=== stop_watch_ctrl ===
Fig. 1: stop_watch_ctrl, clock network drawn from the DEF
Scale: 6 px per µm.
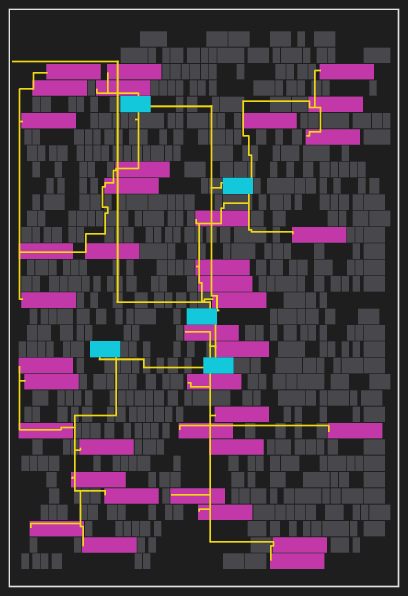

[src/rtl/stop_watch_ctrl.sv]
// Stopwatch timing core: 00.0-99.9 BCD up/down counter with run/pause/done FSM
// and display encoding (dash on done, leading-zero blanking). Outputs depend only on registers.
module stop_watch_ctrl #(
  parameter int DVSR = 5_000_000
) (
  input  logic        clk,
  input  logic        reset,
  input  logic        start_stop,
  input  logic        clr,
  input  logic        load,
  input  logic [11:0] preset,
  input  logic        up,
  output logic [4:0]  hex2,
  output logic [4:0]  hex1,
  output logic [4:0]  hex0,
  output logic [2:0]  dp_out,
  output logic [2:0]  en_out,
  output logic        running,
  output logic        done,
  output logic        ovf
);
  localparam int CW = (DVSR > 1) ? $clog2(DVSR) : 1;

  typedef enum logic [1:0] {IDLE, RUN, PAUSE, DONE} state_t;

  state_t        state, state_n;
  logic [CW-1:0] cnt, cnt_n;
  logic [3:0]    d2, d1, d0, d2_n, d1_n, d0_n;
  logic          ovf_n;
  logic          tick;

  assign tick = (state == RUN) && (cnt == CW'(DVSR - 1));

  always_ff @(posedge clk or negedge reset) begin
    if (!reset) begin
      state <= IDLE;
      cnt   <= '0;
      d2    <= '0;
      d1    <= '0;
      d0    <= '0;
      ovf   <= 1'b0;
    end else begin
      state <= state_n;
      cnt   <= cnt_n;
      d2    <= d2_n;
      d1    <= d1_n;
      d0    <= d0_n;
      ovf   <= ovf_n;
    end
  end

  always_comb begin
    state_n = state;
    cnt_n   = cnt;
    d2_n    = d2;
    d1_n    = d1;
    d0_n    = d0;
    ovf_n   = ovf;

    if (state == RUN) begin
      cnt_n = tick ? '0 : cnt + CW'(1);
      if (tick) begin
        if (up) begin
          if (d0 != 4'd9) d0_n = d0 + 4'd1;
          else begin
            d0_n = 4'd0;
            if (d1 != 4'd9) d1_n = d1 + 4'd1;
            else begin
              d1_n = 4'd0;
              if (d2 != 4'd9) d2_n = d2 + 4'd1;
              else begin
                d2_n  = 4'd0;
                ovf_n = 1'b1;
              end
            end
          end
        end else if ({d2, d1, d0} == 12'h000) begin
          // Reaching zero by another path still terminates a down count.
          state_n = DONE;
        end else begin
          if (d0 != 4'd0) d0_n = d0 - 4'd1;
          else begin
            d0_n = 4'd9;
            if (d1 != 4'd0) d1_n = d1 - 4'd1;
            else begin
              d1_n = 4'd9;
              d2_n = d2 - 4'd1;
            end
          end
          if ({d2, d1, d0} == 12'h001) state_n = DONE;
        end
      end
    end

    if (clr) begin
      state_n = IDLE;
      cnt_n   = '0;
      d2_n    = 4'd0;
      d1_n    = 4'd0;
      d0_n    = 4'd0;
      ovf_n   = 1'b0;
    end else if (load && state != RUN) begin
      state_n = IDLE;
      cnt_n   = '0;
      d2_n    = (preset[11:8] > 4'd9) ? 4'd9 : preset[11:8];
      d1_n    = (preset[7:4]  > 4'd9) ? 4'd9 : preset[7:4];
      d0_n    = (preset[3:0]  > 4'd9) ? 4'd9 : preset[3:0];
    end else if (start_stop) begin
      case (state)
        IDLE: if (up || {d2, d1, d0} != 12'h000) begin
          state_n = RUN;
          cnt_n   = '0;
        end
        RUN: if (state_n == RUN) begin
          // Pause freezes the divider unless this cycle is the tick itself.
          state_n = PAUSE;
          if (!tick) cnt_n = cnt;
        end
        PAUSE:   state_n = RUN;
        default: state_n = state;
      endcase
    end
  end

  always_comb begin
    hex2    = {1'b0, d2};
    hex1    = {1'b0, d1};
    hex0    = {1'b0, d0};
    dp_out  = 3'b010;
    en_out  = {(d2 != 4'd0), 2'b11};
    running = (state == RUN);
    done    = (state == DONE);
    if (state == DONE) begin
      hex2   = 5'b10001;
      hex1   = 5'b10001;
      hex0   = 5'b10001;
      dp_out = 3'b000;
      en_out = 3'b111;
    end
  end
endmodule

[config.mk]
export PLATFORM = sky130hd
export DESIGN_NAME = stop_watch_ctrl
export DESIGN_NICKNAME = d
export VERILOG_FILES = /design/src/rtl/stop_watch_ctrl.sv
export SDC_FILE = /design/constraint.sdc
export NUM_CORES = 1
export LEC_CHECK = 0
export ABC_AREA = 1
export CAP_MARGIN = 15
export CORE_ASPECT_RATIO = 1.5
export CORE_UTILIZATION = 58
export CTS_CLUSTER_SIZE = 28
export DETAILED_ROUTE_END_ITERATION = 7
export PLACE_DENSITY_LB_ADDON = 0.12
export REMOVE_ABC_BUFFERS = 1
export SKIP_CTS_REPAIR_TIMING = 1
export SLEW_MARGIN = 20
export SYNTH_ARGS = -nofsm -noshare
export SYNTH_HDL_FRONTEND = slang
export SYNTH_SLANG_ARGS = --single-unit
export TNS_END_PERCENT = 20
[constraint.sdc]
create_clock -name clk -period 5.75 [get_ports clk]
set_input_delay 0.8625 -clock clk [delete_from_list [all_inputs] [get_ports clk]]
set_output_delay 0.8625 -clock clk [all_outputs]
set_load 0.005 [all_outputs]
=== internram_requester ===
===== src/rtl/internram_requester.sv =====
// internram_requester: turns CPU/DMA byte/half/word accesses into word-addressed internal RAM cycles.
// Define INTERNRAM_RMW_EN for RAM macros without byte enables (sub-word writes become read-modify-write).
module internram_requester #(
    parameter int ADDR_WIDTH = 16
) (
    input  logic                  clock,
    input  logic                  reset,
    input  logic                  cpu_req,
    input  logic                  cpu_we,
    input  logic [1:0]            cpu_size,
    input  logic [ADDR_WIDTH-1:0] cpu_addr,
    input  logic [31:0]           cpu_wdata,
    output logic                  cpu_ack,
    output logic [31:0]           cpu_rdata,
    output logic                  cpu_busy,
    output logic [ADDR_WIDTH-3:0] ram_address,
    output logic                  ram_wren,
    output logic [31:0]           ram_data,
    output logic [3:0]            ram_byteena,
    input  logic [31:0]           ram_q
);
    localparam logic [1:0] SZ_BYTE = 2'd0;
    localparam logic [1:0] SZ_HALF = 2'd1;

    typedef enum logic [2:0] {
        IDLE,
        RD_ADDR,
        RD_DATA,
        WR
`ifdef INTERNRAM_RMW_EN
        , RMW_RD,
        RMW_DATA
`endif
    } state_t;

    state_t                state, next_state;
    logic [1:0]            lat_size, next_size;
    logic [1:0]            lat_a, next_a;
    logic                  next_ack, next_wren;
    logic [31:0]           next_rdata, next_data;
    logic [3:0]            next_byteena;
    logic [ADDR_WIDTH-3:0] next_address;

    function automatic logic [3:0] lane_enables(input logic [1:0] size, input logic [1:0] a);
        case (size)
            SZ_BYTE: lane_enables = 4'b0001 << a;
            SZ_HALF: lane_enables = a[1] ? 4'b1100 : 4'b0011;
            default: lane_enables = 4'b1111;
        endcase
    endfunction

    function automatic logic [31:0] replicate(input logic [1:0] size, input logic [31:0] d);
        case (size)
            SZ_BYTE: replicate = {4{d[7:0]}};
            SZ_HALF: replicate = {2{d[15:0]}};
            default: replicate = d;
        endcase
    endfunction

    // ARM7 misaligned-load rules: byte/half zero-extended, halves and words rotated.
    function automatic logic [31:0] format_read(input logic [1:0] size, input logic [1:0] a,
                                                input logic [31:0] q);
        logic [31:0] byte_sh;
        logic [31:0] half_z;
        logic [63:0] rot;
        byte_sh = q >> {a, 3'b000};
        half_z  = {16'h0000, a[1] ? q[31:16] : q[15:0]};
        rot     = {q, q} >> {a, 3'b000};
        case (size)
            SZ_BYTE: format_read = {24'h000000, byte_sh[7:0]};
            SZ_HALF: format_read = a[0] ? {half_z[7:0], half_z[31:8]} : half_z;
            default: format_read = rot[31:0];
        endcase
    endfunction

`ifdef INTERNRAM_RMW_EN
    function automatic logic [31:0] merge_lanes(input logic [31:0] old_word, input logic [31:0] new_word,
                                                input logic [3:0] be);
        for (int i = 0; i < 4; i++)
            merge_lanes[8*i +: 8] = be[i] ? new_word[8*i +: 8] : old_word[8*i +: 8];
    endfunction
`endif

    always_comb begin
        // NOTE: every output of this block gets a default first so no path can infer a latch.
        next_state   = state;
        next_size    = lat_size;
        next_a       = lat_a;
        next_ack     = 1'b0;
        next_rdata   = cpu_rdata;
        next_address = ram_address;
        next_wren    = 1'b0;
        next_data    = ram_data;
        next_byteena = 4'b0000;
        case (state)
            IDLE: begin
                if (cpu_req) begin
                    next_size    = cpu_size;
                    next_a       = cpu_addr[1:0];
                    next_address = cpu_addr[ADDR_WIDTH-1:2];
                    if (cpu_we) begin
                        next_data = replicate(cpu_size, cpu_wdata);
`ifdef INTERNRAM_RMW_EN
                        if (cpu_size == SZ_BYTE || cpu_size == SZ_HALF) begin
                            next_state = RMW_RD;
                        end else begin
                            next_state   = WR;
                            next_wren    = 1'b1;
                            next_byteena = 4'b1111;
                        end
`else
                        next_state   = WR;
                        next_wren    = 1'b1;
                        next_byteena = lane_enables(cpu_size, cpu_addr[1:0]);
`endif
                    end else begin
                        next_state = RD_ADDR;
                    end
                end
            end
            RD_ADDR: next_state = RD_DATA;
            RD_DATA: begin
                next_state = IDLE;
                next_rdata = format_read(lat_size, lat_a, ram_q);
                next_ack   = 1'b1;
            end
            WR: begin
                next_state = IDLE;
                next_ack   = 1'b1;
            end
`ifdef INTERNRAM_RMW_EN
            RMW_RD: next_state = RMW_DATA;
            RMW_DATA: begin
                next_state   = WR;
                next_wren    = 1'b1;
                next_byteena = 4'b1111;
                next_data    = merge_lanes(ram_q, ram_data, lane_enables(lat_size, lat_a));
            end
`endif
            default: next_state = IDLE;
        endcase
    end

    // NOTE: sequential state uses non-blocking assignments so all registers update from pre-edge values.
    always_ff @(posedge clock or posedge reset) begin
        if (reset) begin
            state       <= IDLE;
            lat_size    <= 2'd0;
            lat_a       <= 2'd0;
            cpu_ack     <= 1'b0;
            cpu_rdata   <= 32'h0;
            cpu_busy    <= 1'b0;
            ram_address <= '0;
            ram_wren    <= 1'b0;
            ram_data    <= 32'h0;
            ram_byteena <= 4'b0000;
        end else begin
            state       <= next_state;
            lat_size    <= next_size;
            lat_a       <= next_a;
            cpu_ack     <= next_ack;
            cpu_rdata   <= next_rdata;
            cpu_busy    <= (next_state != IDLE);
            ram_address <= next_address;
            ram_wren    <= next_wren;
            ram_data    <= next_data;
            ram_byteena <= next_byteena;
        end
    end

endmodule


===== config.mk =====
export PLATFORM = sky130hd
export DESIGN_NAME = internram_requester
export DESIGN_NICKNAME = d
export VERILOG_FILES = /design/src/rtl/internram_requester.sv
export SDC_FILE = /design/constraint.sdc
export NUM_CORES = 1
export LEC_CHECK = 0
export ABC_CLOCK_PERIOD_IN_PS = 3100
export CAP_MARGIN = 0
export CORE_MARGIN = 2
export CORE_UTILIZATION = 44
export DETAILED_ROUTE_END_ITERATION = 12
export GPL_TIMING_DRIVEN = 0
export PLACE_DENSITY = 0.88
export SLEW_MARGIN = 20
export SYNTH_ARGS = -nofsm -noshare
export SYNTH_HDL_FRONTEND = slang
export SYNTH_SLANG_ARGS = --single-unit
export TNS_END_PERCENT = 50

===== constraint.sdc =====
create_clock -name clock -period 3.1 [get_ports clock]
set_clock_uncertainty 0.15 [all_clocks]
set_input_delay 0.31 -clock clock [delete_from_list [all_inputs] [get_ports clock]]
set_output_delay 0.31 -clock clock [all_outputs]
set_load 0.01 [all_outputs]

=== apb_master ===
File: config.mk
export PLATFORM = sky130hd
export DESIGN_NAME = apb_master
export DESIGN_NICKNAME = d
export VERILOG_FILES = /design/src/rtl/apb_master.sv
export SDC_FILE = /design/constraint.sdc
export NUM_CORES = 1
export LEC_CHECK = 0
export ABC_AREA = 0
export CORE_MARGIN = 8
export CORE_UTILIZATION = 42
export CTS_BUF_LIST = sky130_fd_sc_hd__clkbuf_2
export DETAILED_ROUTE_END_ITERATION = 12
export GPL_TIMING_DRIVEN = 0
export HOLD_SLACK_MARGIN = 0.06
export PLACE_DENSITY_LB_ADDON = 0.2
export SKIP_CTS_REPAIR_TIMING = 1
export SYNTH_ARGS = -nofsm -noshare
export SYNTH_HDL_FRONTEND = slang
export SYNTH_SLANG_ARGS = --single-unit
File: constraint.sdc
create_clock -name PCLK -period 2 [get_ports PCLK]
set_input_delay 0.2 -clock PCLK [delete_from_list [all_inputs] [get_ports PCLK]]
set_output_delay 0.2 -clock PCLK [all_outputs]
set_load 0.02 [all_outputs]
File: src/rtl/apb_master.sv
// apb_master: single-outstanding APB3 requester.
//
// Turns a valid/ready command stream into APB SETUP/ACCESS transfers and
// returns one response per command. A wait counter aborts a transfer when
// the slave holds PREADY low for TIMEOUT ACCESS cycles.
//
// Ports:
//   PCLK, PRESET             clock (rising edge), synchronous active-low reset
//   cmd_valid/cmd_ready      command handshake
//   cmd_write/addr/wdata     command payload
//   rsp_valid/rsp_ready      response handshake
//   rsp_rdata/err/timeout    response payload
//   PADDR/PSEL/PENABLE/
//   PWRITE/PWDATA            APB requester outputs (all registered)
//   PREADY/PSLVERR/PRDATA    APB completer inputs
//
// state    | meaning
// ---------+-------------------------------------------------------------
// S_IDLE   | cmd_ready high, waiting for a command
// S_SETUP  | PSEL=1, PENABLE=0 for exactly one cycle
// S_ACCESS | PSEL=1, PENABLE=1 until PREADY or timeout
// S_RESP   | rsp_valid high, response held until rsp_ready

module apb_master #(
  parameter int ADDR_WIDTH = 8,
  parameter int DATA_WIDTH = 32,
  parameter int TIMEOUT    = 16
) (
  input  logic                  PCLK,
  input  logic                  PRESET,
  input  logic                  cmd_valid,
  output logic                  cmd_ready,
  input  logic                  cmd_write,
  input  logic [ADDR_WIDTH-1:0] cmd_addr,
  input  logic [DATA_WIDTH-1:0] cmd_wdata,
  output logic                  rsp_valid,
  input  logic                  rsp_ready,
  output logic [DATA_WIDTH-1:0] rsp_rdata,
  output logic                  rsp_err,
  output logic                  rsp_timeout,
  output logic [ADDR_WIDTH-1:0] PADDR,
  output logic                  PSEL,
  output logic                  PENABLE,
  output logic                  PWRITE,
  output logic [DATA_WIDTH-1:0] PWDATA,
  input  logic                  PREADY,
  input  logic                  PSLVERR,
  input  logic [DATA_WIDTH-1:0] PRDATA
);

  localparam int CNT_W = $clog2(TIMEOUT);
  localparam logic [CNT_W-1:0] CNT_LAST = CNT_W'(TIMEOUT - 1);

  typedef enum logic [1:0] {S_IDLE, S_SETUP, S_ACCESS, S_RESP} state_t;

  state_t                 state_q,       state_d;
  logic                   cmd_ready_q,   cmd_ready_d;
  logic                   psel_q,        psel_d;
  logic                   penable_q,     penable_d;
  logic                   pwrite_q,      pwrite_d;
  logic [ADDR_WIDTH-1:0]  paddr_q,       paddr_d;
  logic [DATA_WIDTH-1:0]  pwdata_q,      pwdata_d;
  logic                   rsp_valid_q,   rsp_valid_d;
  logic [DATA_WIDTH-1:0]  rsp_rdata_q,   rsp_rdata_d;
  logic                   rsp_err_q,     rsp_err_d;
  logic                   rsp_timeout_q, rsp_timeout_d;
  logic [CNT_W-1:0]       cnt_q,         cnt_d;

  always_comb begin
    state_d       = state_q;
    cmd_ready_d   = 1'b0;
    psel_d        = psel_q;
    penable_d     = penable_q;
    pwrite_d      = pwrite_q;
    paddr_d       = paddr_q;
    pwdata_d      = pwdata_q;
    rsp_valid_d   = rsp_valid_q;
    rsp_rdata_d   = rsp_rdata_q;
    rsp_err_d     = rsp_err_q;
    rsp_timeout_d = rsp_timeout_q;
    cnt_d         = cnt_q;

    unique case (state_q)
      S_IDLE: begin
        // cmd_ready_q is low for the first cycle after reset, so the
        // handshake uses the registered value the requester actually sees.
        cmd_ready_d = 1'b1;
        if (cmd_valid && cmd_ready_q) begin
          state_d     = S_SETUP;
          cmd_ready_d = 1'b0;
          psel_d      = 1'b1;
          paddr_d     = cmd_addr;
          pwrite_d    = cmd_write;
          pwdata_d    = cmd_write ? cmd_wdata : '0;
          cnt_d       = '0;
        end
      end
      S_SETUP: begin
        state_d   = S_ACCESS;
        penable_d = 1'b1;
      end
      S_ACCESS: begin
        // PREADY wins over the timeout on the last allowed cycle.
        if (PREADY) begin
          state_d       = S_RESP;
          psel_d        = 1'b0;
          penable_d     = 1'b0;
          rsp_valid_d   = 1'b1;
          rsp_rdata_d   = pwrite_q ? '0 : PRDATA;
          rsp_err_d     = PSLVERR;
          rsp_timeout_d = 1'b0;
        end else if (cnt_q == CNT_LAST) begin
          state_d       = S_RESP;
          psel_d        = 1'b0;
          penable_d     = 1'b0;
          rsp_valid_d   = 1'b1;
          rsp_rdata_d   = '0;
          rsp_err_d     = 1'b1;
          rsp_timeout_d = 1'b1;
        end else begin
          cnt_d = cnt_q + 1'b1;
        end
      end
      S_RESP: begin
        if (rsp_ready) begin
          state_d     = S_IDLE;
          rsp_valid_d = 1'b0;
          cmd_ready_d = 1'b1;
        end
      end
      default: state_d = S_IDLE;
    endcase
  end

  always_ff @(posedge PCLK) begin
    if (!PRESET) begin
      state_q       <= S_IDLE;
      cmd_ready_q   <= 1'b0;
      psel_q        <= 1'b0;
      penable_q     <= 1'b0;
      pwrite_q      <= 1'b0;
      paddr_q       <= '0;
      pwdata_q      <= '0;
      rsp_valid_q   <= 1'b0;
      rsp_rdata_q   <= '0;
      rsp_err_q     <= 1'b0;
      rsp_timeout_q <= 1'b0;
      cnt_q         <= '0;
    end else begin
      state_q       <= state_d;
      cmd_ready_q   <= cmd_ready_d;
      psel_q        <= psel_d;
      penable_q     <= penable_d;
      pwrite_q      <= pwrite_d;
      paddr_q       <= paddr_d;
      pwdata_q      <= pwdata_d;
      rsp_valid_q   <= rsp_valid_d;
      rsp_rdata_q   <= rsp_rdata_d;
      rsp_err_q     <= rsp_err_d;
      rsp_timeout_q <= rsp_timeout_d;
      cnt_q         <= cnt_d;
    end
  end

  assign cmd_ready   = cmd_ready_q;
  assign PSEL        = psel_q;
  assign PENABLE     = penable_q;
  assign PWRITE      = pwrite_q;
  assign PADDR       = paddr_q;
  assign PWDATA      = pwdata_q;
  assign rsp_valid   = rsp_valid_q;
  assign rsp_rdata   = rsp_rdata_q;
  assign rsp_err     = rsp_err_q;
  assign rsp_timeout = rsp_timeout_q;

endmodule

=== sseg_serial_ctrl_flat ===
## config.mk

```make
export PLATFORM = sky130hd
export DESIGN_NAME = sseg_serial_ctrl_flat
export DESIGN_NICKNAME = d
export VERILOG_FILES = /design/src/rtl/sseg_serial_ctrl_if.sv /design/src/rtl/sseg_serial_ctrl.sv /design/src/flat_wrapper.sv
export SDC_FILE = /design/constraint.sdc
export NUM_CORES = 1
export LEC_CHECK = 0
export CORE_MARGIN = 1
export CORE_UTILIZATION = 35
export DETAILED_ROUTE_END_ITERATION = 8
export PLACE_DENSITY = 0.61
export SETUP_SLACK_MARGIN = 0.1
export SYNTH_ARGS = -nofsm -noshare
export SYNTH_HDL_FRONTEND = slang
export SYNTH_SLANG_ARGS = --single-unit
```

## constraint.sdc

```tcl
create_clock -name clk -period 4.4 [get_ports clk]
set_input_delay 0.88 -clock clk [delete_from_list [all_inputs] [get_ports clk]]
set_output_delay 0.88 -clock clk [all_outputs]
set_load 0.01 [all_outputs]
```

## src/rtl/sseg_serial_ctrl_if.sv

```systemverilog
// Bus between a frame producer and the serial seven-segment controller.
//
// Handshake: start is sampled only while the controller is idle (busy=0).
// A start seen in cycle k launches a frame whose inputs are snapshotted in that
// same cycle. busy rises in cycle k+1 and stays high through the latch cycle.
// done pulses for exactly one cycle in the latch cycle. A start raised while
// busy=1 is dropped, not queued.
interface sseg_serial_ctrl_if #(
  parameter int DIGITS = 8
);
  logic                  start;
  logic                  flash;
  logic [4*DIGITS-1:0]   hexs;
  logic [DIGITS-1:0]     les;
  logic [DIGITS-1:0]     point;
  logic                  raw_mode;
  logic [8*DIGITS-1:0]   raw_seg;
  logic                  seg_clk;
  logic                  seg_clrn;
  logic                  seg_sout;
  logic                  seg_pen;
  logic                  busy;
  logic                  done;

  modport master (
    output start, flash, hexs, les, point, raw_mode, raw_seg,
    input  seg_clk, seg_clrn, seg_sout, seg_pen, busy, done
  );

  modport slave (
    input  start, flash, hexs, les, point, raw_mode, raw_seg,
    output seg_clk, seg_clrn, seg_sout, seg_pen, busy, done
  );
endinterface

```

## src/rtl/sseg_serial_ctrl.sv

```systemverilog
// Serial seven-segment display controller: encodes DIGITS hex nibbles (or raw
// bytes) into one frame and shifts it out to external shift-register drivers
// over a clock/data/clear/enable link, then pulses the latch enable.
module sseg_serial_ctrl #(
  parameter int DIGITS         = 8,
  parameter int CLK_DIV        = 2,
  parameter int MSB_FIRST      = 1,
  parameter int SEG_ACTIVE_LOW = 1,
  parameter int AUTO_PERIOD    = 0
) (
  input  logic                clk,
  input  logic                rst,
  sseg_serial_ctrl_if.slave   bus,
  output logic [1:0]          dbg_state
);

  localparam int NBITS = 8 * DIGITS;
  localparam int BW    = $clog2(NBITS);
  localparam int DW    = (CLK_DIV > 1) ? $clog2(CLK_DIV) : 1;
  localparam int AW    = (AUTO_PERIOD > 1) ? $clog2(AUTO_PERIOD) : 1;

  localparam logic [BW-1:0] BIT_LAST  = BW'(NBITS - 1);
  localparam logic [DW-1:0] DIV_LAST  = DW'(CLK_DIV - 1);
  localparam logic [AW-1:0] AUTO_LAST = AW'((AUTO_PERIOD > 0) ? AUTO_PERIOD - 1 : 0);
  localparam logic [7:0]    BLANK     = (SEG_ACTIVE_LOW != 0) ? 8'hFF : 8'h00;

  typedef enum logic [1:0] {
    S_IDLE  = 2'd0,
    S_LOAD  = 2'd1,
    S_SHIFT = 2'd2,
    S_LATCH = 2'd3
  } state_t;

  state_t            state;
  logic [NBITS-1:0]  shreg;
  logic [BW-1:0]     bit_cnt;
  logic [DW-1:0]     div_cnt;
  logic [AW-1:0]     auto_cnt;
  logic              seg_clk_q;
  logic              seg_clrn_q;
  logic              seg_sout_q;
  logic              seg_pen_q;
  logic              busy_q;
  logic              done_q;

  logic [NBITS-1:0]  frame_enc;
  logic              next_bit;
  logic [NBITS-1:0]  shreg_shifted;
  logic              auto_hit;
  logic              trigger;

  // Active-high {g,f,e,d,c,b,a} pattern for one hex digit.
  function automatic logic [6:0] hex_to_seg(input logic [3:0] h);
    case (h)
      4'h0:    hex_to_seg = 7'h3F;
      4'h1:    hex_to_seg = 7'h06;
      4'h2:    hex_to_seg = 7'h5B;
      4'h3:    hex_to_seg = 7'h4F;
      4'h4:    hex_to_seg = 7'h66;
      4'h5:    hex_to_seg = 7'h6D;
      4'h6:    hex_to_seg = 7'h7D;
      4'h7:    hex_to_seg = 7'h07;
      4'h8:    hex_to_seg = 7'h7F;
      4'h9:    hex_to_seg = 7'h6F;
      4'hA:    hex_to_seg = 7'h77;
      4'hB:    hex_to_seg = 7'h7C;
      4'hC:    hex_to_seg = 7'h39;
      4'hD:    hex_to_seg = 7'h5E;
      4'hE:    hex_to_seg = 7'h79;
      default: hex_to_seg = 7'h71;
    endcase
  endfunction

  // Build the pin-polarity frame from the live inputs; blanking wins over both modes.
  always_comb begin
    frame_enc = '0;
    for (int i = 0; i < DIGITS; i++) begin
      if (bus.les[i] && bus.flash) begin
        frame_enc[8*i +: 8] = BLANK;
      end else if (bus.raw_mode) begin
        frame_enc[8*i +: 8] = bus.raw_seg[8*i +: 8];
      end else if (SEG_ACTIVE_LOW != 0) begin
        frame_enc[8*i +: 8] = ~{bus.point[i], hex_to_seg(bus.hexs[4*i +: 4])};
      end else begin
        frame_enc[8*i +: 8] = {bus.point[i], hex_to_seg(bus.hexs[4*i +: 4])};
      end
    end
  end

  // Bit order is fixed by MSB_FIRST: the head of the shift register is the next bit out.
  assign next_bit      = (MSB_FIRST != 0) ? shreg[NBITS-1] : shreg[0];
  assign shreg_shifted = (MSB_FIRST != 0) ? {shreg[NBITS-2:0], 1'b0}
                                          : {1'b0, shreg[NBITS-1:1]};

  assign auto_hit = (AUTO_PERIOD > 0) && (auto_cnt == AUTO_LAST);
  assign trigger  = bus.start || auto_hit;

  // Frame sequencer: IDLE -> LOAD -> SHIFT -> LATCH -> IDLE, all outputs registered.
  always_ff @(posedge clk) begin
    if (!rst) begin
      state      <= S_IDLE;
      shreg      <= '0;
      bit_cnt    <= '0;
      div_cnt    <= '0;
      auto_cnt   <= '0;
      seg_clk_q  <= 1'b0;
      seg_clrn_q <= 1'b0;
      seg_sout_q <= 1'b0;
      seg_pen_q  <= 1'b0;
      busy_q     <= 1'b0;
      done_q     <= 1'b0;
    end else begin
      done_q <= 1'b0;
      case (state)
        S_IDLE: begin
          busy_q     <= 1'b0;
          seg_clk_q  <= 1'b0;
          seg_clrn_q <= 1'b1;
          seg_sout_q <= 1'b0;
          if (trigger) begin
            // Snapshot happens here so later input changes cannot reach this frame.
            state      <= S_LOAD;
            shreg      <= frame_enc;
            auto_cnt   <= '0;
            busy_q     <= 1'b1;
            seg_clrn_q <= 1'b0;
            seg_pen_q  <= 1'b0;
          end else if (AUTO_PERIOD > 0) begin
            auto_cnt <= auto_cnt + 1'b1;
          end
        end
        S_LOAD: begin
          state      <= S_SHIFT;
          seg_clrn_q <= 1'b1;
          seg_clk_q  <= 1'b0;
          seg_sout_q <= next_bit;
          shreg      <= shreg_shifted;
          bit_cnt    <= '0;
          div_cnt    <= '0;
        end
        S_SHIFT: begin
          if (div_cnt == DIV_LAST) begin
            div_cnt <= '0;
            if (!seg_clk_q) begin
              seg_clk_q <= 1'b1;
            end else begin
              // Data changes only after the high phase, keeping it stable across the rise.
              seg_clk_q <= 1'b0;
              if (bit_cnt == BIT_LAST) begin
                state     <= S_LATCH;
                seg_pen_q <= 1'b1;
                done_q    <= 1'b1;
              end else begin
                bit_cnt    <= bit_cnt + 1'b1;
                seg_sout_q <= next_bit;
                shreg      <= shreg_shifted;
              end
            end
          end else begin
            div_cnt <= div_cnt + 1'b1;
          end
        end
        S_LATCH: begin
          state      <= S_IDLE;
          busy_q     <= 1'b0;
          seg_sout_q <= 1'b0;
          seg_clrn_q <= 1'b1;
        end
        default: begin
          state <= S_IDLE;
        end
      endcase
    end
  end

  assign bus.seg_clk  = seg_clk_q;
  assign bus.seg_clrn = seg_clrn_q;
  assign bus.seg_sout = seg_sout_q;
  assign bus.seg_pen  = seg_pen_q;
  assign bus.busy     = busy_q;
  assign bus.done     = done_q;
  assign dbg_state    = state;

endmodule

```

## src/flat_wrapper.sv

```systemverilog
// flat-port wrapper written by rule: the top's interface ports become plain ports
module sseg_serial_ctrl_flat 
#(
  parameter int DIGITS         = 8,
  parameter int CLK_DIV        = 2,
  parameter int MSB_FIRST      = 1,
  parameter int SEG_ACTIVE_LOW = 1,
  parameter int AUTO_PERIOD    = 0
)
  (clk, rst, dbg_state, bus_start, bus_flash, bus_hexs, bus_les, bus_point, bus_raw_mode, bus_raw_seg, bus_seg_clk, bus_seg_clrn, bus_seg_sout, bus_seg_pen, bus_busy, bus_done);
  sseg_serial_ctrl_if #(.DIGITS(DIGITS)) bus_i ();
  input  logic clk;
  input  logic rst;
  output logic [1:0] dbg_state;
  input wire logic [$bits(bus_i.start)-1:0] bus_start;
  input wire logic [$bits(bus_i.flash)-1:0] bus_flash;
  input wire logic [$bits(bus_i.hexs)-1:0] bus_hexs;
  input wire logic [$bits(bus_i.les)-1:0] bus_les;
  input wire logic [$bits(bus_i.point)-1:0] bus_point;
  input wire logic [$bits(bus_i.raw_mode)-1:0] bus_raw_mode;
  input wire logic [$bits(bus_i.raw_seg)-1:0] bus_raw_seg;
  output wire logic [$bits(bus_i.seg_clk)-1:0] bus_seg_clk;
  output wire logic [$bits(bus_i.seg_clrn)-1:0] bus_seg_clrn;
  output wire logic [$bits(bus_i.seg_sout)-1:0] bus_seg_sout;
  output wire logic [$bits(bus_i.seg_pen)-1:0] bus_seg_pen;
  output wire logic [$bits(bus_i.busy)-1:0] bus_busy;
  output wire logic [$bits(bus_i.done)-1:0] bus_done;
  assign bus_i.start = bus_start;
  assign bus_i.flash = bus_flash;
  assign bus_i.hexs = bus_hexs;
  assign bus_i.les = bus_les;
  assign bus_i.point = bus_point;
  assign bus_i.raw_mode = bus_raw_mode;
  assign bus_i.raw_seg = bus_raw_seg;
  assign bus_seg_clk = bus_i.seg_clk;
  assign bus_seg_clrn = bus_i.seg_clrn;
  assign bus_seg_sout = bus_i.seg_sout;
  assign bus_seg_pen = bus_i.seg_pen;
  assign bus_busy = bus_i.busy;
  assign bus_done = bus_i.done;
  sseg_serial_ctrl #(.DIGITS(DIGITS), .CLK_DIV(CLK_DIV), .MSB_FIRST(MSB_FIRST), .SEG_ACTIVE_LOW(SEG_ACTIVE_LOW), .AUTO_PERIOD(AUTO_PERIOD)) u_core (.clk(clk), .rst(rst), .bus(bus_i), .dbg_state(dbg_state));
endmodule
```


## Gallery

Cell classes on the final placement.
panel A
Scale: 3 px per µm. Fill, decap, tap and diode cells in grey.
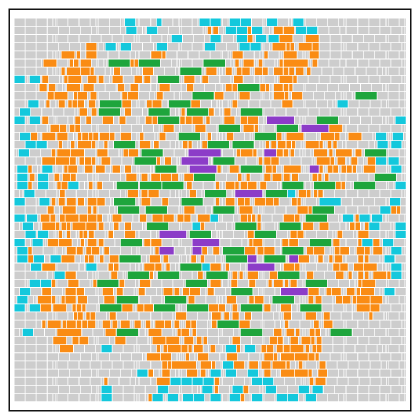
panel B
Scale: 4 px per µm. Fill, decap, tap and diode cells in grey.
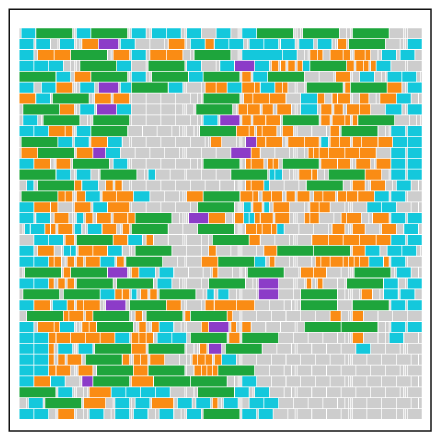
panel C
Scale: 4 px per µm. Fill, decap, tap and diode cells in grey.
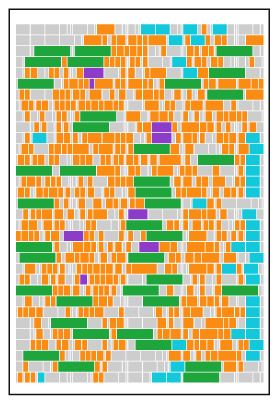
panel D
Scale: 4 px per µm. Fill, decap, tap and diode cells in grey.
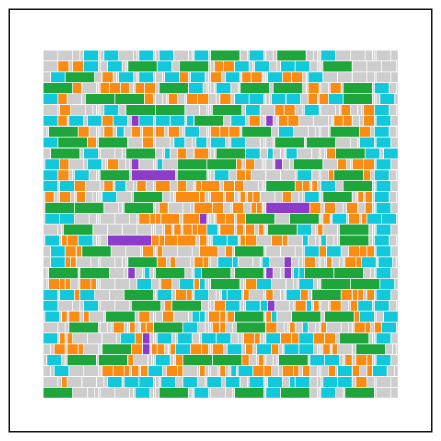
The one with the smallest die is panel C.
For stop_watch_ctrl, see panel C.
For apb_master, see panel D.
For internram_requester, see panel B.
For sseg_serial_ctrl_flat, see panel A.

Key to panel D:
Purple is clock drivers and dummy loads, cells 15. Cyan is remaining buffers and delay cells, cells 186. Orange is remaining logic cells, cells 249. Green is registers, cells 85.

Fig. 2: stop_watch_ctrl, placement density heat map
Scale: 3 px per µm. 6 x 10 tiles, from black (low) to pale yellow (high), 0 to 100% covered.
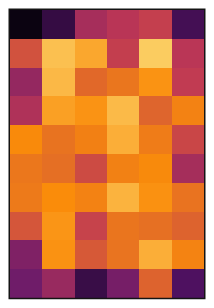
The mean over all tiles is 61%. The fullest tile reaches 89%. 25% of the tiles are over 75% full.
Final Util: 0.6896
Init Core Util: 0.6123

Notes on Fig. 1 above:
Cyan is clock-net drivers, count 5. Magenta is flip-flops, count 38. Yellow is clock wires, length 536 µm.
There are 6 routed clock nets. Position of the flops: all over the die.
Fin Clk Skew: 0.002737 ns
Power Clock: 0.193 mW
Late-Pin Clk Latency: 0.29 ns

==> flow_summary_export.csv, stop_watch_ctrl <==
group,metric,value,unit
status,status,"finished, final reports clean",
grt,grt.busiest_layer,"met2",
final_layout,signal_buffers,37,
final_layout,design_area,3844,µm²
synth,ys_sh_adder,0.06232,
final_timing,period_used_share,0.5513,
setup_path,r2r_end,"cnt[17]",
grt,track_usage,0.3117,
pwr,p_per_area,198.6,nW/µm²
worst_hold_path,hp-start,"ovf",
final_layout,fin_nets,596,
setup_path,start_kind,"input pin",
place,place_area,3752,µm²
final_layout,n_clock_buffer,7,
flow_run,drv_cap,0,
setup_path,r2r_cells,8,
synth,synth_area,3413,µm²
place,placed_cells,624,
final_layout,largest_register_ffs,23,
detailed_routing,num_vias,3551,
pwr,clkPwrFrac,0.252,
setup_path,crit_path_max_incr_delay,0.83,ns
synth,topCombFamilyByArea,"simple AND/OR/NAND/NOR gates",
grt,groute.layer.met2.usage,0.6026,
synth,largest_area_cell,"dfrtp_1",
synth,mux_share,0,
grt,grt_use_met1,0.3391,
die,die_w,64.64,µm
setup_path,setup.worst_path.start,"up",
synth,synth_area_per_cell,6.404,µm²
clock_tree,path_clk_slew,0.07,ns
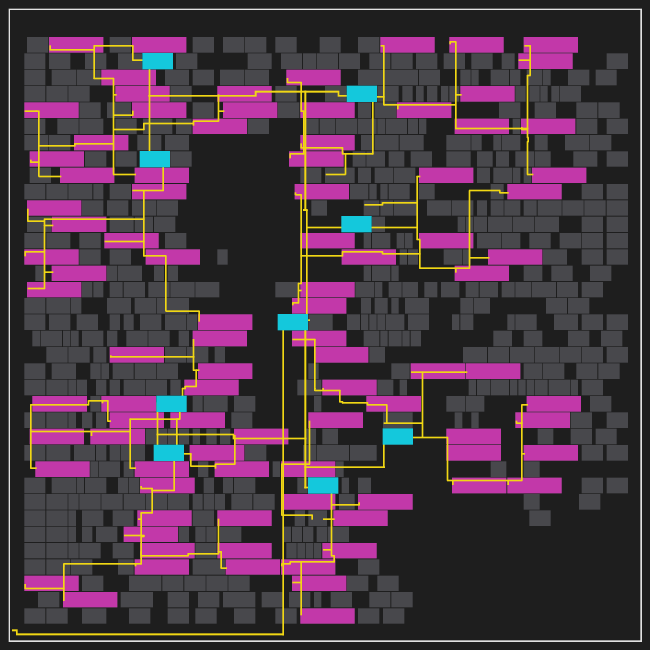
Fig. 3. Clock network drawn from the DEF (internram_requester).
Scale: 6 px per µm.
Cyan is clock-net drivers, count 9. Yellow is clock wires, length 1090 µm. Magenta is flip-flops, count 92.
Position of the flops: all over the die.
Late-Pin Clk Latency: 0.36 ns
Power Clock: 0.791 mW
Clk pwr share: 0.185

==> flow_summary_export.csv, internram_requester <==
group,metric,value,unit
status,status,"finished, final reports clean",
synth,largest_area_cell,"dfrtp_1",
pwr,power_leader,"combinational cells",
pwr,p_seq_frac,0.403,
final_layout,final.fill_count,705,
final_layout,bufAreaShareNonClock,0.2867,
setup_path,r2r_end,"ram_data[24]",
pwr,internal_power,2.892,mW
setup_path,crit_slowest_cell,"dfrtp_1",
synth,ys_types,29,
synth,synth.most_common_cell,"dfrtp_1",
detailed_routing,avgViaCountPerCell,5.523,
detailed_routing,drc,0,
synth,synth_top_area_share,0.5121,
pwr,seq_power,1.72,mW
detailed_routing,wl,13670,µm
synth,synthTopCellsByCount,"dfrtp_1 (92), a21oi_1 (44), mux2_2 (44), mux2i_1 (40), nand2_1 (21)",
setup_path,critPathArrivalTime,2.03,ns
clock_tree,htree_num_levels,3,
pwr,swShare,0.3228,
grt,groute.layer.met2.usage,0.4202,
detailed_routing,dr.max_layer_used,"met4",
final_timing,setup_ws,1.178,ns
final_layout,top_area_cell_class,"flip-flops and latches",
final_layout,diodes,0,
setup_path,r2r_cells,6,
synth,ys_sh_xor,0,
place,place.gp.congestion,0.9534,
final_timing,hold_violations,0,
setup_path,criticalPathCategory,"register to register",
final_layout,fin_cells,710,
detailed_routing,drtPass1Iterations,4,
place,hpwl,10410,µm
detailed_routing,num_vias,3921,
synth,yosys_cells,392,
synth,synth_cells,392,
final_layout,sh_comb_area,0.2993,
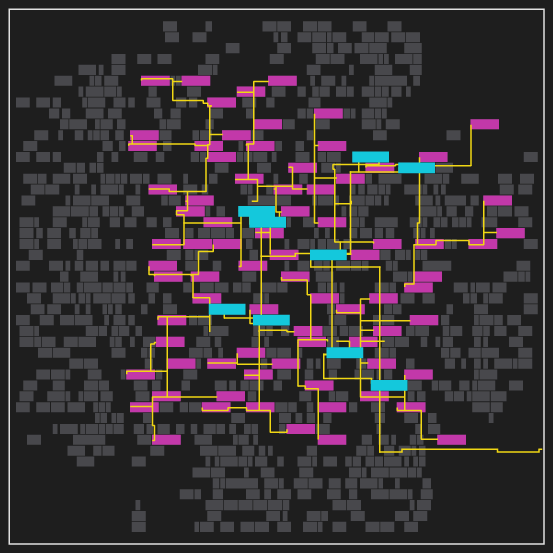
Fig. 4. Clock network drawn from the DEF (sseg_serial_ctrl_flat).
Scale: 4 px per µm.
Yellow is clock wires, length 1090 µm. Cyan is clock-net drivers, count 9. Magenta is flip-flops, count 79.
There are 10 routed clock nets.
Clk pwr share: 0.204
Late-Pin Clk Latency: 0.34 ns
Fin Clk Skew: 0.01343 ns
Power Clock: 0.782 mW

==> flow_summary_export.csv, sseg_serial_ctrl_flat <==
group,metric,value,unit
synth,ys_sh_xor,0.005807,
detailed_routing,num_vias,5585,
synth,ys_warn_count,0,
grt,groute.layer.met2.usage,0.2885,
synth,synth_cells,738,
synth,aoi_share,0.2835,
pwr,comb_power,1.98,mW
grt,grt_overflow,0,
place,port_buffers,124,
final_layout,fin_cells,1048,
setup_path,cp_num_cells,6,
final_timing,setup_ws,1.593,ns
synth,synth_flops,79,
detailed_routing,drt-wirelength-per-cell,15.13,µm
setup_path,cp-endpoint,"u_core.shreg[14]",
final_layout,seq_cells,79,
synth,fp_nets,911,
clock_tree,cts_num_sinks,79,
setup_path,setup.worst_path.start,"u_core.dbg_state[0]",
die,coreArea,16700,µm²
final_layout,clock_area_frac,0.04111,
setup_path,r2r-start,"u_core.dbg_state[0]",
pwr,seq_power,1.07,mW
setup_path,crit_chain,"inv_1, ha_2, buf_4, a21oi_1, o21ai_0, a32o_1",
grt,track_usage,0.1800,
grt,met3_usage,0.02854,
final_layout,fin_nets,996,
clock_tree,cts_root_buf,"clkbuf_16",
synth,async_flop_share,0,
flow_run,tool_warnings,72,
place,placed_cells,1032,
clock_tree,cts_made_buffers,9,
status,status,"finished, final reports clean",
detailed_routing,wl_met2,7064,µm
detailed_routing,wl_met3,614,µm
pwr,power,3.827,mW
synth,synth_area_per_cell,8.175,µm²
Fig. 5: apb_master, clock network drawn from the DEF
Scale: 6 px per µm.
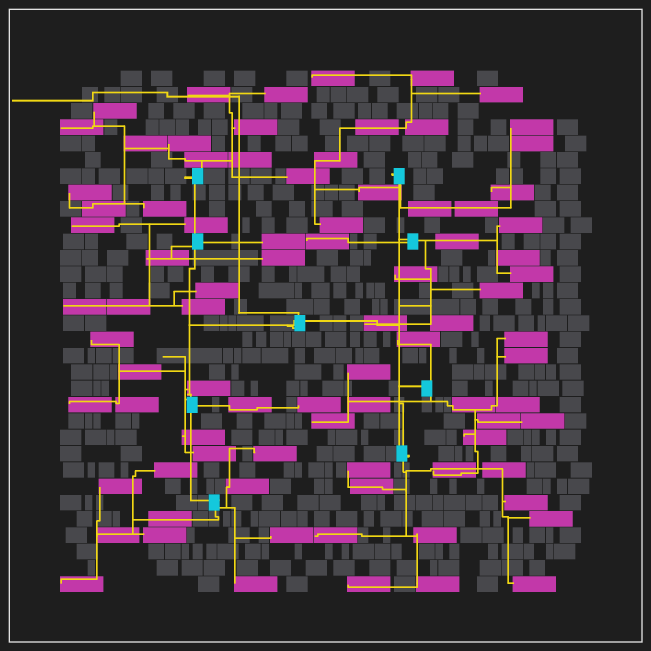
Cyan is clock-net drivers, count 9. Magenta is flip-flops, count 85. Yellow is clock wires, length 1060 µm.
There are 10 routed clock nets. Position of the flops: all over the die.
Power Clock: 1.10 mW
Clk pwr share: 0.288
Fin Clk Skew: 0.03153 ns
Late-Pin Clk Latency: 0.51 ns

Fig. 6: apb_master, clock routing
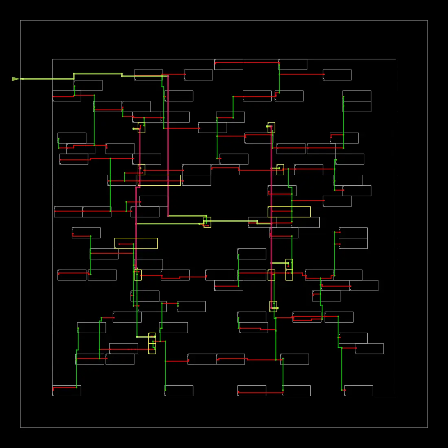
clkbuf count: 10
Sink Count: 85
Flops: 85

==> flow_summary_export.csv, apb_master <==
group,metric,value,unit
grt,track_usage,0.1763,
setup_path,cp_top_family,"buffers and inverters",
detailed_routing,wl_met3,626,µm
synth,synth_cells,363,
detailed_routing,ant_nets,0,
final_timing,setup_viol,0,
synth,synth_area_per_cell,9.210,µm²
grt,antenna_found_initial,0,
setup_path,worst_setup_path_end_kind,"output pin",
pwr,power,3.830,mW
grt,grt_use_met1,0.1943,
final_layout,postLayoutCoreUtil,0.6720,
final_layout,design_area,5192,µm²
final_layout,final.fill_count,672,
setup_path,critPathMaxFanout,4,
place,placed_cells,620,
synth,topCombFamilyByArea,"AND-OR/OR-AND gates",
setup_path,cp_num_cells,1,
synth,mux_share,0.005988,
setup_path,r2r_cells,6,
pwr,p_switching,1.066,mW
detailed_routing,wl_met2,5188,µm
place,hpwl,7777,µm
final_layout,bufAreaShareNonClock,0.3294,
detailed_routing,dr.max_layer_used,"met4",
detailed_routing,wl,10170,µm
worst_hold_path,hp-start,"PRESET",
setup_path,critPathBufInv,1,
final_layout,final_cell_mix,"clkdlybuf4s50_1 (155), dfxtp_1 (85), nand2_1 (56)",
synth,ys_area,3343,µm²
setup_path,setup.worst_path.start,"cmd_ready",
final_layout,sh_comb_area,0.2851,
synth,aoi_share,0.2133,
die,chip_area,11070,µm²
place,place_area,5022,µm²
place,place.gp.congestion,0.7768,
final_timing,clock.fmax,563.7,MHz
grt,grt.busiest_layer,"met2",
final_layout,signal_buffers,186,
status,status,"finished, final reports clean",
final_layout,inv_count,6,
detailed_routing,num_vias,3188,
place,post-place-ws,0.2374,ns
synth,area_leaders,"dfxtp_1 (51%), a21boi_0 (9.2%), a22oi_1 (7.2%), nor2b_1 (6.9%), nand2_1 (6.3%)",
final_timing,timing.slew.headroom,0.6807,

=== trojan_vector_sweeper ===
==> src/rtl/sweep_pkg.sv <==
// Shared types and polynomial tables for the trojan vector sweeper.
package sweep_pkg;

    typedef enum logic [2:0] {IDLE, APPLY, SAMPLE, HOLD, FIN} sweep_state_t;

    // Fibonacci tap masks (bit p-1 set for tap p) giving maximal-length sequences.
    function automatic logic [15:0] lfsr_taps(input int width);
        case (width)
            2:       return 16'h0003;
            3:       return 16'h0006;
            4:       return 16'h000C;
            5:       return 16'h0014;
            6:       return 16'h0030;
            7:       return 16'h0060;
            8:       return 16'h00B8;
            9:       return 16'h0110;
            10:      return 16'h0240;
            11:      return 16'h0500;
            12:      return 16'h0829;
            13:      return 16'h100D;
            14:      return 16'h2015;
            15:      return 16'h6000;
            16:      return 16'hD008;
            default: return 16'h0000;
        endcase
    endfunction

    // Galois feedback mask for the signature register; width 1 degenerates to XOR accumulate.
    function automatic logic [31:0] misr_poly(input int width);
        if (width <= 1)
            return 32'h0000_0000;
        else if (width <= 16)
            return {16'h0000, lfsr_taps(width)};
        else
            return 32'h04C1_1DB7;
    endfunction

endpackage

==> src/rtl/sweep_lfsr.sv <==
// Next-vector logic: binary increment or Fibonacci LFSR step, plus last-vector detect.
module sweep_lfsr
    import sweep_pkg::*;
#(
    parameter int N_IN = 4
) (
    input  logic [N_IN-1:0] vec_i,
    input  logic            mode_i,
    output logic [N_IN-1:0] next_o,
    output logic            is_last_o
);

    localparam logic [15:0]     TAPS16 = lfsr_taps(N_IN);
    localparam logic [N_IN-1:0] TAPS   = TAPS16[N_IN-1:0];
    localparam logic [N_IN-1:0] ONE    = {{(N_IN-1){1'b0}}, 1'b1};

    logic            fb;
    logic [N_IN-1:0] lfsr_nxt;

    assign fb       = ^(vec_i & TAPS);
    assign lfsr_nxt = {vec_i[N_IN-2:0], fb};

    always_comb begin
        next_o    = vec_i + ONE;
        is_last_o = &vec_i;
        if (mode_i) begin
            next_o    = lfsr_nxt;
            // The sequence closes when it is about to return to the seed.
            is_last_o = (lfsr_nxt == ONE);
        end
    end

endmodule

==> src/rtl/sweep_misr.sv <==
// Response compactor, built only when SWEEP_MISR_EN is defined.
`ifdef SWEEP_MISR_EN
module sweep_misr
    import sweep_pkg::*;
#(
    parameter int N_OUT = 1
) (
    input  logic             clk,
    input  logic             rst_n,
    input  logic             clr_i,
    input  logic             en_i,
    input  logic [N_OUT-1:0] data_i,
    output logic [N_OUT-1:0] sig_o
);

    localparam logic [31:0]      POLY32 = misr_poly(N_OUT);
    localparam logic [N_OUT-1:0] POLY   = POLY32[N_OUT-1:0];

    logic [N_OUT-1:0] sig_q;
    logic [N_OUT-1:0] sig_d;

    generate
        if (N_OUT == 1) begin : g_xor
            always_comb sig_d = sig_q ^ data_i;
        end else begin : g_galois
            always_comb
                sig_d = {sig_q[N_OUT-2:0], 1'b0} ^ (sig_q[N_OUT-1] ? POLY : '0) ^ data_i;
        end
    endgenerate

    always_ff @(posedge clk or negedge rst_n) begin
        if (!rst_n)
            sig_q <= '0;
        else if (clr_i)
            sig_q <= '0;
        else if (en_i)
            sig_q <= sig_d;
    end

    assign sig_o = sig_q;

endmodule
`endif

==> src/rtl/trojan_vector_sweeper.sv <==
// Back-pressured exhaustive/LFSR stimulus sweeper emitting {vector,response} records.
// Optional MISR signature compaction is enabled with `define SWEEP_MISR_EN.
module trojan_vector_sweeper
    import sweep_pkg::*;
#(
    parameter int N_IN   = 4,
    parameter int N_OUT  = 1,
    parameter int SETTLE = 1
) (
    input  logic             CK,
    input  logic             reset,
    input  logic             start,
    input  logic             mode,
    output logic [N_IN-1:0]  vec_out,
    input  logic [N_OUT-1:0] dut_resp,
    output logic             rec_valid,
    input  logic             rec_ready,
    output logic [N_IN-1:0]  rec_vec,
    output logic [N_OUT-1:0] rec_resp,
    output logic             busy,
    output logic             done,
    output logic [N_OUT-1:0] signature
);

    localparam logic [7:0]      SETTLE_LD = 8'(SETTLE - 1);
    localparam logic [N_IN-1:0] ONE       = {{(N_IN-1){1'b0}}, 1'b1};

    sweep_state_t     state_q;
    logic             mode_q;
    logic [7:0]       cnt_q;
    logic [N_IN-1:0]  vec_q;
    logic [N_IN-1:0]  vec_d;
    logic             is_last;
    logic [N_IN-1:0]  rec_vec_q;
    logic [N_OUT-1:0] rec_resp_q;
    logic             rec_valid_q;
    logic             busy_q;
    logic             done_q;

    sweep_lfsr #(.N_IN(N_IN)) u_step (
        .vec_i     (vec_q),
        .mode_i    (mode_q),
        .next_o    (vec_d),
        .is_last_o (is_last)
    );

    // SAMPLE is the first cycle a record is offered; HOLD covers back-pressure stalls.
    always_ff @(posedge CK or negedge reset) begin
        if (!reset) begin
            state_q     <= IDLE;
            mode_q      <= 1'b0;
            cnt_q       <= 8'd0;
            vec_q       <= '0;
            rec_vec_q   <= '0;
            rec_resp_q  <= '0;
            rec_valid_q <= 1'b0;
            busy_q      <= 1'b0;
            done_q      <= 1'b0;
        end else begin
            done_q <= 1'b0;
            case (state_q)
                IDLE: begin
                    if (start) begin
                        mode_q  <= mode;
                        vec_q   <= mode ? ONE : '0;
                        cnt_q   <= SETTLE_LD;
                        busy_q  <= 1'b1;
                        state_q <= APPLY;
                    end
                end
                APPLY: begin
                    if (cnt_q == 8'd0) begin
                        rec_vec_q   <= vec_q;
                        rec_resp_q  <= dut_resp;
                        rec_valid_q <= 1'b1;
                        state_q     <= SAMPLE;
                    end else begin
                        cnt_q <= cnt_q - 8'd1;
                    end
                end
                SAMPLE, HOLD: begin
                    if (rec_ready) begin
                        rec_valid_q <= 1'b0;
                        if (is_last) begin
                            done_q  <= 1'b1;
                            busy_q  <= 1'b0;
                            state_q <= FIN;
                        end else begin
                            vec_q   <= vec_d;
                            cnt_q   <= SETTLE_LD;
                            state_q <= APPLY;
                        end
                    end else begin
                        state_q <= HOLD;
                    end
                end
                FIN:     state_q <= IDLE;
                default: state_q <= IDLE;
            endcase
        end
    end

    assign vec_out   = vec_q;
    assign rec_vec   = rec_vec_q;
    assign rec_resp  = rec_resp_q;
    assign rec_valid = rec_valid_q;
    assign busy      = busy_q;
    assign done      = done_q;

`ifdef SWEEP_MISR_EN
    sweep_misr #(.N_OUT(N_OUT)) u_misr (
        .clk    (CK),
        .rst_n  (reset),
        .clr_i  ((state_q == IDLE) && start),
        .en_i   (rec_valid_q && rec_ready),
        .data_i (rec_resp_q),
        .sig_o  (signature)
    );
`else
    assign signature = '0;
`endif

endmodule
==> config.mk <==
export PLATFORM = sky130hd
export DESIGN_NAME = trojan_vector_sweeper
export DESIGN_NICKNAME = d
export VERILOG_FILES = /design/src/rtl/sweep_pkg.sv /design/src/rtl/sweep_lfsr.sv /design/src/rtl/sweep_misr.sv /design/src/rtl/trojan_vector_sweeper.sv
export SDC_FILE = /design/constraint.sdc
export NUM_CORES = 1
export LEC_CHECK = 0
export ABC_AREA = 1
export CORE_MARGIN = 4
export CORE_UTILIZATION = 25
export CTS_BUF_LIST = sky130_fd_sc_hd__clkbuf_16
export DETAILED_ROUTE_END_ITERATION = 8
export PLACE_DENSITY = 0.39
export RECOVER_POWER = 25
export SKIP_CTS_REPAIR_TIMING = 1
export SLEW_MARGIN = 20
export SYNTH_ARGS = -nofsm -noshare
export SYNTH_HDL_FRONTEND = slang
export SYNTH_SLANG_ARGS = --single-unit
==> constraint.sdc <==
create_clock -name CK -period 1.7 [get_ports CK]
set_input_delay 0.17 -clock CK [delete_from_list [all_inputs] [get_ports CK]]
set_output_delay 0.17 -clock CK [all_outputs]
set_load 0.02 [all_outputs]
=== serial_cmp_unit_flat ===
`src/rtl/serial_cmp_if.sv`:
```
// serial_cmp_if: request/result handshake bundle for serial_cmp_unit
interface serial_cmp_if #(parameter int WIDTH = 16);
    logic             start_valid;
    logic             start_ready;
    logic [1:0]       mode;
    logic [WIDTH-1:0] a;
    logic [WIDTH-1:0] b;
    logic             res_valid;
    logic             res_ready;
    logic [WIDTH-1:0] result;
    logic             busy;
    modport master (output start_valid, mode, a, b, res_ready,
                    input start_ready, res_valid, result, busy);
    modport slave (input start_valid, mode, a, b, res_ready,
                   output start_ready, res_valid, result, busy);
endinterface

```
`src/rtl/serial_cmp_unit.sv`:
```
// serial_cmp_unit: digit-serial MSB-first set-on-compare (SLT/SLTU/SEQ/SNE) with early exit
module serial_cmp_unit #(
    parameter int WIDTH = 16,
    parameter int DIGIT = 4
) (
    input logic        clk,
    input logic        rst,
    serial_cmp_if.slave io
);
    localparam int NCHUNK = WIDTH / DIGIT;
    localparam int KW = NCHUNK > 1 ? $clog2(NCHUNK) : 1;
    typedef enum logic [1:0] {IDLE, RUN, DONE} state_t;
    state_t state, nxt;
    logic [WIDTH-1:0] ra, rb;
    logic [1:0] rm;
    logic [KW-1:0] k;
    logic flag;
    logic [DIGIT-1:0] ca, cb;
    logic diff, last, slt;
    // operands shift left each RUN cycle, so the current chunk is always the top digit
    assign ca = ra[WIDTH-1 -: DIGIT];
    assign cb = rb[WIDTH-1 -: DIGIT];
    assign diff = ca != cb;
    assign last = k == KW'(NCHUNK - 1);
    assign slt = io.mode == 2'b00;
    always_ff @(posedge clk) begin
        if (rst) state <= IDLE;
        else state <= nxt;
    end
    always_comb begin
        nxt = state;
        nxt = state == IDLE ? (io.start_valid ? RUN : IDLE)
            : state == RUN  ? (diff || last ? DONE : RUN)
            : (io.res_ready ? IDLE : DONE);
    end
    // flipping the sign bits maps signed order onto unsigned order
    always_ff @(posedge clk) begin
        if (rst) begin
            ra <= '0;
            rb <= '0;
            rm <= '0;
            k <= '0;
            flag <= 1'b0;
        end else if (state == IDLE && io.start_valid) begin
            ra <= {io.a[WIDTH-1] ^ slt, io.a[WIDTH-2:0]};
            rb <= {io.b[WIDTH-1] ^ slt, io.b[WIDTH-2:0]};
            rm <= io.mode;
            k <= '0;
            flag <= 1'b0;
        end else if (state == RUN) begin
            if (diff) flag <= rm[1] ? rm[0] : ca < cb;
            else if (last) flag <= rm == 2'b10;
            else begin
                k <= k + 1'b1;
                ra <= ra << DIGIT;
                rb <= rb << DIGIT;
            end
        end else if (state == DONE && io.res_ready) begin
            flag <= 1'b0;
            k <= '0;
        end
    end
    always_comb begin
        io.start_ready = state == IDLE;
        io.res_valid = state == DONE;
        io.busy = state != IDLE;
        io.result = {{(WIDTH-1){1'b0}}, flag};
    end
endmodule

```
`src/flat_wrapper.sv`:
```
// flat-port wrapper written by rule: the top's interface ports become plain ports
module serial_cmp_unit_flat 
#(
    parameter int WIDTH = 16,
    parameter int DIGIT = 4
)
  (clk, rst, io_start_valid, io_mode, io_a, io_b, io_res_ready, io_start_ready, io_res_valid, io_result, io_busy);
  serial_cmp_if #(.WIDTH(WIDTH)) io_i ();
  input logic clk;
  input logic rst;
  input wire logic [$bits(io_i.start_valid)-1:0] io_start_valid;
  input wire logic [$bits(io_i.mode)-1:0] io_mode;
  input wire logic [$bits(io_i.a)-1:0] io_a;
  input wire logic [$bits(io_i.b)-1:0] io_b;
  input wire logic [$bits(io_i.res_ready)-1:0] io_res_ready;
  output wire logic [$bits(io_i.start_ready)-1:0] io_start_ready;
  output wire logic [$bits(io_i.res_valid)-1:0] io_res_valid;
  output wire logic [$bits(io_i.result)-1:0] io_result;
  output wire logic [$bits(io_i.busy)-1:0] io_busy;
  assign io_i.start_valid = io_start_valid;
  assign io_i.mode = io_mode;
  assign io_i.a = io_a;
  assign io_i.b = io_b;
  assign io_i.res_ready = io_res_ready;
  assign io_start_ready = io_i.start_ready;
  assign io_res_valid = io_i.res_valid;
  assign io_result = io_i.result;
  assign io_busy = io_i.busy;
  serial_cmp_unit #(.WIDTH(WIDTH), .DIGIT(DIGIT)) u_core (.clk(clk), .rst(rst), .io(io_i));
endmodule
```
`config.mk`:
```
export PLATFORM = sky130hd
export DESIGN_NAME = serial_cmp_unit_flat
export DESIGN_NICKNAME = d
export VERILOG_FILES = /design/src/rtl/serial_cmp_if.sv /design/src/rtl/serial_cmp_unit.sv /design/src/flat_wrapper.sv
export SDC_FILE = /design/constraint.sdc
export NUM_CORES = 1
export LEC_CHECK = 0
export CORE_MARGIN = 1.5
export CORE_UTILIZATION = 47
export DETAILED_ROUTE_END_ITERATION = 8
export GPL_TIMING_DRIVEN = 0
export PLACE_DENSITY = 0.84
export SYNTH_ARGS = -nofsm -noshare
export SYNTH_HDL_FRONTEND = slang
export SYNTH_SLANG_ARGS = --single-unit
```
`constraint.sdc`:
```
create_clock -name clk -period 2.55 [get_ports clk]
set_input_delay 0.3825 -clock clk [delete_from_list [all_inputs] [get_ports clk]]
set_output_delay 0.3825 -clock clk [all_outputs]
set_load 0.02 [all_outputs]
```
Fig. 7: trojan_vector_sweeper, placement density heat map
Scale: 3 px per µm. 8 x 8 tiles, from black (low) to pale yellow (high), 0 to 100% covered.
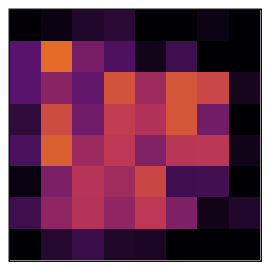
The mean over all tiles is 25%. The densest ninth of the die: centre. The fullest tile reaches 65%.
Init Core Util: 0.2588
CORE AREA: 5507 µm²
Final Util: 0.3329

==> flow_summary_export.csv, trojan_vector_sweeper <==
group,metric,value,unit
status,status,"finished, final reports clean",
detailed_routing,wl_met1,1628,µm
final_layout,diodes,0,
clock_tree,htree_num_levels,1,
detailed_routing,drtIter0Drc,74,
final_layout,final.fill_count,585,
clock_tree,clkLatencyLatePin,0.26,ns
worst_hold_path,min_to,"rec_resp",
clock_tree,cts_num_sinks,24,
synth,synth_seq_share,0.4214,
place,hpwl,2566,µm
pwr,p_seq_frac,0.288,
worst_hold_path,hold_path_depth,3,
synth,mux_share,0,
die,tapcell.inserted,72,
pwr,swShare,0.4476,
die,dieHeight,83.50,µm
synth,async_flop_share,1.000,
worst_hold_path,hp-start,"dut_resp",
setup_path,cp_top_family,"buffers and inverters",
final_layout,fin_nets,226,
synth,synth_area,1425,µm²
final_layout,flop_area,600.6,µm²
final_layout,largest-register,"cnt_q",
setup_path,r2r_cells,11,
die,die_w,83.50,µm
final_timing,setup_ws,0.06329,ns
final_timing,fin_setup_tns,0,ns
Fig. 8: serial_cmp_unit_flat, cell classes on the final placement
Scale: 6 px per µm. Fill, decap, tap and diode cells in grey.
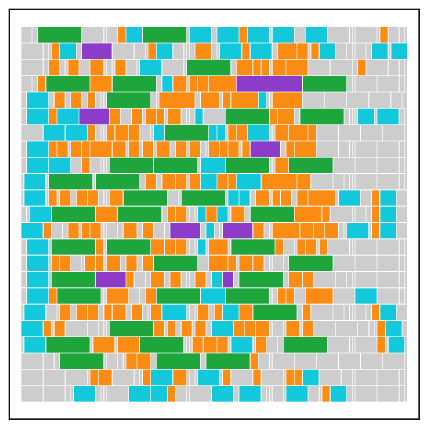
Purple is clock drivers and dummy loads, cells 8. Orange is remaining logic cells, cells 185. Green is registers, cells 39. Cyan is remaining buffers and delay cells, cells 76.
post-route cell area: 2633 µm²
Core Rows: 23
Seq/total area: 0.2966
CORE AREA: 4029 µm²
Final Util: 0.6534

Fig. 9: serial_cmp_unit_flat, layout detail
Region (22, 22) to (47, 47) µm. Cells in grey, sequential cells in the stronger grey; small squares are vias.
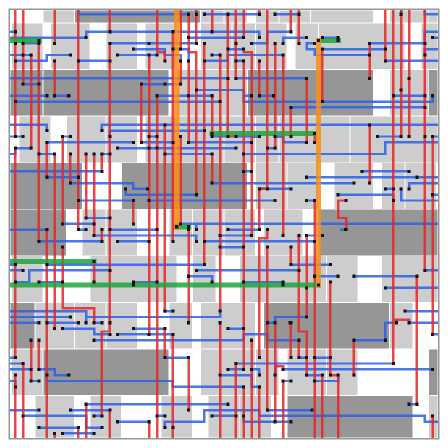
Red is M2. Blue is M1. Orange is M4. Green is M3.
Sequential cells in the window: 8. 62 logic cells have their middle in the window. Netlist names of flops here include u_core.ra (6). Most frequent: nor3_1 (19), dfxtp_1 (8), nor4_1 (7).

==> flow_summary_export.csv, serial_cmp_unit_flat <==
group,metric,value,unit
status,status,"finished, final reports clean",
clock_tree,tritoncts,"done",
final_layout,sh_comb_area,0.3793,
detailed_routing,dr.max_layer_used,"met4",
pwr,p_seq_frac,0.416,
synth,synth.most_common_cell,"nor3_1",
final_layout,bufAreaShareNonClock,0.2457,
pwr,swShare,0.3034,
worst_hold_path,hold_path.class,"register to register",
detailed_routing,drc,0,
worst_hold_path,hold_path_depth,2,
synth,topCombFamilyByArea,"simple AND/OR/NAND/NOR gates",
setup_path,setup.worst_path.start,"u_core.rb[14]",
synth,edf_count,0,
grt,groute.layer.met2.usage,0.3811,
setup_path,crit_slowest_cell,"or3_1",
die,die_w,68.06,µm
detailed_routing,drt-wirelength-per-cell,13.06,µm
clock_tree,cts_num_sinks,39,

=== fpu_buffer_fill_ctrl ===
Fig. 10: fpu_buffer_fill_ctrl, placement density heat map
Scale: 1.5 px per µm. 17 x 16 tiles, from black (low) to pale yellow (high), 0 to 100% covered.
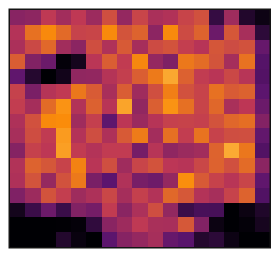

### config.mk
export PLATFORM = sky130hd
export DESIGN_NAME = fpu_buffer_fill_ctrl
export DESIGN_NICKNAME = d
export VERILOG_FILES = /design/src/rtl/fpu_buffer_fill_ctrl.sv
export SDC_FILE = /design/constraint.sdc
export NUM_CORES = 1
export LEC_CHECK = 0
export ABC_AREA = 1
export CAP_MARGIN = 20
export CORE_AREA = 2 2 171 156
export DETAILED_ROUTE_END_ITERATION = 8
export DIE_AREA = 0 0 173 158
export PLACE_DENSITY_LB_ADDON = 0.15
export SKIP_CTS_REPAIR_TIMING = 1
export SYNTH_ARGS = -nofsm -noshare
export SYNTH_HDL_FRONTEND = slang
export SYNTH_SLANG_ARGS = --single-unit
### constraint.sdc
create_clock -name clk -period 3.9 [get_ports clk]
set_input_delay 1.17 -clock clk [delete_from_list [all_inputs] [get_ports clk]]
set_output_delay 1.17 -clock clk [all_outputs]
set_load 0.02 [all_outputs]
### src/rtl/fpu_buffer_fill_ctrl.sv
// Fills one of two read banks with column-major memory reads; states IDLE (wait start) | REQ (issuing) | DRAIN (await last data).
// Defining FPU_FILL_PERF_EN adds the perf_stall request-backpressure counter output.
module fpu_buffer_fill_ctrl #(
  parameter int BUFFER_DEPTH    = 512,
  parameter int COL_WIDTH       = 10,
  parameter int MAX_OUTSTANDING = 4,
  localparam int BA = $clog2(BUFFER_DEPTH),
  localparam int CA = $clog2(COL_WIDTH)
) (
  input  logic           clk,
  input  logic           rst_n,
  input  logic           start,
  input  logic [31:0]    base_addr,
  input  logic [31:0]    stride,
  input  logic [BA:0]    fill_rows,
  output logic           mem_req_valid,
  input  logic           mem_req_ready,
  output logic [31:0]    mem_req_addr,
  input  logic           mem_rsp_valid,
  input  logic [63:0]    mem_rsp_data,
  output logic           wr_en_rd_buffer,
  output logic           rd_buffer_sel,
  output logic [BA+CA-1:0] request_write_address,
  output logic [63:0]    request_data_in,
  input  logic           buf_release,
  output logic [1:0]     full_count,
  output logic           busy,
  output logic           fill_done
`ifdef FPU_FILL_PERF_EN
  , output logic [31:0]  perf_stall
`endif
);

  localparam int RW = BA - 2;
  localparam int OW = $clog2(MAX_OUTSTANDING) + 1;

  typedef enum logic [1:0] {S_IDLE, S_REQ, S_DRAIN} state_e;

  state_e        state_q;
  logic [31:0]   col_base_q, stride_q;
  logic [RW-1:0] beats_q, irow_q, wrow_q;
  logic [CA-1:0] icol_q, wcol_q;
  logic [OW-1:0] outst_q;
  logic          sel_q, done_q;
  logic [1:0]    full_q;

  logic issue, irow_last, icol_last, wrow_last, wcol_last, fill_fin, accept, release_ok;
  logic unused_rows;

  assign unused_rows = ^fill_rows[2:0];

  assign mem_req_valid = (state_q == S_REQ) && (outst_q < OW'(MAX_OUTSTANDING));
  assign mem_req_addr  = col_base_q + {{(29-RW){1'b0}}, irow_q, 3'b000};
  assign issue         = mem_req_valid && mem_req_ready;

  // Responses are only meaningful while reads are in flight; strays leave the bank untouched.
  assign wr_en_rd_buffer       = mem_rsp_valid && (outst_q != '0);
  assign request_data_in       = wr_en_rd_buffer ? mem_rsp_data : '0;
  assign request_write_address = wr_en_rd_buffer ? {wcol_q, wrow_q[BA-4:0], 3'b000} : '0;

  assign irow_last  = (irow_q == beats_q - RW'(1));
  assign icol_last  = (icol_q == CA'(COL_WIDTH - 1));
  assign wrow_last  = (wrow_q == beats_q - RW'(1));
  assign wcol_last  = (wcol_q == CA'(COL_WIDTH - 1));
  assign fill_fin   = (state_q == S_DRAIN) && wr_en_rd_buffer && wrow_last && wcol_last;
  assign accept     = (state_q == S_IDLE) && start && (full_q < 2'd2) && (fill_rows[BA:3] != '0);
  assign release_ok = buf_release && (full_q != 2'd0);

  assign busy          = (state_q != S_IDLE);
  assign rd_buffer_sel = sel_q;
  assign full_count    = full_q;
  assign fill_done     = done_q;

  always_ff @(posedge clk or negedge rst_n) begin
    if (!rst_n) begin
      state_q    <= S_IDLE;
      col_base_q <= '0;
      stride_q   <= '0;
      beats_q    <= '0;
      irow_q     <= '0;
      icol_q     <= '0;
      wrow_q     <= '0;
      wcol_q     <= '0;
      outst_q    <= '0;
      sel_q      <= 1'b0;
      done_q     <= 1'b0;
      full_q     <= 2'd0;
    end else begin
      done_q <= 1'b0;
      if (issue) begin
        if (irow_last) begin
          irow_q     <= '0;
          icol_q     <= icol_q + CA'(1);
          col_base_q <= col_base_q + stride_q;
        end else begin
          irow_q <= irow_q + RW'(1);
        end
      end
      if (wr_en_rd_buffer) begin
        if (wrow_last) begin
          wrow_q <= '0;
          wcol_q <= wcol_q + CA'(1);
        end else begin
          wrow_q <= wrow_q + RW'(1);
        end
      end
      if (issue && !wr_en_rd_buffer)      outst_q <= outst_q + OW'(1);
      else if (!issue && wr_en_rd_buffer) outst_q <= outst_q - OW'(1);
      if (fill_fin && !release_ok)      full_q <= full_q + 2'd1;
      else if (!fill_fin && release_ok) full_q <= full_q - 2'd1;
      case (state_q)
        S_IDLE: if (accept) begin
          state_q    <= S_REQ;
          col_base_q <= base_addr;
          stride_q   <= stride;
          beats_q    <= fill_rows[BA:3];
          irow_q     <= '0;
          icol_q     <= '0;
          wrow_q     <= '0;
          wcol_q     <= '0;
        end
        S_REQ:   if (issue && irow_last && icol_last) state_q <= S_DRAIN;
        S_DRAIN: if (fill_fin) begin
          state_q <= S_IDLE;
          done_q  <= 1'b1;
          sel_q   <= ~sel_q;
        end
        default: state_q <= S_IDLE;
      endcase
    end
  end

`ifdef FPU_FILL_PERF_EN
  logic [31:0] stall_q;
  always_ff @(posedge clk or negedge rst_n) begin
    if (!rst_n) stall_q <= '0;
    else if (mem_req_valid && !mem_req_ready && (stall_q != '1)) stall_q <= stall_q + 32'd1;
  end
  assign perf_stall = stall_q;
`endif

endmodule

=== pc_jump_ctrl ===
==> src/rtl/pc_jump_ctrl.sv <==
// Fetch PC update: sequential advance, jump redirect, and a one-deep buffer for a jump resolved under stall.
// Redirect PC appears one edge after the accepting cycle; stall holds the PC and defers any buffered redirect.
module pc_jump_ctrl #(
  parameter int                  PC_WIDTH  = 16,
  parameter logic [PC_WIDTH-1:0] RESET_PC  = '0,
  parameter int                  INST_STEP = 1,
  parameter int                  CNT_WIDTH = 16
) (
  input  logic                 clk,
  input  logic                 rst,
  input  logic                 jump_valid,
  input  logic                 jump_en,
  input  logic [PC_WIDTH-1:0]  jump_target,
  input  logic                 stall,
  output logic [PC_WIDTH-1:0]  pc,
  output logic                 flush_if,
  output logic                 jump_pending,
  output logic [CNT_WIDTH-1:0] jump_cnt
);

  typedef enum logic {IDLE = 1'b0, PEND = 1'b1} state_e;

  localparam logic [PC_WIDTH-1:0] STEP = PC_WIDTH'(INST_STEP);

  state_e                state_q;
  logic [PC_WIDTH-1:0]   pc_q;
  logic [PC_WIDTH-1:0]   tgt_q;
  logic [CNT_WIDTH-1:0]  cnt_q;

  logic                  taken;
  logic                  redirect;
  logic [CNT_WIDTH-1:0]  cnt_d;

  always_comb begin
    taken    = jump_valid & jump_en;
    redirect = ~stall & (((state_q == IDLE) & taken) | (state_q == PEND));
    cnt_d    = (&cnt_q) ? cnt_q : cnt_q + CNT_WIDTH'(1);
  end

  // While PEND, decode re-presents the same jump, so its inputs are ignored
  // and the buffered target is the only source of the redirect.
  always_ff @(posedge clk or negedge rst) begin
    if (!rst) begin
      state_q <= IDLE;
      pc_q    <= RESET_PC;
      tgt_q   <= '0;
      cnt_q   <= '0;
    end else if (state_q == IDLE) begin
      if (!stall) begin
        if (taken) begin
          pc_q  <= jump_target;
          cnt_q <= cnt_d;
        end else begin
          pc_q  <= pc_q + STEP;
        end
      end else if (taken) begin
        tgt_q   <= jump_target;
        state_q <= PEND;
      end
    end else begin
      if (!stall) begin
        pc_q    <= tgt_q;
        cnt_q   <= cnt_d;
        state_q <= IDLE;
      end
    end
  end

  assign pc           = pc_q;
  assign jump_pending = (state_q == PEND);
  assign jump_cnt     = cnt_q;
  assign flush_if     = redirect & rst;

endmodule

==> config.mk <==
export PLATFORM = sky130hd
export DESIGN_NAME = pc_jump_ctrl
export DESIGN_NICKNAME = d
export VERILOG_FILES = /design/src/rtl/pc_jump_ctrl.sv
export SDC_FILE = /design/constraint.sdc
export NUM_CORES = 1
export LEC_CHECK = 0
export CELL_PAD_IN_SITES_DETAIL_PLACEMENT = 1
export CELL_PAD_IN_SITES_GLOBAL_PLACEMENT = 1
export CORE_ASPECT_RATIO = 1.2
export CORE_MARGIN = 2
export CORE_UTILIZATION = 35
export CTS_CLUSTER_SIZE = 14
export DETAILED_ROUTE_END_ITERATION = 12
export GPL_ROUTABILITY_DRIVEN = 0
export HOLD_SLACK_MARGIN = 0.1
export PLACE_DENSITY_LB_ADDON = 0.1
export SLEW_MARGIN = 20
export SYNTH_ARGS = -nofsm -noshare
export SYNTH_HDL_FRONTEND = slang
export SYNTH_SLANG_ARGS = --single-unit
export TNS_END_PERCENT = 1
==> constraint.sdc <==
create_clock -name clk -period 2.25 [get_ports clk]
set_clock_uncertainty 0.05 [all_clocks]
set_input_delay 0.5625 -clock clk [delete_from_list [all_inputs] [get_ports clk]]
set_output_delay 0.5625 -clock clk [all_outputs]
set_load 0.05 [all_outputs]
=== alarm_seq_ctrl ===
--- src/rtl/alarm_pkg.sv ---
// Shared definitions for the car-alarm sequencer: state encodings, default
// delay lengths and the counter-width helpers.
package alarm_pkg;

  typedef enum logic [2:0] {
    ST_DISARMED = 3'd0,
    ST_ARMING   = 3'd1,
    ST_ARMED    = 3'd2,
    ST_ENTRY    = 3'd3,
    ST_ALARM    = 3'd4
  } alarm_state_e;

  localparam int DEF_EXIT_CYCLES  = 8;
  localparam int DEF_ENTRY_CYCLES = 6;
  localparam int DEF_SIREN_CYCLES = 20;
  localparam int DEF_CHIRP_CYCLES = 2;
  localparam int DEF_PULSE_HALF   = 4;

  function automatic int max_of(input int a, input int b);
    return (a > b) ? a : b;
  endfunction

  // A counter that must hold N-1 needs clog2(N) bits, never fewer than one.
  function automatic int cnt_width(input int n);
    return max_of(1, $clog2(n));
  endfunction

endpackage

--- src/rtl/alarm_timer.sv ---
// Loadable down-counter that parks at zero; zero_o flags the parked/expired count.
module alarm_timer #(
  parameter int W = 4
) (
  input  logic         clk,
  input  logic         rst,
  input  logic         load,
  input  logic [W-1:0] load_val,
  output logic         zero_o
);

  logic [W-1:0] cnt_q, cnt_d;

  always_comb begin
    cnt_d = cnt_q;
    if (load) begin
      cnt_d = load_val;
    end else if (cnt_q != '0) begin
      cnt_d = cnt_q - W'(1);
    end
  end

  always_ff @(posedge clk) begin
    if (rst) begin
      cnt_q <= '0;
    end else begin
      cnt_q <= cnt_d;
    end
  end

  assign zero_o = (cnt_q == '0);

endmodule

--- src/rtl/alarm_seq_ctrl.sv ---
// Car-alarm sequencer: arm/disarm by remote press, exit/entry delays, bounded siren.
// Define ALARM_PULSE_EN to make the siren toggle every PULSE_HALF clocks in ALARM.
module alarm_seq_ctrl
  import alarm_pkg::*;
#(
  parameter int EXIT_CYCLES  = DEF_EXIT_CYCLES,
  parameter int ENTRY_CYCLES = DEF_ENTRY_CYCLES,
  parameter int SIREN_CYCLES = DEF_SIREN_CYCLES,
  parameter int CHIRP_CYCLES = DEF_CHIRP_CYCLES
`ifdef ALARM_PULSE_EN
  ,
  parameter int PULSE_HALF   = DEF_PULSE_HALF
`endif
) (
  input  logic       clk,
  input  logic       rst,
  input  logic       remote,
  input  logic       sensor,
  output logic       alarm,
  output logic       armed,
  output logic       chirp,
  output logic [2:0] state_o
);

  localparam int TW = cnt_width(max_of(EXIT_CYCLES, max_of(ENTRY_CYCLES, SIREN_CYCLES)));
  localparam int CW = cnt_width(CHIRP_CYCLES);

  localparam logic [TW-1:0] EXIT_LD  = TW'(EXIT_CYCLES - 1);
  localparam logic [TW-1:0] ENTRY_LD = TW'(ENTRY_CYCLES - 1);
  localparam logic [TW-1:0] SIREN_LD = TW'(SIREN_CYCLES - 1);
  localparam logic [CW-1:0] CHIRP_LD = CW'(CHIRP_CYCLES - 1);

  alarm_state_e  state_q, state_d;
  logic          remote_q;
  logic          press;
  logic          tmr_load;
  logic [TW-1:0] tmr_val;
  logic          tmr_zero;
  logic          chirp_start;
  logic          chirp_zero;
  logic          alarm_q, alarm_d;
  logic          armed_q, armed_d;
  logic          chirp_q, chirp_d;

`ifdef ALARM_PULSE_EN
  localparam int PW = cnt_width(PULSE_HALF);
  localparam logic [PW-1:0] PHASE_LAST = PW'(PULSE_HALF - 1);
  logic [PW-1:0] phase_q, phase_d;
`endif

  // remote_q follows remote even during reset so a key held through reset
  // release is not mistaken for a fresh press.
  assign press = remote & ~remote_q;

  always_comb begin
    state_d     = state_q;
    chirp_start = 1'b0;
    case (state_q)
      ST_DISARMED: begin
        if (press) begin
          state_d     = ST_ARMING;
          chirp_start = 1'b1;
        end
      end
      ST_ARMING: begin
        if (press) begin
          state_d     = ST_DISARMED;
          chirp_start = 1'b1;
        end else if (tmr_zero) begin
          state_d = ST_ARMED;
        end
      end
      ST_ARMED: begin
        if (press) begin
          state_d     = ST_DISARMED;
          chirp_start = 1'b1;
        end else if (sensor) begin
          state_d = ST_ENTRY;
        end
      end
      ST_ENTRY: begin
        if (press) begin
          state_d     = ST_DISARMED;
          chirp_start = 1'b1;
        end else if (tmr_zero) begin
          state_d = ST_ALARM;
        end
      end
      ST_ALARM: begin
        if (press) begin
          state_d     = ST_DISARMED;
          chirp_start = 1'b1;
        end else if (tmr_zero) begin
          state_d = ST_ARMED;
        end
      end
      default: state_d = ST_DISARMED;
    endcase
  end

  // Reload the shared timer on every state change; untimed states get zero.
  always_comb begin
    tmr_load = (state_d != state_q);
    case (state_d)
      ST_ARMING: tmr_val = EXIT_LD;
      ST_ENTRY:  tmr_val = ENTRY_LD;
      ST_ALARM:  tmr_val = SIREN_LD;
      default:   tmr_val = '0;
    endcase
  end

  always_comb begin
    armed_d = (state_d == ST_ARMED) || (state_d == ST_ENTRY) || (state_d == ST_ALARM);
    chirp_d = chirp_q;
    if (chirp_start) begin
      chirp_d = 1'b1;
    end else if (chirp_q && chirp_zero) begin
      chirp_d = 1'b0;
    end
`ifdef ALARM_PULSE_EN
    alarm_d = 1'b0;
    phase_d = '0;
    if (state_d == ST_ALARM) begin
      if (state_q != ST_ALARM) begin
        alarm_d = 1'b1;
      end else if (phase_q == PHASE_LAST) begin
        alarm_d = ~alarm_q;
      end else begin
        alarm_d = alarm_q;
        phase_d = phase_q + PW'(1);
      end
    end
`else
    alarm_d = (state_d == ST_ALARM);
`endif
  end

  always_ff @(posedge clk) begin
    remote_q <= remote;
    if (rst) begin
      state_q <= ST_DISARMED;
      alarm_q <= 1'b0;
      armed_q <= 1'b0;
      chirp_q <= 1'b0;
`ifdef ALARM_PULSE_EN
      phase_q <= '0;
`endif
    end else begin
      state_q <= state_d;
      alarm_q <= alarm_d;
      armed_q <= armed_d;
      chirp_q <= chirp_d;
`ifdef ALARM_PULSE_EN
      phase_q <= phase_d;
`endif
    end
  end

  alarm_timer #(.W(TW)) u_main_timer (
    .clk      (clk),
    .rst      (rst),
    .load     (tmr_load),
    .load_val (tmr_val),
    .zero_o   (tmr_zero)
  );

  alarm_timer #(.W(CW)) u_chirp_timer (
    .clk      (clk),
    .rst      (rst),
    .load     (chirp_start),
    .load_val (CHIRP_LD),
    .zero_o   (chirp_zero)
  );

  assign alarm   = alarm_q;
  assign armed   = armed_q;
  assign chirp   = chirp_q;
  assign state_o = state_q;

endmodule

--- config.mk ---
export PLATFORM = sky130hd
export DESIGN_NAME = alarm_seq_ctrl
export DESIGN_NICKNAME = d
export VERILOG_FILES = /design/src/rtl/alarm_pkg.sv /design/src/rtl/alarm_timer.sv /design/src/rtl/alarm_seq_ctrl.sv
export SDC_FILE = /design/constraint.sdc
export NUM_CORES = 1
export LEC_CHECK = 0
export CORE_MARGIN = 8
export CORE_UTILIZATION = 38
export DETAILED_ROUTE_END_ITERATION = 8
export PLACE_DENSITY = 0.64
export REMOVE_ABC_BUFFERS = 1
export SETUP_SLACK_MARGIN = 0.4
export SLEW_MARGIN = 20
export SYNTH_ARGS = -nofsm -noshare
export SYNTH_HDL_FRONTEND = slang
export SYNTH_SLANG_ARGS = --single-unit
--- constraint.sdc ---
create_clock -name clk -period 2.6 [get_ports clk]
set_clock_uncertainty 0.15 [all_clocks]
set_input_delay 0.52 -clock clk [delete_from_list [all_inputs] [get_ports clk]]
set_output_delay 0.52 -clock clk [all_outputs]
set_load 0.01 [all_outputs]
=== fetch_ctrl ===
**src/rtl/fetch_ctrl.sv**
```systemverilog
// Instruction fetch controller: PC sequencing, redirect/epoch handling and an
// in-order tracking FIFO of outstanding requests. Perf counters built only when FETCH_CTRL_PERF_EN is defined.
module fetch_ctrl #(
    parameter logic [31:0] RESET_PC = 32'h0000_0000,
    parameter int          DEPTH    = 2
) (
    input  logic        clk,
    input  logic        rst,
    input  logic        ex_redir_valid,
    input  logic [31:0] ex_redir_pc,
    input  logic        dc_redir_valid,
    input  logic [31:0] dc_redir_pc,
    input  logic [31:0] bp_next_pc,
    output logic        im_req_valid,
    input  logic        im_req_ready,
    output logic [31:0] im_addr,
    input  logic        im_resp_valid,
    output logic        fetch_valid,
    output logic [31:0] fetch_pc,
    output logic [1:0]  fetch_epoch,
    output logic        resp_err,
    output logic [15:0] perf_redir_cnt,
    output logic [15:0] perf_squash_cnt
);

    localparam int             PW      = (DEPTH > 1) ? $clog2(DEPTH) : 1;
    localparam int             SLOTS   = 1 << PW;
    localparam logic [PW-1:0]  LAST    = PW'(DEPTH - 1);
    localparam logic [2:0]     DEPTH_C = 3'(DEPTH);

    typedef enum logic [1:0] {
        BOOT,
        RUN,
        PEND
    } state_t;

    state_t        state_reg, state_next;
    logic [31:0]   pc_reg, pc_next;
    logic [1:0]    epoch_reg, epoch_next;
    logic [31:0]   pend_pc_reg, pend_pc_next;
    logic          pend_src_reg, pend_src_next;
    logic          req_hold_reg, req_hold_next;
    logic [PW-1:0] rd_ptr_reg, wr_ptr_reg;
    logic [2:0]    count_reg;
    logic          resp_err_reg;

    logic [31:0]   ent_pc_reg    [SLOTS];
    logic [1:0]    ent_epoch_reg [SLOTS];
    logic          ent_live_reg  [SLOTS];

    logic          redir_any;
    logic [31:0]   redir_tgt;
    logic          fifo_full;
    logic          fifo_empty;
    logic          req_valid;
    logic          redir_apply;
    logic          push;
    logic          pop;
    logic          head_live;

    function automatic logic [PW-1:0] ptr_inc(input logic [PW-1:0] p);
        return (p == LAST) ? '0 : p + 1'b1;
    endfunction

    assign redir_any  = ex_redir_valid | dc_redir_valid;
    assign redir_tgt  = ex_redir_valid ? ex_redir_pc : dc_redir_pc;
    assign fifo_full  = (count_reg == DEPTH_C);
    assign fifo_empty = (count_reg == 3'd0);
    assign head_live  = ent_live_reg[rd_ptr_reg];

    assign im_req_valid = req_valid & ~rst;
    assign im_addr      = pc_reg;
    assign push         = im_req_valid & im_req_ready;
    assign pop          = im_resp_valid & ~fifo_empty;

    assign fetch_valid  = pop & head_live & ~rst;
    assign fetch_pc     = ent_pc_reg[rd_ptr_reg];
    assign fetch_epoch  = ent_epoch_reg[rd_ptr_reg];
    assign resp_err     = resp_err_reg;

    // A request that has been offered but not yet accepted must be held, so a
    // redirect arriving meanwhile either rides on the handshake or is parked.
    always_comb begin
        state_next    = state_reg;
        pc_next       = pc_reg;
        pend_pc_next  = pend_pc_reg;
        pend_src_next = pend_src_reg;
        req_valid     = 1'b0;
        redir_apply   = 1'b0;
        case (state_reg)
            BOOT: begin
                state_next = RUN;
            end
            RUN: begin
                req_valid = req_hold_reg | (~fifo_full & ~redir_any);
                if (redir_any) begin
                    if (!req_valid || im_req_ready) begin
                        redir_apply = 1'b1;
                        pc_next     = redir_tgt;
                    end else begin
                        pend_pc_next  = redir_tgt;
                        pend_src_next = ex_redir_valid;
                        state_next    = PEND;
                    end
                end else if (req_valid && im_req_ready) begin
                    pc_next = bp_next_pc;
                end
            end
            PEND: begin
                req_valid = 1'b1;
                if (ex_redir_valid) begin
                    pend_pc_next  = ex_redir_pc;
                    pend_src_next = 1'b1;
                end
                if (im_req_ready) begin
                    redir_apply   = 1'b1;
                    pc_next       = ex_redir_valid ? ex_redir_pc : pend_pc_reg;
                    pend_pc_next  = '0;
                    pend_src_next = 1'b0;
                    state_next    = RUN;
                end
            end
            default: begin
                state_next = BOOT;
            end
        endcase
    end

    assign epoch_next    = redir_apply ? epoch_reg + 2'd1 : epoch_reg;
    assign req_hold_next = (state_next == RUN) & req_valid & ~im_req_ready;

    always_ff @(posedge clk) begin
        if (rst) begin
            state_reg    <= BOOT;
            pc_reg       <= RESET_PC;
            epoch_reg    <= 2'd0;
            pend_pc_reg  <= '0;
            pend_src_reg <= 1'b0;
            req_hold_reg <= 1'b0;
            rd_ptr_reg   <= '0;
            wr_ptr_reg   <= '0;
            count_reg    <= 3'd0;
            resp_err_reg <= 1'b0;
        end else begin
            state_reg    <= state_next;
            pc_reg       <= pc_next;
            epoch_reg    <= epoch_next;
            pend_pc_reg  <= pend_pc_next;
            pend_src_reg <= pend_src_next;
            req_hold_reg <= req_hold_next;
            if (push) begin
                wr_ptr_reg <= ptr_inc(wr_ptr_reg);
            end
            if (pop) begin
                rd_ptr_reg <= ptr_inc(rd_ptr_reg);
            end
            case ({push, pop})
                2'b10:   count_reg <= count_reg + 3'd1;
                2'b01:   count_reg <= count_reg - 3'd1;
                default: count_reg <= count_reg;
            endcase
            if (im_resp_valid && fifo_empty) begin
                resp_err_reg <= 1'b1;
            end
        end
    end

    // A request accepted in the same cycle as a redirect is already stale.
    generate
        for (genvar gi = 0; gi < SLOTS; gi++) begin : g_entry
            always_ff @(posedge clk) begin
                if (rst) begin
                    ent_live_reg[gi] <= 1'b0;
                end else if (push && (wr_ptr_reg == PW'(gi))) begin
                    ent_live_reg[gi] <= ~redir_apply;
                end else if (redir_apply) begin
                    ent_live_reg[gi] <= 1'b0;
                end
            end

            always_ff @(posedge clk) begin
                if (push && (wr_ptr_reg == PW'(gi))) begin
                    ent_pc_reg[gi]    <= pc_reg;
                    ent_epoch_reg[gi] <= epoch_reg;
                end
            end
        end
    endgenerate

`ifdef FETCH_CTRL_PERF_EN
    logic [15:0] redir_cnt_reg;
    logic [15:0] squash_cnt_reg;
    logic        squash_evt;

    assign squash_evt = pop & ~head_live;

    always_ff @(posedge clk) begin
        if (rst) begin
            redir_cnt_reg  <= 16'd0;
            squash_cnt_reg <= 16'd0;
        end else begin
            if (redir_apply && (redir_cnt_reg != 16'hFFFF)) begin
                redir_cnt_reg <= redir_cnt_reg + 16'd1;
            end
            if (squash_evt && (squash_cnt_reg != 16'hFFFF)) begin
                squash_cnt_reg <= squash_cnt_reg + 16'd1;
            end
        end
    end

    assign perf_redir_cnt  = redir_cnt_reg;
    assign perf_squash_cnt = squash_cnt_reg;
`else
    assign perf_redir_cnt  = 16'd0;
    assign perf_squash_cnt = 16'd0;
`endif

endmodule

```
**config.mk**
```make
export PLATFORM = sky130hd
export DESIGN_NAME = fetch_ctrl
export DESIGN_NICKNAME = d
export VERILOG_FILES = /design/src/rtl/fetch_ctrl.sv
export SDC_FILE = /design/constraint.sdc
export NUM_CORES = 1
export LEC_CHECK = 0
export ABC_AREA = 1
export CELL_PAD_IN_SITES_DETAIL_PLACEMENT = 0
export CELL_PAD_IN_SITES_GLOBAL_PLACEMENT = 1
export CORE_AREA = 5 5 146 148
export DETAILED_ROUTE_END_ITERATION = 7
export DIE_AREA = 0 0 151 153
export PLACE_DENSITY_LB_ADDON = 0.1
export REMOVE_ABC_BUFFERS = 1
export SLEW_MARGIN = 25
export SYNTH_ARGS = -nofsm -noshare
export SYNTH_HDL_FRONTEND = slang
export SYNTH_SLANG_ARGS = --single-unit
```
**constraint.sdc**
```tcl
create_clock -name clk -period 3.92 [get_ports clk]
set_input_delay 1.176 -clock clk [delete_from_list [all_inputs] [get_ports clk]]
set_output_delay 1.176 -clock clk [all_outputs]
set_load 0.1 [all_outputs]
```
=== fetch_pc_ctrl ===
File: config.mk
export PLATFORM = sky130hd
export DESIGN_NAME = fetch_pc_ctrl
export DESIGN_NICKNAME = d
export VERILOG_FILES = /design/src/rtl/fetch_pc_ctrl.sv
export SDC_FILE = /design/constraint.sdc
export NUM_CORES = 1
export LEC_CHECK = 0
export ABC_AREA = 1
export CAP_MARGIN = 20
export CORE_MARGIN = 2
export CORE_UTILIZATION = 35
export CTS_CLUSTER_DIAMETER = 200
export DETAILED_ROUTE_END_ITERATION = 10
export PLACE_DENSITY = 0.65
export SYNTH_ARGS = -nofsm -noshare
export SYNTH_HDL_FRONTEND = slang
export SYNTH_SLANG_ARGS = --single-unit
File: constraint.sdc
create_clock -name Clk -period 2.5 [get_ports Clk]
set_input_delay 0.5 -clock Clk [delete_from_list [all_inputs] [get_ports Clk]]
set_output_delay 0.5 -clock Clk [all_outputs]
set_load 0.05 [all_outputs]
File: src/rtl/fetch_pc_ctrl.sv
// Fetch-stage PC controller: drives the next-PC mux select and sequential
// candidate, registers the mux result, and owns run/stall/halt state.
module fetch_pc_ctrl #(
    parameter int W     = 8,
    parameter int CNT_W = 16
) (
    input  logic             Clk,
    input  logic             Reset_n,
    input  logic             Start,
    input  logic [W-1:0]     StartAddr,
    input  logic             Stall,
    input  logic             BranchTaken,
    input  logic             Jump,
    input  logic             HaltReq,
    input  logic [W-1:0]     PCNext,
    output logic [1:0]       PCSel,
    output logic [W-1:0]     PCPlus1,
    output logic [W-1:0]     PC,
    output logic             InstValid,
    output logic             Halted,
    output logic [CNT_W-1:0] CycleCount
);

    typedef enum logic [1:0] {
        S_IDLE,
        S_RUN,
        S_HALTED
    } state_t;

    localparam logic [1:0] SEL_SEQ = 2'b00;
    localparam logic [1:0] SEL_BR  = 2'b01;
    localparam logic [1:0] SEL_JMP = 2'b10;

    state_t state;
    logic   run;
    logic   adv;
    logic   cnt_sat;

    assign run     = (state == S_RUN);
    assign adv     = run && !HaltReq && !Stall;
    assign cnt_sat = &CycleCount;

    assign PCPlus1 = PC + W'(1);

    // Jump outranks a simultaneous taken branch.
    always_comb begin
        PCSel = SEL_SEQ;
        if (adv) begin
            unique case (1'b1)
                Jump:                 PCSel = SEL_JMP;
                !Jump && BranchTaken: PCSel = SEL_BR;
                default:              PCSel = SEL_SEQ;
            endcase
        end
    end

    always_ff @(posedge Clk or negedge Reset_n) begin
        if (!Reset_n) begin
            state      <= S_IDLE;
            PC         <= '0;
            InstValid  <= 1'b0;
            Halted     <= 1'b0;
            CycleCount <= '0;
        end else begin
            unique case (state)
                S_IDLE, S_HALTED: begin
                    if (Start) begin
                        state      <= S_RUN;
                        PC         <= StartAddr;
                        InstValid  <= 1'b1;
                        Halted     <= 1'b0;
                        CycleCount <= '0;
                    end
                end
                S_RUN: begin
                    if (!cnt_sat)
                        CycleCount <= CycleCount + CNT_W'(1);
                    if (HaltReq) begin
                        state     <= S_HALTED;
                        InstValid <= 1'b0;
                        Halted    <= 1'b1;
                    end else if (!Stall) begin
                        PC <= PCNext;
                    end
                end
                default: begin
                    state     <= S_IDLE;
                    InstValid <= 1'b0;
                    Halted    <= 1'b0;
                end
            endcase
        end
    end

endmodule

Fig. 11: pc_jump_ctrl, clock network drawn from the DEF
Scale: 6 px per µm.
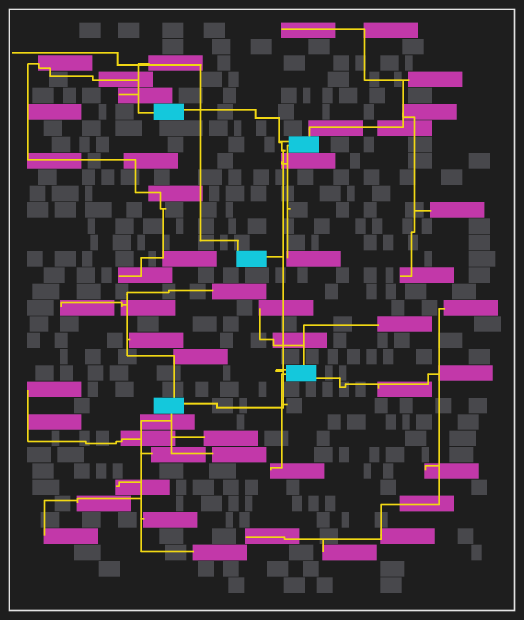
Yellow is clock wires, length 726 µm. Cyan is clock-net drivers, count 5. Magenta is flip-flops, count 49.
Position of the flops: all over the die. There are 6 routed clock nets.
Late-Pin Clk Latency: 0.32 ns
Clk pwr share: 0.183
Power Clock: 0.572 mW

==> flow_summary_export.csv, pc_jump_ctrl <==
group,metric,value,unit
final_timing,tightest_slew,0.6376,ns
synth,synth_top_area_share,0.4567,
final_layout,top_area_cell_class,"multi-input combinational cells",
clock_tree,ctsLongestPathBuffers,2,
grt,antenna_found_initial,0,
grt,grt.busiest_layer,"met2",
final_layout,seq_cells,49,
flow_run,drv_cap,0,
detailed_routing,drc,0,
final_layout,diodes,0,
synth,ys_types,53,
pwr,swShare,0.4349,
setup_path,critPathArrivalTime,1.59,ns
synth,mux_share,0.07922,
setup_path,criticalPathCategory,"input pin to output pin",
detailed_routing,ant_nets,0,
final_layout,logic_gates,194,
grt,grt_max_degree,50,
synth,ys_sh_xor,0.05219,
final_timing,timing.slew.headroom,0.5750,
final_layout,n_clock_buffer,5,
synth,aoi_share,0.1482,
status,status,"finished, final reports clean",
setup_path,r2r_setup_slack,0.32,ns
die,chip_area,8391,µm²
synth,edf_count,0,
setup_path,worst_setup_path_end_kind,"output pin",
final_timing,setup_ws,0.04288,ns
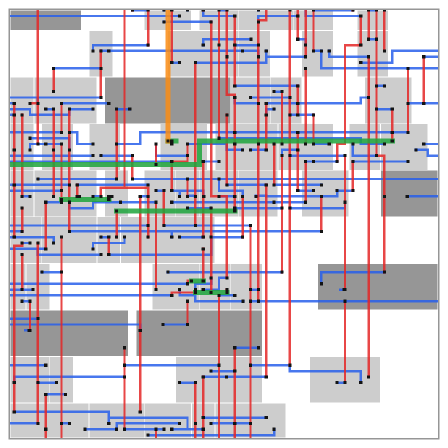
Fig. 12. Layout detail (alarm_seq_ctrl).
Region (17, 17) to (42, 42) µm. Cells in grey, sequential cells in the stronger grey; small squares are vias.
Blue is M1. Red is M2. Orange is M4. Green is M3.
Netlist names of flops here include u_main_timer.cnt_q (3), state_o (1). Sequential cells in the window: 4. 47 logic cells have their middle in the window. Most frequent: a21oi_1 (5).

==> flow_summary_export.csv, alarm_seq_ctrl <==
group,metric,value,unit
status,status,"finished, final reports clean",
synth,ff_type,"dfxtp_1",
clock_tree,path_clk_slew,0.08,ns
die,fp_util,0.4108,
clock_tree,post_cts_resized,0,
final_layout,bufAreaShareNonClock,0.1056,
clock_tree,htree_num_levels,1,
clock_tree,tritoncts,"done",
final_timing,clock.fmax,498.5,MHz
setup_path,cp_top_family,"buffers and inverters",
grt,grt_pass1_wl,2497,µm
worst_hold_path,hold_path_depth,2,
final_timing,tightest_slew,0.5820,ns
final_timing,drv_slew,0,
synth,aoi_share,0.2251,
setup_path,r2r-start,"u_main_timer.cnt_q[0]",
grt,grt_overflow,0,
setup_path,worst_setup_path_end_kind,"output pin",
grt,grt_max_degree,15,
pwr,pwr-share-comb,0.511,
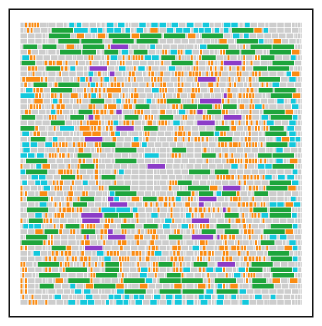
Fig. 13. Cell classes on the final placement (fetch_ctrl).
Scale: 2 px per µm. Fill, decap, tap and diode cells in grey.
Purple is clock drivers and dummy loads, cells 32. Cyan is remaining buffers and delay cells, cells 193. Orange is remaining logic cells, cells 728. Green is registers, cells 146.
post-route cell area: 9812 µm²
Seq/total area: 0.3694
Final Util: 0.4928

Fig. 14: fetch_ctrl, layout detail
Region (63, 64) to (88, 89) µm. Cells in grey, sequential cells in the stronger grey; small squares are vias.
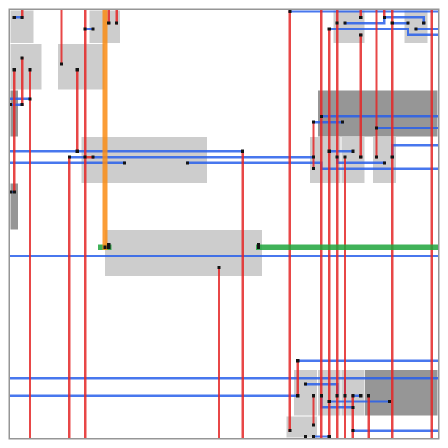
Blue is M1. Green is M3. Red is M2. Orange is M4.
15 logic cells have their middle in the window. Most frequent: nand2_1 (4). Sequential cells in the window: 2. Netlist names of flops here include im_addr (1), pend_pc_reg (1).

==> flow_summary_export.csv, fetch_ctrl <==
group,metric,value,unit
pwr,pwr-share-comb,0.281,
die,dieHeight,153,µm
synth,topCombFamilyByArea,"simple AND/OR/NAND/NOR gates",
final_layout,final_cell_mix,"nand2_1 (327), clkdlybuf4s50_1 (118), nor2_1 (75), dfxtp_1 (75), edfxtp_1 (70)",
synth,synth_seq_share,0.4876,
pwr,p_switching,1.686,mW
grt,groute.layer.met2.usage,0.3403,
grt,grt.busiest_layer,"met2",
setup_path,critPathBufInv,2,
setup_path,cp_num_cells,9,
worst_hold_path,hp-start,"rd_ptr_reg",
pwr,swShare,0.3570,
final_timing,tightest_slew,0.9806,ns
final_layout,layout_top_cell,"nand2_1",
synth,ys_sh_xor,0.001179,
synth,synth_area,7431,µm²
status,status,"finished, final reports clean",
detailed_routing,avgViaCountPerCell,4.762,
clock_tree,cts_made_buffers,17,
grt,grt_use_met1,0.2429,
synth,edf_count,70,
detailed_routing,wl_met1,9615,µm
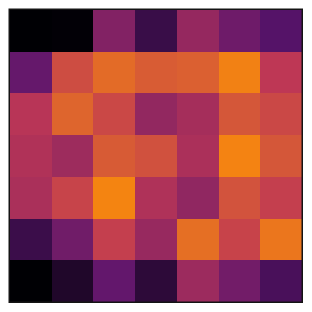
Fig. 15. Placement density heat map (fetch_pc_ctrl).
Scale: 4 px per µm. 7 x 7 tiles, from black (low) to pale yellow (high), 0 to 100% covered.
The fullest tile reaches 73%. The densest ninth of the die: east. The mean over all tiles is 43%.

Fig. 16: fetch_pc_ctrl, clock routing
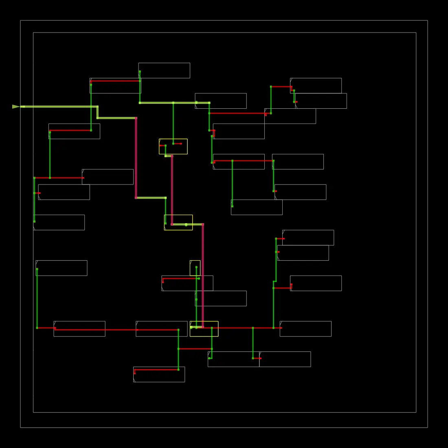
Power Clock: 0.254 mW
Fin Clk Skew: 0.004317 ns

==> flow_summary_export.csv, fetch_pc_ctrl <==
group,metric,value,unit
status,status,"finished, final reports clean",
synth,edf_count,0,
synth,topCombFamilyByArea,"simple AND/OR/NAND/NOR gates",
die,fp_util,0.3565,
final_layout,final_cell_mix,"nand2_1 (80), clkdlybuf4s50_1 (52), dfrtp_1 (27), inv_1 (27), o21ai_0 (24)",
grt,grt_pass1_wl,7113,µm
pwr,power.leakage,1.090,nW
synth,ys_sh_adder,0.01506,
pwr,pwr-share-comb,0.606,
clock_tree,hold_buffers,0,
synth,ys_warn_count,0,
grt,grt_overflow,0,
final_timing,fin_hold_ws,0.5127,ns
synth,synth_area,1662,µm²
final_layout,largest_registers,"CycleCount: 16 flops, PC: 8 flops",
Fig. 17: fpu_buffer_fill_ctrl, clock routing
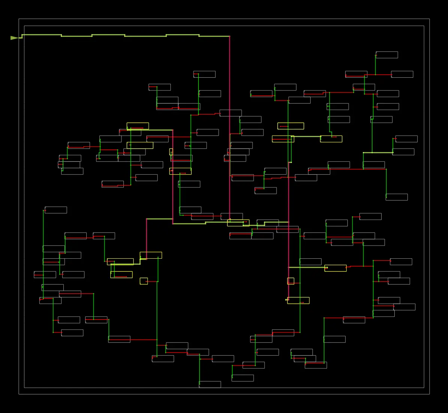
CTS Buf Count: 9
Power Clock: 1.06 mW
Fin Clk Skew: 0.01315 ns

Notes on Fig. 10 above:
2.9% of the tiles are over 75% full. The fullest tile reaches 82%. The mean over all tiles is 45%.
Final Util: 0.4910
Init Core Util: 0.3430
CORE AREA: 25640 µm²

==> flow_summary_export.csv, fpu_buffer_fill_ctrl <==
group,metric,value,unit
status,status,"finished, violations left",
status,violations,"negative setup slack",
grt,grt_pass1_vias,8762,
final_timing,rsz0062_at_grt,"true",
detailed_routing,drc,0,
synth,synth_cells,1384,
final_timing,setup_viol,2,
pwr,p_seq_frac,0.205,
setup_path,r2r_end,"full_count[1]",
pwr,worst_ir_drop_vdd,0.3474,mV
setup_path,worst_setup_path_end_kind,"output pin",
setup_path,r2r_setup_slack,1.11,ns
synth,synth_area_per_cell,6.356,µm²
synth,aoi_share,0.08306,
final_timing,drv_slew,0,
synth,synth.most_common_cell,"nand2_1",
pwr,seq_power,2.03,mW
setup_path,start_kind,"register",
die,die_w,173,µm
clock_tree,cts_root_buf,"clkbuf_16",
detailed_routing,avgViaCountPerCell,4.626,
final_timing,setup_ws,-0.03718,ns
final_timing,fin_setup_tns,-0.06450,ns
final_layout,final_cell_mix,"nand2_1 (439), inv_1 (225), nor2_1 (180)",
final_layout,area_delta_synth_final,43.12,%
setup_path,setup.worst_path.start,"col_base_q[3]",
clock_tree,htree_num_levels,3,
synth,synth_flops,102,
grt,grt_max_degree,96,
final_layout,flop_area,2552,µm²
grt,grt_pass1_wl,46930,µm
detailed_routing,wl_met1,14870,µm
die,dieHeight,158,µm
synth,synth_seq_share,0.2901,
final_layout,inv_count,233,
die,tapcell.inserted,348,
final_timing,hold_violations,0,
final_layout,clock_area_frac,0.02663,
synth,synth_top_area_share,0.2901,
synth,area_leaders,"dfrtp_1 (29%), nand2_1 (19%), inv_1 (9.7%), nor2_1 (7.8%), ha_1 (6.7%)",
final_layout,seq_cells,102,
setup_path,crit_chain,"ha_2, inv_2, fa_2, inv_2, nand2_1, o21a_1, o211ai_1, buf_4, nand2_4, nor2_4, buf_4, buf_6, xor2_2, buf_4",
setup_path,critPathMaxFanout,4,
pwr,power,9.896,mW

=== vlib_adder_tree_acc ===
Fig. 18: vlib_adder_tree_acc, clock network drawn from the DEF
Scale: 3 px per µm.
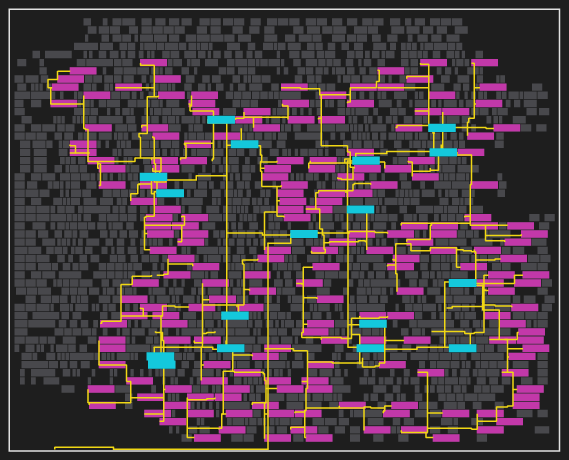

File: src/rtl/vlib_pkg.sv
// Shared types and helpers for the vlib adder tree: level count, per-level widths,
// accumulator saturation limits and the per-stage valid/last sideband.
package vlib_pkg;

   typedef struct packed {
      logic valid;
      logic last;
   } sb_t;

   function automatic int num_levels(input int n);
      return $clog2(n);
   endfunction

   // Each pairwise level grows the operand by one bit, so no sum is ever truncated.
   function automatic int level_width(input int bw, input int k);
      return bw + k;
   endfunction

   function automatic logic [63:0] sat_pos(input int w);
      return (64'd1 << (w - 1)) - 64'd1;
   endfunction

   function automatic logic [63:0] sat_neg(input int w);
      return ~sat_pos(w);
   endfunction

endpackage

File: src/rtl/vlib_adder_level.sv
// One registered adder-tree level: sums adjacent signed pairs, one bit wider out,
// and carries the beat's valid/last sideband alongside.
module vlib_adder_level
   import vlib_pkg::*;
#(
   parameter int PAIRS = 4,
   parameter int IN_W  = 16
) (
   input  logic                      CLK,
   input  logic                      RST_N,
   input  logic                      i_stall,
   input  logic [2*PAIRS*IN_W-1:0]   i_data,
   input  sb_t                       i_sb,
   output logic [PAIRS*(IN_W+1)-1:0] o_data,
   output sb_t                       o_sb
);

   localparam int OUT_W = IN_W + 1;

   logic [PAIRS*OUT_W-1:0] w_sum;
   logic [PAIRS*OUT_W-1:0] r_data;
   sb_t                    r_sb;

   always_comb begin
      w_sum = '0;
      for (int p = 0; p < PAIRS; p++) begin
         w_sum[p*OUT_W +: OUT_W] =
            {i_data[2*p*IN_W + IN_W - 1], i_data[2*p*IN_W +: IN_W]} +
            {i_data[(2*p+1)*IN_W + IN_W - 1], i_data[(2*p+1)*IN_W +: IN_W]};
      end
   end

   always_ff @(posedge CLK or negedge RST_N) begin
      if (!RST_N) begin
         r_data <= '0;
         r_sb   <= '0;
      end else if (!i_stall) begin
         r_data <= w_sum;
         r_sb   <= i_sb;
      end
   end

   assign o_data = r_data;
   assign o_sb   = r_sb;

endmodule

File: src/rtl/vlib_adder_tree_acc.sv
// Pipelined signed adder tree with per-group accumulator and valid/ready output.
// Optional saturation instead of wrap: define VLIB_ADDER_TREE_SAT_EN.
module vlib_adder_tree_acc
   import vlib_pkg::*;
#(
   parameter int BITWIDTH  = 16,
   parameter int NUM_IN    = 8,
   parameter int ACC_WIDTH = 32
) (
   input  logic                       CLK,
   input  logic                       RST_N,
   input  logic                       IN_VALID,
   output logic                       IN_READY,
   input  logic [NUM_IN*BITWIDTH-1:0] IN_DATA,
   input  logic                       IN_LAST,
   output logic                       OUT_VALID,
   input  logic                       OUT_READY,
   output logic [ACC_WIDTH-1:0]       OUT_DATA,
   output logic                       OUT_OVF
);

   localparam int L   = num_levels(NUM_IN);
   localparam int TW  = level_width(BITWIDTH, L);
   localparam int MSB = ACC_WIDTH - 1;

   logic                 w_stall;
   logic                 w_in_ready;
   logic [TW-1:0]        w_tree;
   sb_t                  w_tree_sb;
   logic [ACC_WIDTH-1:0] w_ext;
   logic [ACC_WIDTH-1:0] w_sum;
   logic [ACC_WIDTH-1:0] w_new;
   logic                 w_ovf;

   logic [ACC_WIDTH-1:0] r_acc;
   logic                 r_grp_ovf;
   logic                 r_out_valid;
   logic [ACC_WIDTH-1:0] r_out_data;
   logic                 r_out_ovf;

   // A pending result nobody takes freezes the whole pipeline, accumulator included.
   assign w_stall    = r_out_valid & ~OUT_READY;
   assign w_in_ready = ~w_stall;

   for (genvar k = 0; k < L; k++) begin : g_lvl
      localparam int PAIRS = NUM_IN >> (k + 1);
      localparam int IW    = level_width(BITWIDTH, k);

      logic [2*PAIRS*IW-1:0]   w_in;
      sb_t                     w_sb_in;
      logic [PAIRS*(IW+1)-1:0] w_out;
      sb_t                     w_sb_out;

      if (k == 0) begin : g_first
         assign w_in    = IN_DATA;
         assign w_sb_in = '{valid: IN_VALID & w_in_ready, last: IN_LAST};
      end else begin : g_next
         assign w_in    = g_lvl[k-1].w_out;
         assign w_sb_in = g_lvl[k-1].w_sb_out;
      end

      vlib_adder_level #(
         .PAIRS (PAIRS),
         .IN_W  (IW)
      ) u_level (
         .CLK     (CLK),
         .RST_N   (RST_N),
         .i_stall (w_stall),
         .i_data  (w_in),
         .i_sb    (w_sb_in),
         .o_data  (w_out),
         .o_sb    (w_sb_out)
      );
   end

   assign w_tree    = g_lvl[L-1].w_out;
   assign w_tree_sb = g_lvl[L-1].w_sb_out;

`ifdef VLIB_ADDER_TREE_SAT_EN
   localparam logic [ACC_WIDTH-1:0] SAT_POS = ACC_WIDTH'(sat_pos(ACC_WIDTH));
   localparam logic [ACC_WIDTH-1:0] SAT_NEG = ACC_WIDTH'(sat_neg(ACC_WIDTH));
`endif

   always_comb begin
      w_ext = ACC_WIDTH'($signed(w_tree));
      w_sum = r_acc + w_ext;
      w_ovf = (r_acc[MSB] == w_ext[MSB]) && (w_sum[MSB] != r_acc[MSB]);
`ifdef VLIB_ADDER_TREE_SAT_EN
      // Once clamped, the accumulator stays pinned until the group closes.
      if (r_grp_ovf)  w_new = r_acc;
      else if (w_ovf) w_new = w_ext[MSB] ? SAT_NEG : SAT_POS;
      else            w_new = w_sum;
`else
      w_new = w_sum;
`endif
   end

   always_ff @(posedge CLK or negedge RST_N) begin
      if (!RST_N) begin
         r_acc       <= '0;
         r_grp_ovf   <= 1'b0;
         r_out_valid <= 1'b0;
         r_out_data  <= '0;
         r_out_ovf   <= 1'b0;
      end else if (!w_stall) begin
         r_out_valid <= 1'b0;
         if (w_tree_sb.valid) begin
            if (w_tree_sb.last) begin
               r_out_data  <= w_new;
               r_out_ovf   <= r_grp_ovf | w_ovf;
               r_out_valid <= 1'b1;
               r_acc       <= '0;
               r_grp_ovf   <= 1'b0;
            end else begin
               r_acc       <= w_new;
               r_grp_ovf   <= r_grp_ovf | w_ovf;
            end
         end
      end
   end

   assign IN_READY  = w_in_ready;
   assign OUT_VALID = r_out_valid;
   assign OUT_DATA  = r_out_data;
   assign OUT_OVF   = r_out_ovf;

endmodule

File: config.mk
export PLATFORM = sky130hd
export DESIGN_NAME = vlib_adder_tree_acc
export DESIGN_NICKNAME = d
export VERILOG_FILES = /design/src/rtl/vlib_pkg.sv /design/src/rtl/vlib_adder_level.sv /design/src/rtl/vlib_adder_tree_acc.sv
export SDC_FILE = /design/constraint.sdc
export NUM_CORES = 1
export LEC_CHECK = 0
export CAP_MARGIN = 20
export CORE_ASPECT_RATIO = 0.8
export CORE_UTILIZATION = 52
export CTS_CLUSTER_DIAMETER = 40
export DETAILED_ROUTE_END_ITERATION = 6
export PLACE_DENSITY = 0.78
export SLEW_MARGIN = 0
export SYNTH_ARGS = -nofsm -noshare
export SYNTH_HDL_FRONTEND = slang
export SYNTH_SLANG_ARGS = --single-unit
File: constraint.sdc
create_clock -name CLK -period 2.68 [get_ports CLK]
set_input_delay 0.804 -clock CLK [delete_from_list [all_inputs] [get_ports CLK]]
set_output_delay 0.804 -clock CLK [all_outputs]
set_load 0.01 [all_outputs]
=== kercol_accum ===
## config.mk

```make
export PLATFORM = sky130hd
export DESIGN_NAME = kercol_accum
export DESIGN_NICKNAME = d
export VERILOG_FILES = /design/src/rtl/kercol_accum.sv
export SDC_FILE = /design/constraint.sdc
export NUM_CORES = 1
export LEC_CHECK = 0
export CORE_AREA = 2 2 160 162
export CTS_CLUSTER_DIAMETER = 40
export DETAILED_ROUTE_END_ITERATION = 10
export DIE_AREA = 0 0 162 164
export MAX_ROUTING_LAYER = met4
export PLACE_DENSITY = 0.91
export SKIP_LAST_GASP = 1
export SYNTH_ARGS = -nofsm -noshare
export SYNTH_HDL_FRONTEND = slang
export SYNTH_HIERARCHICAL = 1
export SYNTH_SLANG_ARGS = --single-unit
```

## constraint.sdc

```tcl
create_clock -name i_clk -period 3.7 [get_ports i_clk]
set_input_delay 0.74 -clock i_clk [delete_from_list [all_inputs] [get_ports i_clk]]
set_output_delay 0.74 -clock i_clk [all_outputs]
set_load 0.02 [all_outputs]
```

## src/rtl/kercol_accum.sv

```systemverilog
// Kernel-column accumulator: sums NO_COL_KERNEL product columns per lane into one window
// and presents the finished window through a single-entry valid/ready output slot.

module kercol_lane #(
    parameter int IN_W  = 16,
    parameter int ACC_W = 19
) (
    input  logic             i_clk,
    input  logic             i_rst,
    input  logic [IN_W-1:0]  i_lane,
    input  logic             i_first,
    input  logic             i_add,
    input  logic             i_load_out,
    output logic [ACC_W-1:0] o_acc
);
    logic [ACC_W-1:0] acc;
    logic [ACC_W-1:0] lane_ext;
    logic [ACC_W-1:0] sum;

    assign lane_ext = ACC_W'(i_lane);
    assign sum      = acc + lane_ext;

    // The final beat's sum goes straight to the output slot; acc is don't-care afterwards.
    always_ff @(posedge i_clk or posedge i_rst) begin
        if (i_rst) begin
            acc   <= '0;
            o_acc <= '0;
        end else begin
            if (i_first)
                acc <= lane_ext;
            else if (i_add)
                acc <= sum;
            if (i_load_out)
                o_acc <= sum;
        end
    end
endmodule

module kercol_accum #(
    parameter int BIT_WIDTH     = 8,
    parameter int NO_COL_KERNEL = 5,
    parameter int ACC_WIDTH     = 2*BIT_WIDTH+3
) (
    input  logic                                          i_clk,
    input  logic                                          i_rst,
    input  logic [NO_COL_KERNEL-1:0][2*BIT_WIDTH-1:0]     i_feature_map_col,
    input  logic [2:0]                                    i_kercol_cnt,
    input  logic                                          i_valid,
    input  logic                                          i_start,
    output logic [NO_COL_KERNEL-1:0][ACC_WIDTH-1:0]       o_acc_col,
    output logic                                          o_out_valid,
    input  logic                                          i_out_ready,
    output logic [15:0]                                   o_win_cnt,
    output logic                                          o_seq_err,
    output logic                                          o_overflow
);
    typedef enum logic {IDLE, ACCUM} state_t;

    localparam logic [2:0] LAST = 3'(NO_COL_KERNEL-1);

    state_t     state;
    logic [2:0] exp_col;
    logic       start_req, start_beat, err_beat, mid_beat, fin_beat;
    logic       deliver, slot_free, load_out;

    // Start beats win over sequencing: a restart silently drops any partial window.
    always_comb begin
        start_req  = i_valid & (i_start | (state == IDLE));
        start_beat = start_req & (i_kercol_cnt == 3'd0);
        err_beat   = i_valid & (start_req ? (i_kercol_cnt != 3'd0) : (i_kercol_cnt != exp_col));
        fin_beat   = i_valid & ~start_req & (i_kercol_cnt == exp_col) & (exp_col == LAST);
        mid_beat   = i_valid & ~start_req & (i_kercol_cnt == exp_col) & (exp_col != LAST);
        deliver    = o_out_valid & i_out_ready;
        slot_free  = ~o_out_valid | i_out_ready;
        load_out   = fin_beat & slot_free;
    end

    genvar k;
    generate
        for (k = 0; k < NO_COL_KERNEL; k++) begin : g_lane
            kercol_lane #(
                .IN_W  (2*BIT_WIDTH),
                .ACC_W (ACC_WIDTH)
            ) u_lane (
                .i_clk      (i_clk),
                .i_rst      (i_rst),
                .i_lane     (i_feature_map_col[k]),
                .i_first    (start_beat),
                .i_add      (mid_beat),
                .i_load_out (load_out),
                .o_acc      (o_acc_col[k])
            );
        end
    endgenerate

    always_ff @(posedge i_clk or posedge i_rst) begin
        if (i_rst) begin
            state       <= IDLE;
            exp_col     <= 3'd0;
            o_out_valid <= 1'b0;
            o_win_cnt   <= 16'd0;
            o_seq_err   <= 1'b0;
            o_overflow  <= 1'b0;
        end else begin
            if (start_beat) begin
                state   <= ACCUM;
                exp_col <= 3'd1;
            end else if (err_beat | fin_beat) begin
                state   <= IDLE;
                exp_col <= 3'd0;
            end else if (mid_beat) begin
                exp_col <= 3'(exp_col + 3'd1);
            end

            if (err_beat)
                o_seq_err <= 1'b1;
            if (fin_beat & ~slot_free)
                o_overflow <= 1'b1;
            if (deliver)
                o_win_cnt <= o_win_cnt + 16'd1;

            // A reload in the draining cycle keeps the slot full without a bubble.
            if (load_out)
                o_out_valid <= 1'b1;
            else if (deliver)
                o_out_valid <= 1'b0;
        end
    end
endmodule

```

Fig. 19: kercol_accum, placement density heat map
Scale: 1.5 px per µm. 16 x 16 tiles, from black (low) to pale yellow (high), 0 to 100% covered.
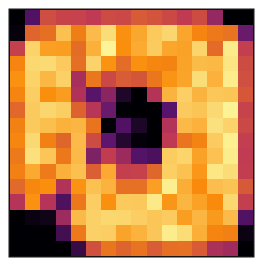
8.2% of the tiles are nearly empty. 47% of the tiles are over 75% full. The emptiest ninth of the die: centre.
Final Util: 0.7049
Init Core Util: 0.5520
CORE AREA: 24820 µm²

Fig. 20: kercol_accum, clock network drawn from the DEF
Scale: 3 px per µm.
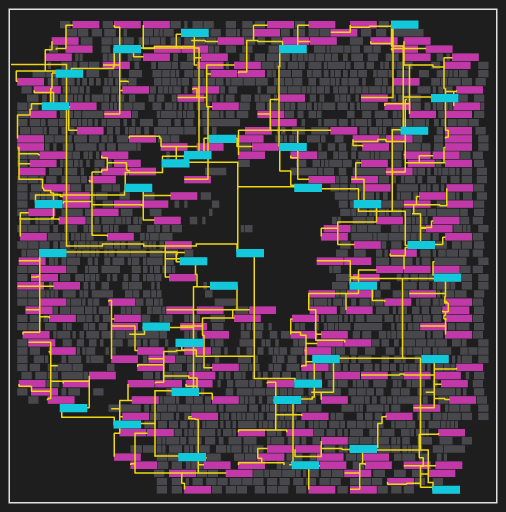
Yellow is clock wires, length 3120 µm. Cyan is clock-net drivers, count 36. Magenta is flip-flops, count 213.
There are 37 routed clock nets.
Late-Pin Clk Latency: 0.50 ns
Fin Clk Skew: 0.01967 ns
Power Clock: 3.72 mW
Clk pwr share: 0.411

==> flow_summary_export.csv, kercol_accum <==
group,metric,value,unit
clock_tree,cts_setup_buffers,0,
synth,ys_warn_count,6,
place,port_buffers,201,
detailed_routing,drc,0,
final_layout,seq_share,0.3047,
flow_run,drv_cap,0,
final_layout,design_area,17500,µm²
flow_run,tool_warnings,28,
synth,synth_cells,1391,
die,io-pin-count,202,
clock_tree,post_cts_resized,0,
status,status,"finished, final reports clean",
pwr,power.leakage,7.698,nW
setup_path,critPathBufInv,2,
grt,track_usage,0.2697,
final_timing,setup_ws,0.5806,ns
synth,topCombFamilyByArea,"AND-OR/OR-AND gates",
setup_path,r2r_setup_slack,1.02,ns
final_layout,diodes,0,
grt,grt_use_met1,0.3311,
detailed_routing,wl_met3,2243,µm
final_layout,seq_cells,213,
setup_path,setup.worst_path.start,"i_feature_map_col[0]",
synth,ys_types,90,
final_timing,hold_violations,0,
pwr,pwr-share-comb,0.295,
detailed_routing,drt-wirelength-per-cell,17.95,µm
synth,simple_gate_share,0.1590,
die,dieHeight,164,µm
Fig. 21: vlib_adder_tree_acc, layout detail
Region (79, 61) to (104, 86) µm. Cells in grey, sequential cells in the stronger grey; small squares are vias.
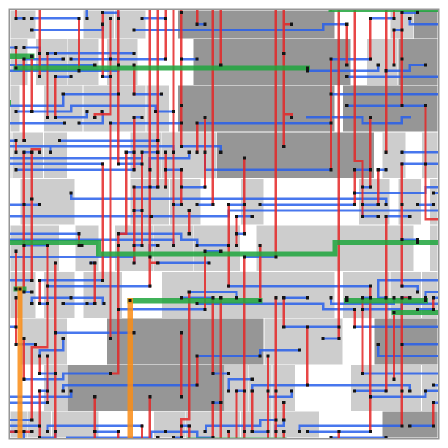
Red is M2. Blue is M1. Orange is M4. Green is M3.
Most frequent: dfrtp_1 (7), a21oi_1 (6), nor2_1 (5). 56 logic cells have their middle in the window. Sequential cells in the window: 7. Netlist names of flops here include g_lvl.u_level.o_data (7).

About Fig. 18:
Cyan is clock-net drivers, count 17. Yellow is clock wires, length 2400 µm. Magenta is flip-flops, count 196.
There are 18 routed clock nets. Position of the flops: all over the die.
Power Clock: 2.65 mW
Late-Pin Clk Latency: 0.45 ns
Fin Clk Skew: 0.01285 ns

==> flow_summary_export.csv, vlib_adder_tree_acc <==
group,metric,value,unit
clock_tree,tritoncts,"done",
synth,fp_nets,1792,
setup_path,r2r-start,"r_acc[0]",
final_layout,inv_count,77,
final_layout,logic_gates,1185,
detailed_routing,drc,0,
status,violations,"negative setup slack",
final_timing,rsz0062_at_grt,"true",
pwr,power.leakage,8.512,nW
grt,grt_max_degree,64,
final_layout,fin_cells,2194,
final_layout,flop_area,4906,µm²
grt,groute.layer.met2.usage,0.4278,
final_timing,setup_ws,-0.1639,ns
grt,track_usage,0.2627,
synth,ys_area,13620,µm²
final_layout,seq_share,0.2669,
die,rows,52,
final_layout,area_delta_synth_final,34.95,%
setup_path,critPathMaxFanout,2,
final_timing,clock.fmax,351.6,MHz
synth,synth_top_area_share,0.3601,
detailed_routing,drtIter0Drc,950,
status,status,"finished, violations left",
grt,antenna_found_initial,0,
final_timing,setup_viol,17,
clock_tree,cts_made_buffers,17,
clock_tree,ctsLongestPathBuffers,2,


## Gallery

Placement density heat map.
picture 1
Scale: 2 px per µm. 13 x 13 tiles, from black (low) to pale yellow (high), 0 to 100% covered.
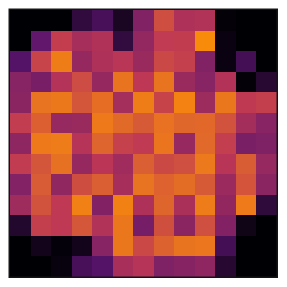
picture 2
Scale: 3 px per µm. 11 x 11 tiles, from black (low) to pale yellow (high), 0 to 100% covered.
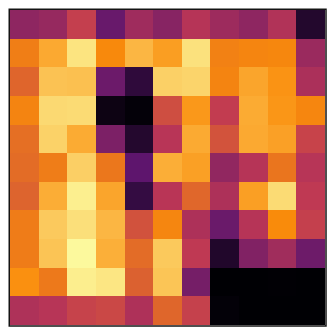
picture 3
Scale: 4 px per µm. 7 x 7 tiles, from black (low) to pale yellow (high), 0 to 100% covered.
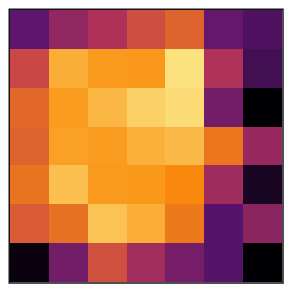
picture 4
Scale: 2 px per µm. 15 x 15 tiles, from black (low) to pale yellow (high), 0 to 100% covered.
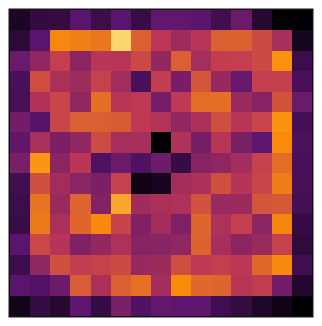
picture 5
Scale: 3 px per µm. 11 x 11 tiles, from black (low) to pale yellow (high), 0 to 100% covered.
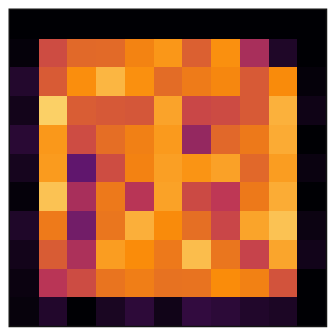
picture 6
Scale: 3 px per µm. 8 x 10 tiles, from black (low) to pale yellow (high), 0 to 100% covered.
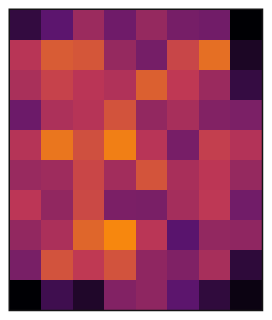
| from | picture |
|---|---|
| apb_master | picture 5 |
| pc_jump_ctrl | picture 6 |
| internram_requester | picture 2 |
| fetch_ctrl | picture 4 |
| sseg_serial_ctrl_flat | picture 1 |
| serial_cmp_unit_flat | picture 3 |
The one with the smallest die is picture 3.
The one with the largest die is picture 4.

Key to picture 2:
33% of the tiles are over 75% full. The fullest tile reaches 99%. The emptiest ninth of the die: south-east. The mean over all tiles is 58%. 7.4% of the tiles are nearly empty.


==> gallery <==
Clock routing.
(a)
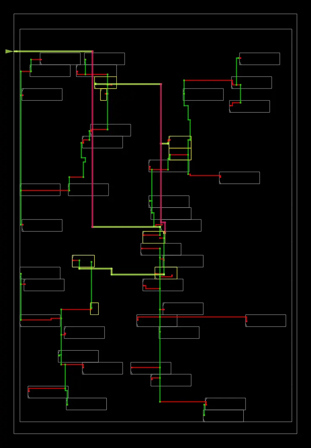
(b)
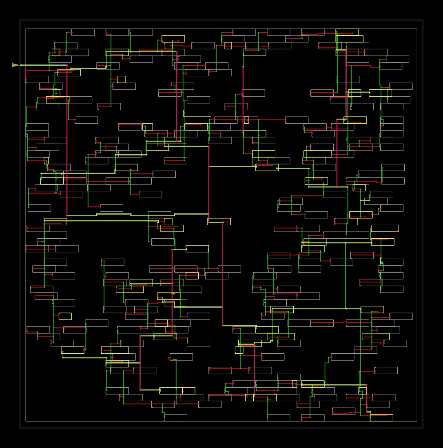
(c)
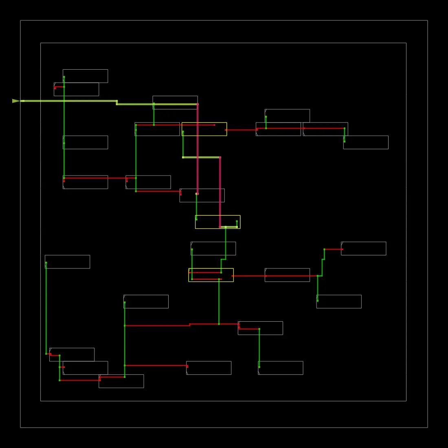
(d)
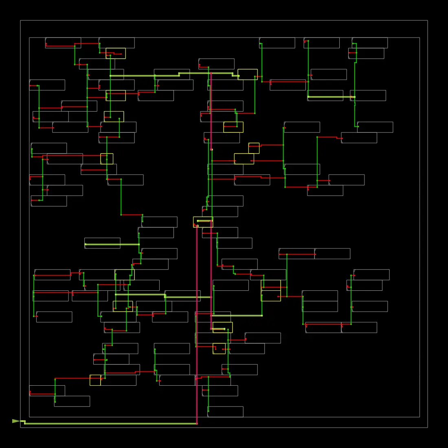
(e)
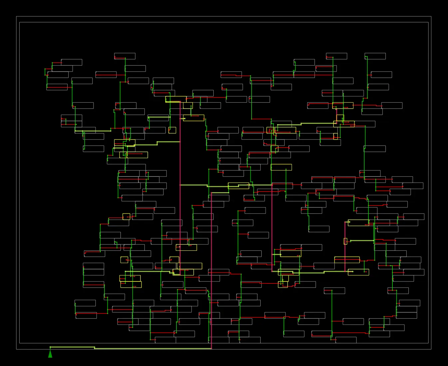
(f)
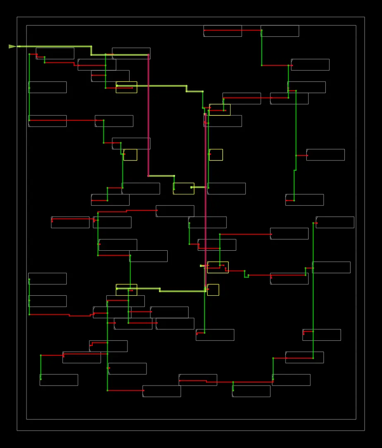
(a): stop_watch_ctrl
(b): kercol_accum
(e): vlib_adder_tree_acc
(d): internram_requester
(f): pc_jump_ctrl
(c): trojan_vector_sweeper

No activity file was given, so power comes from the tool's default toggle rates.
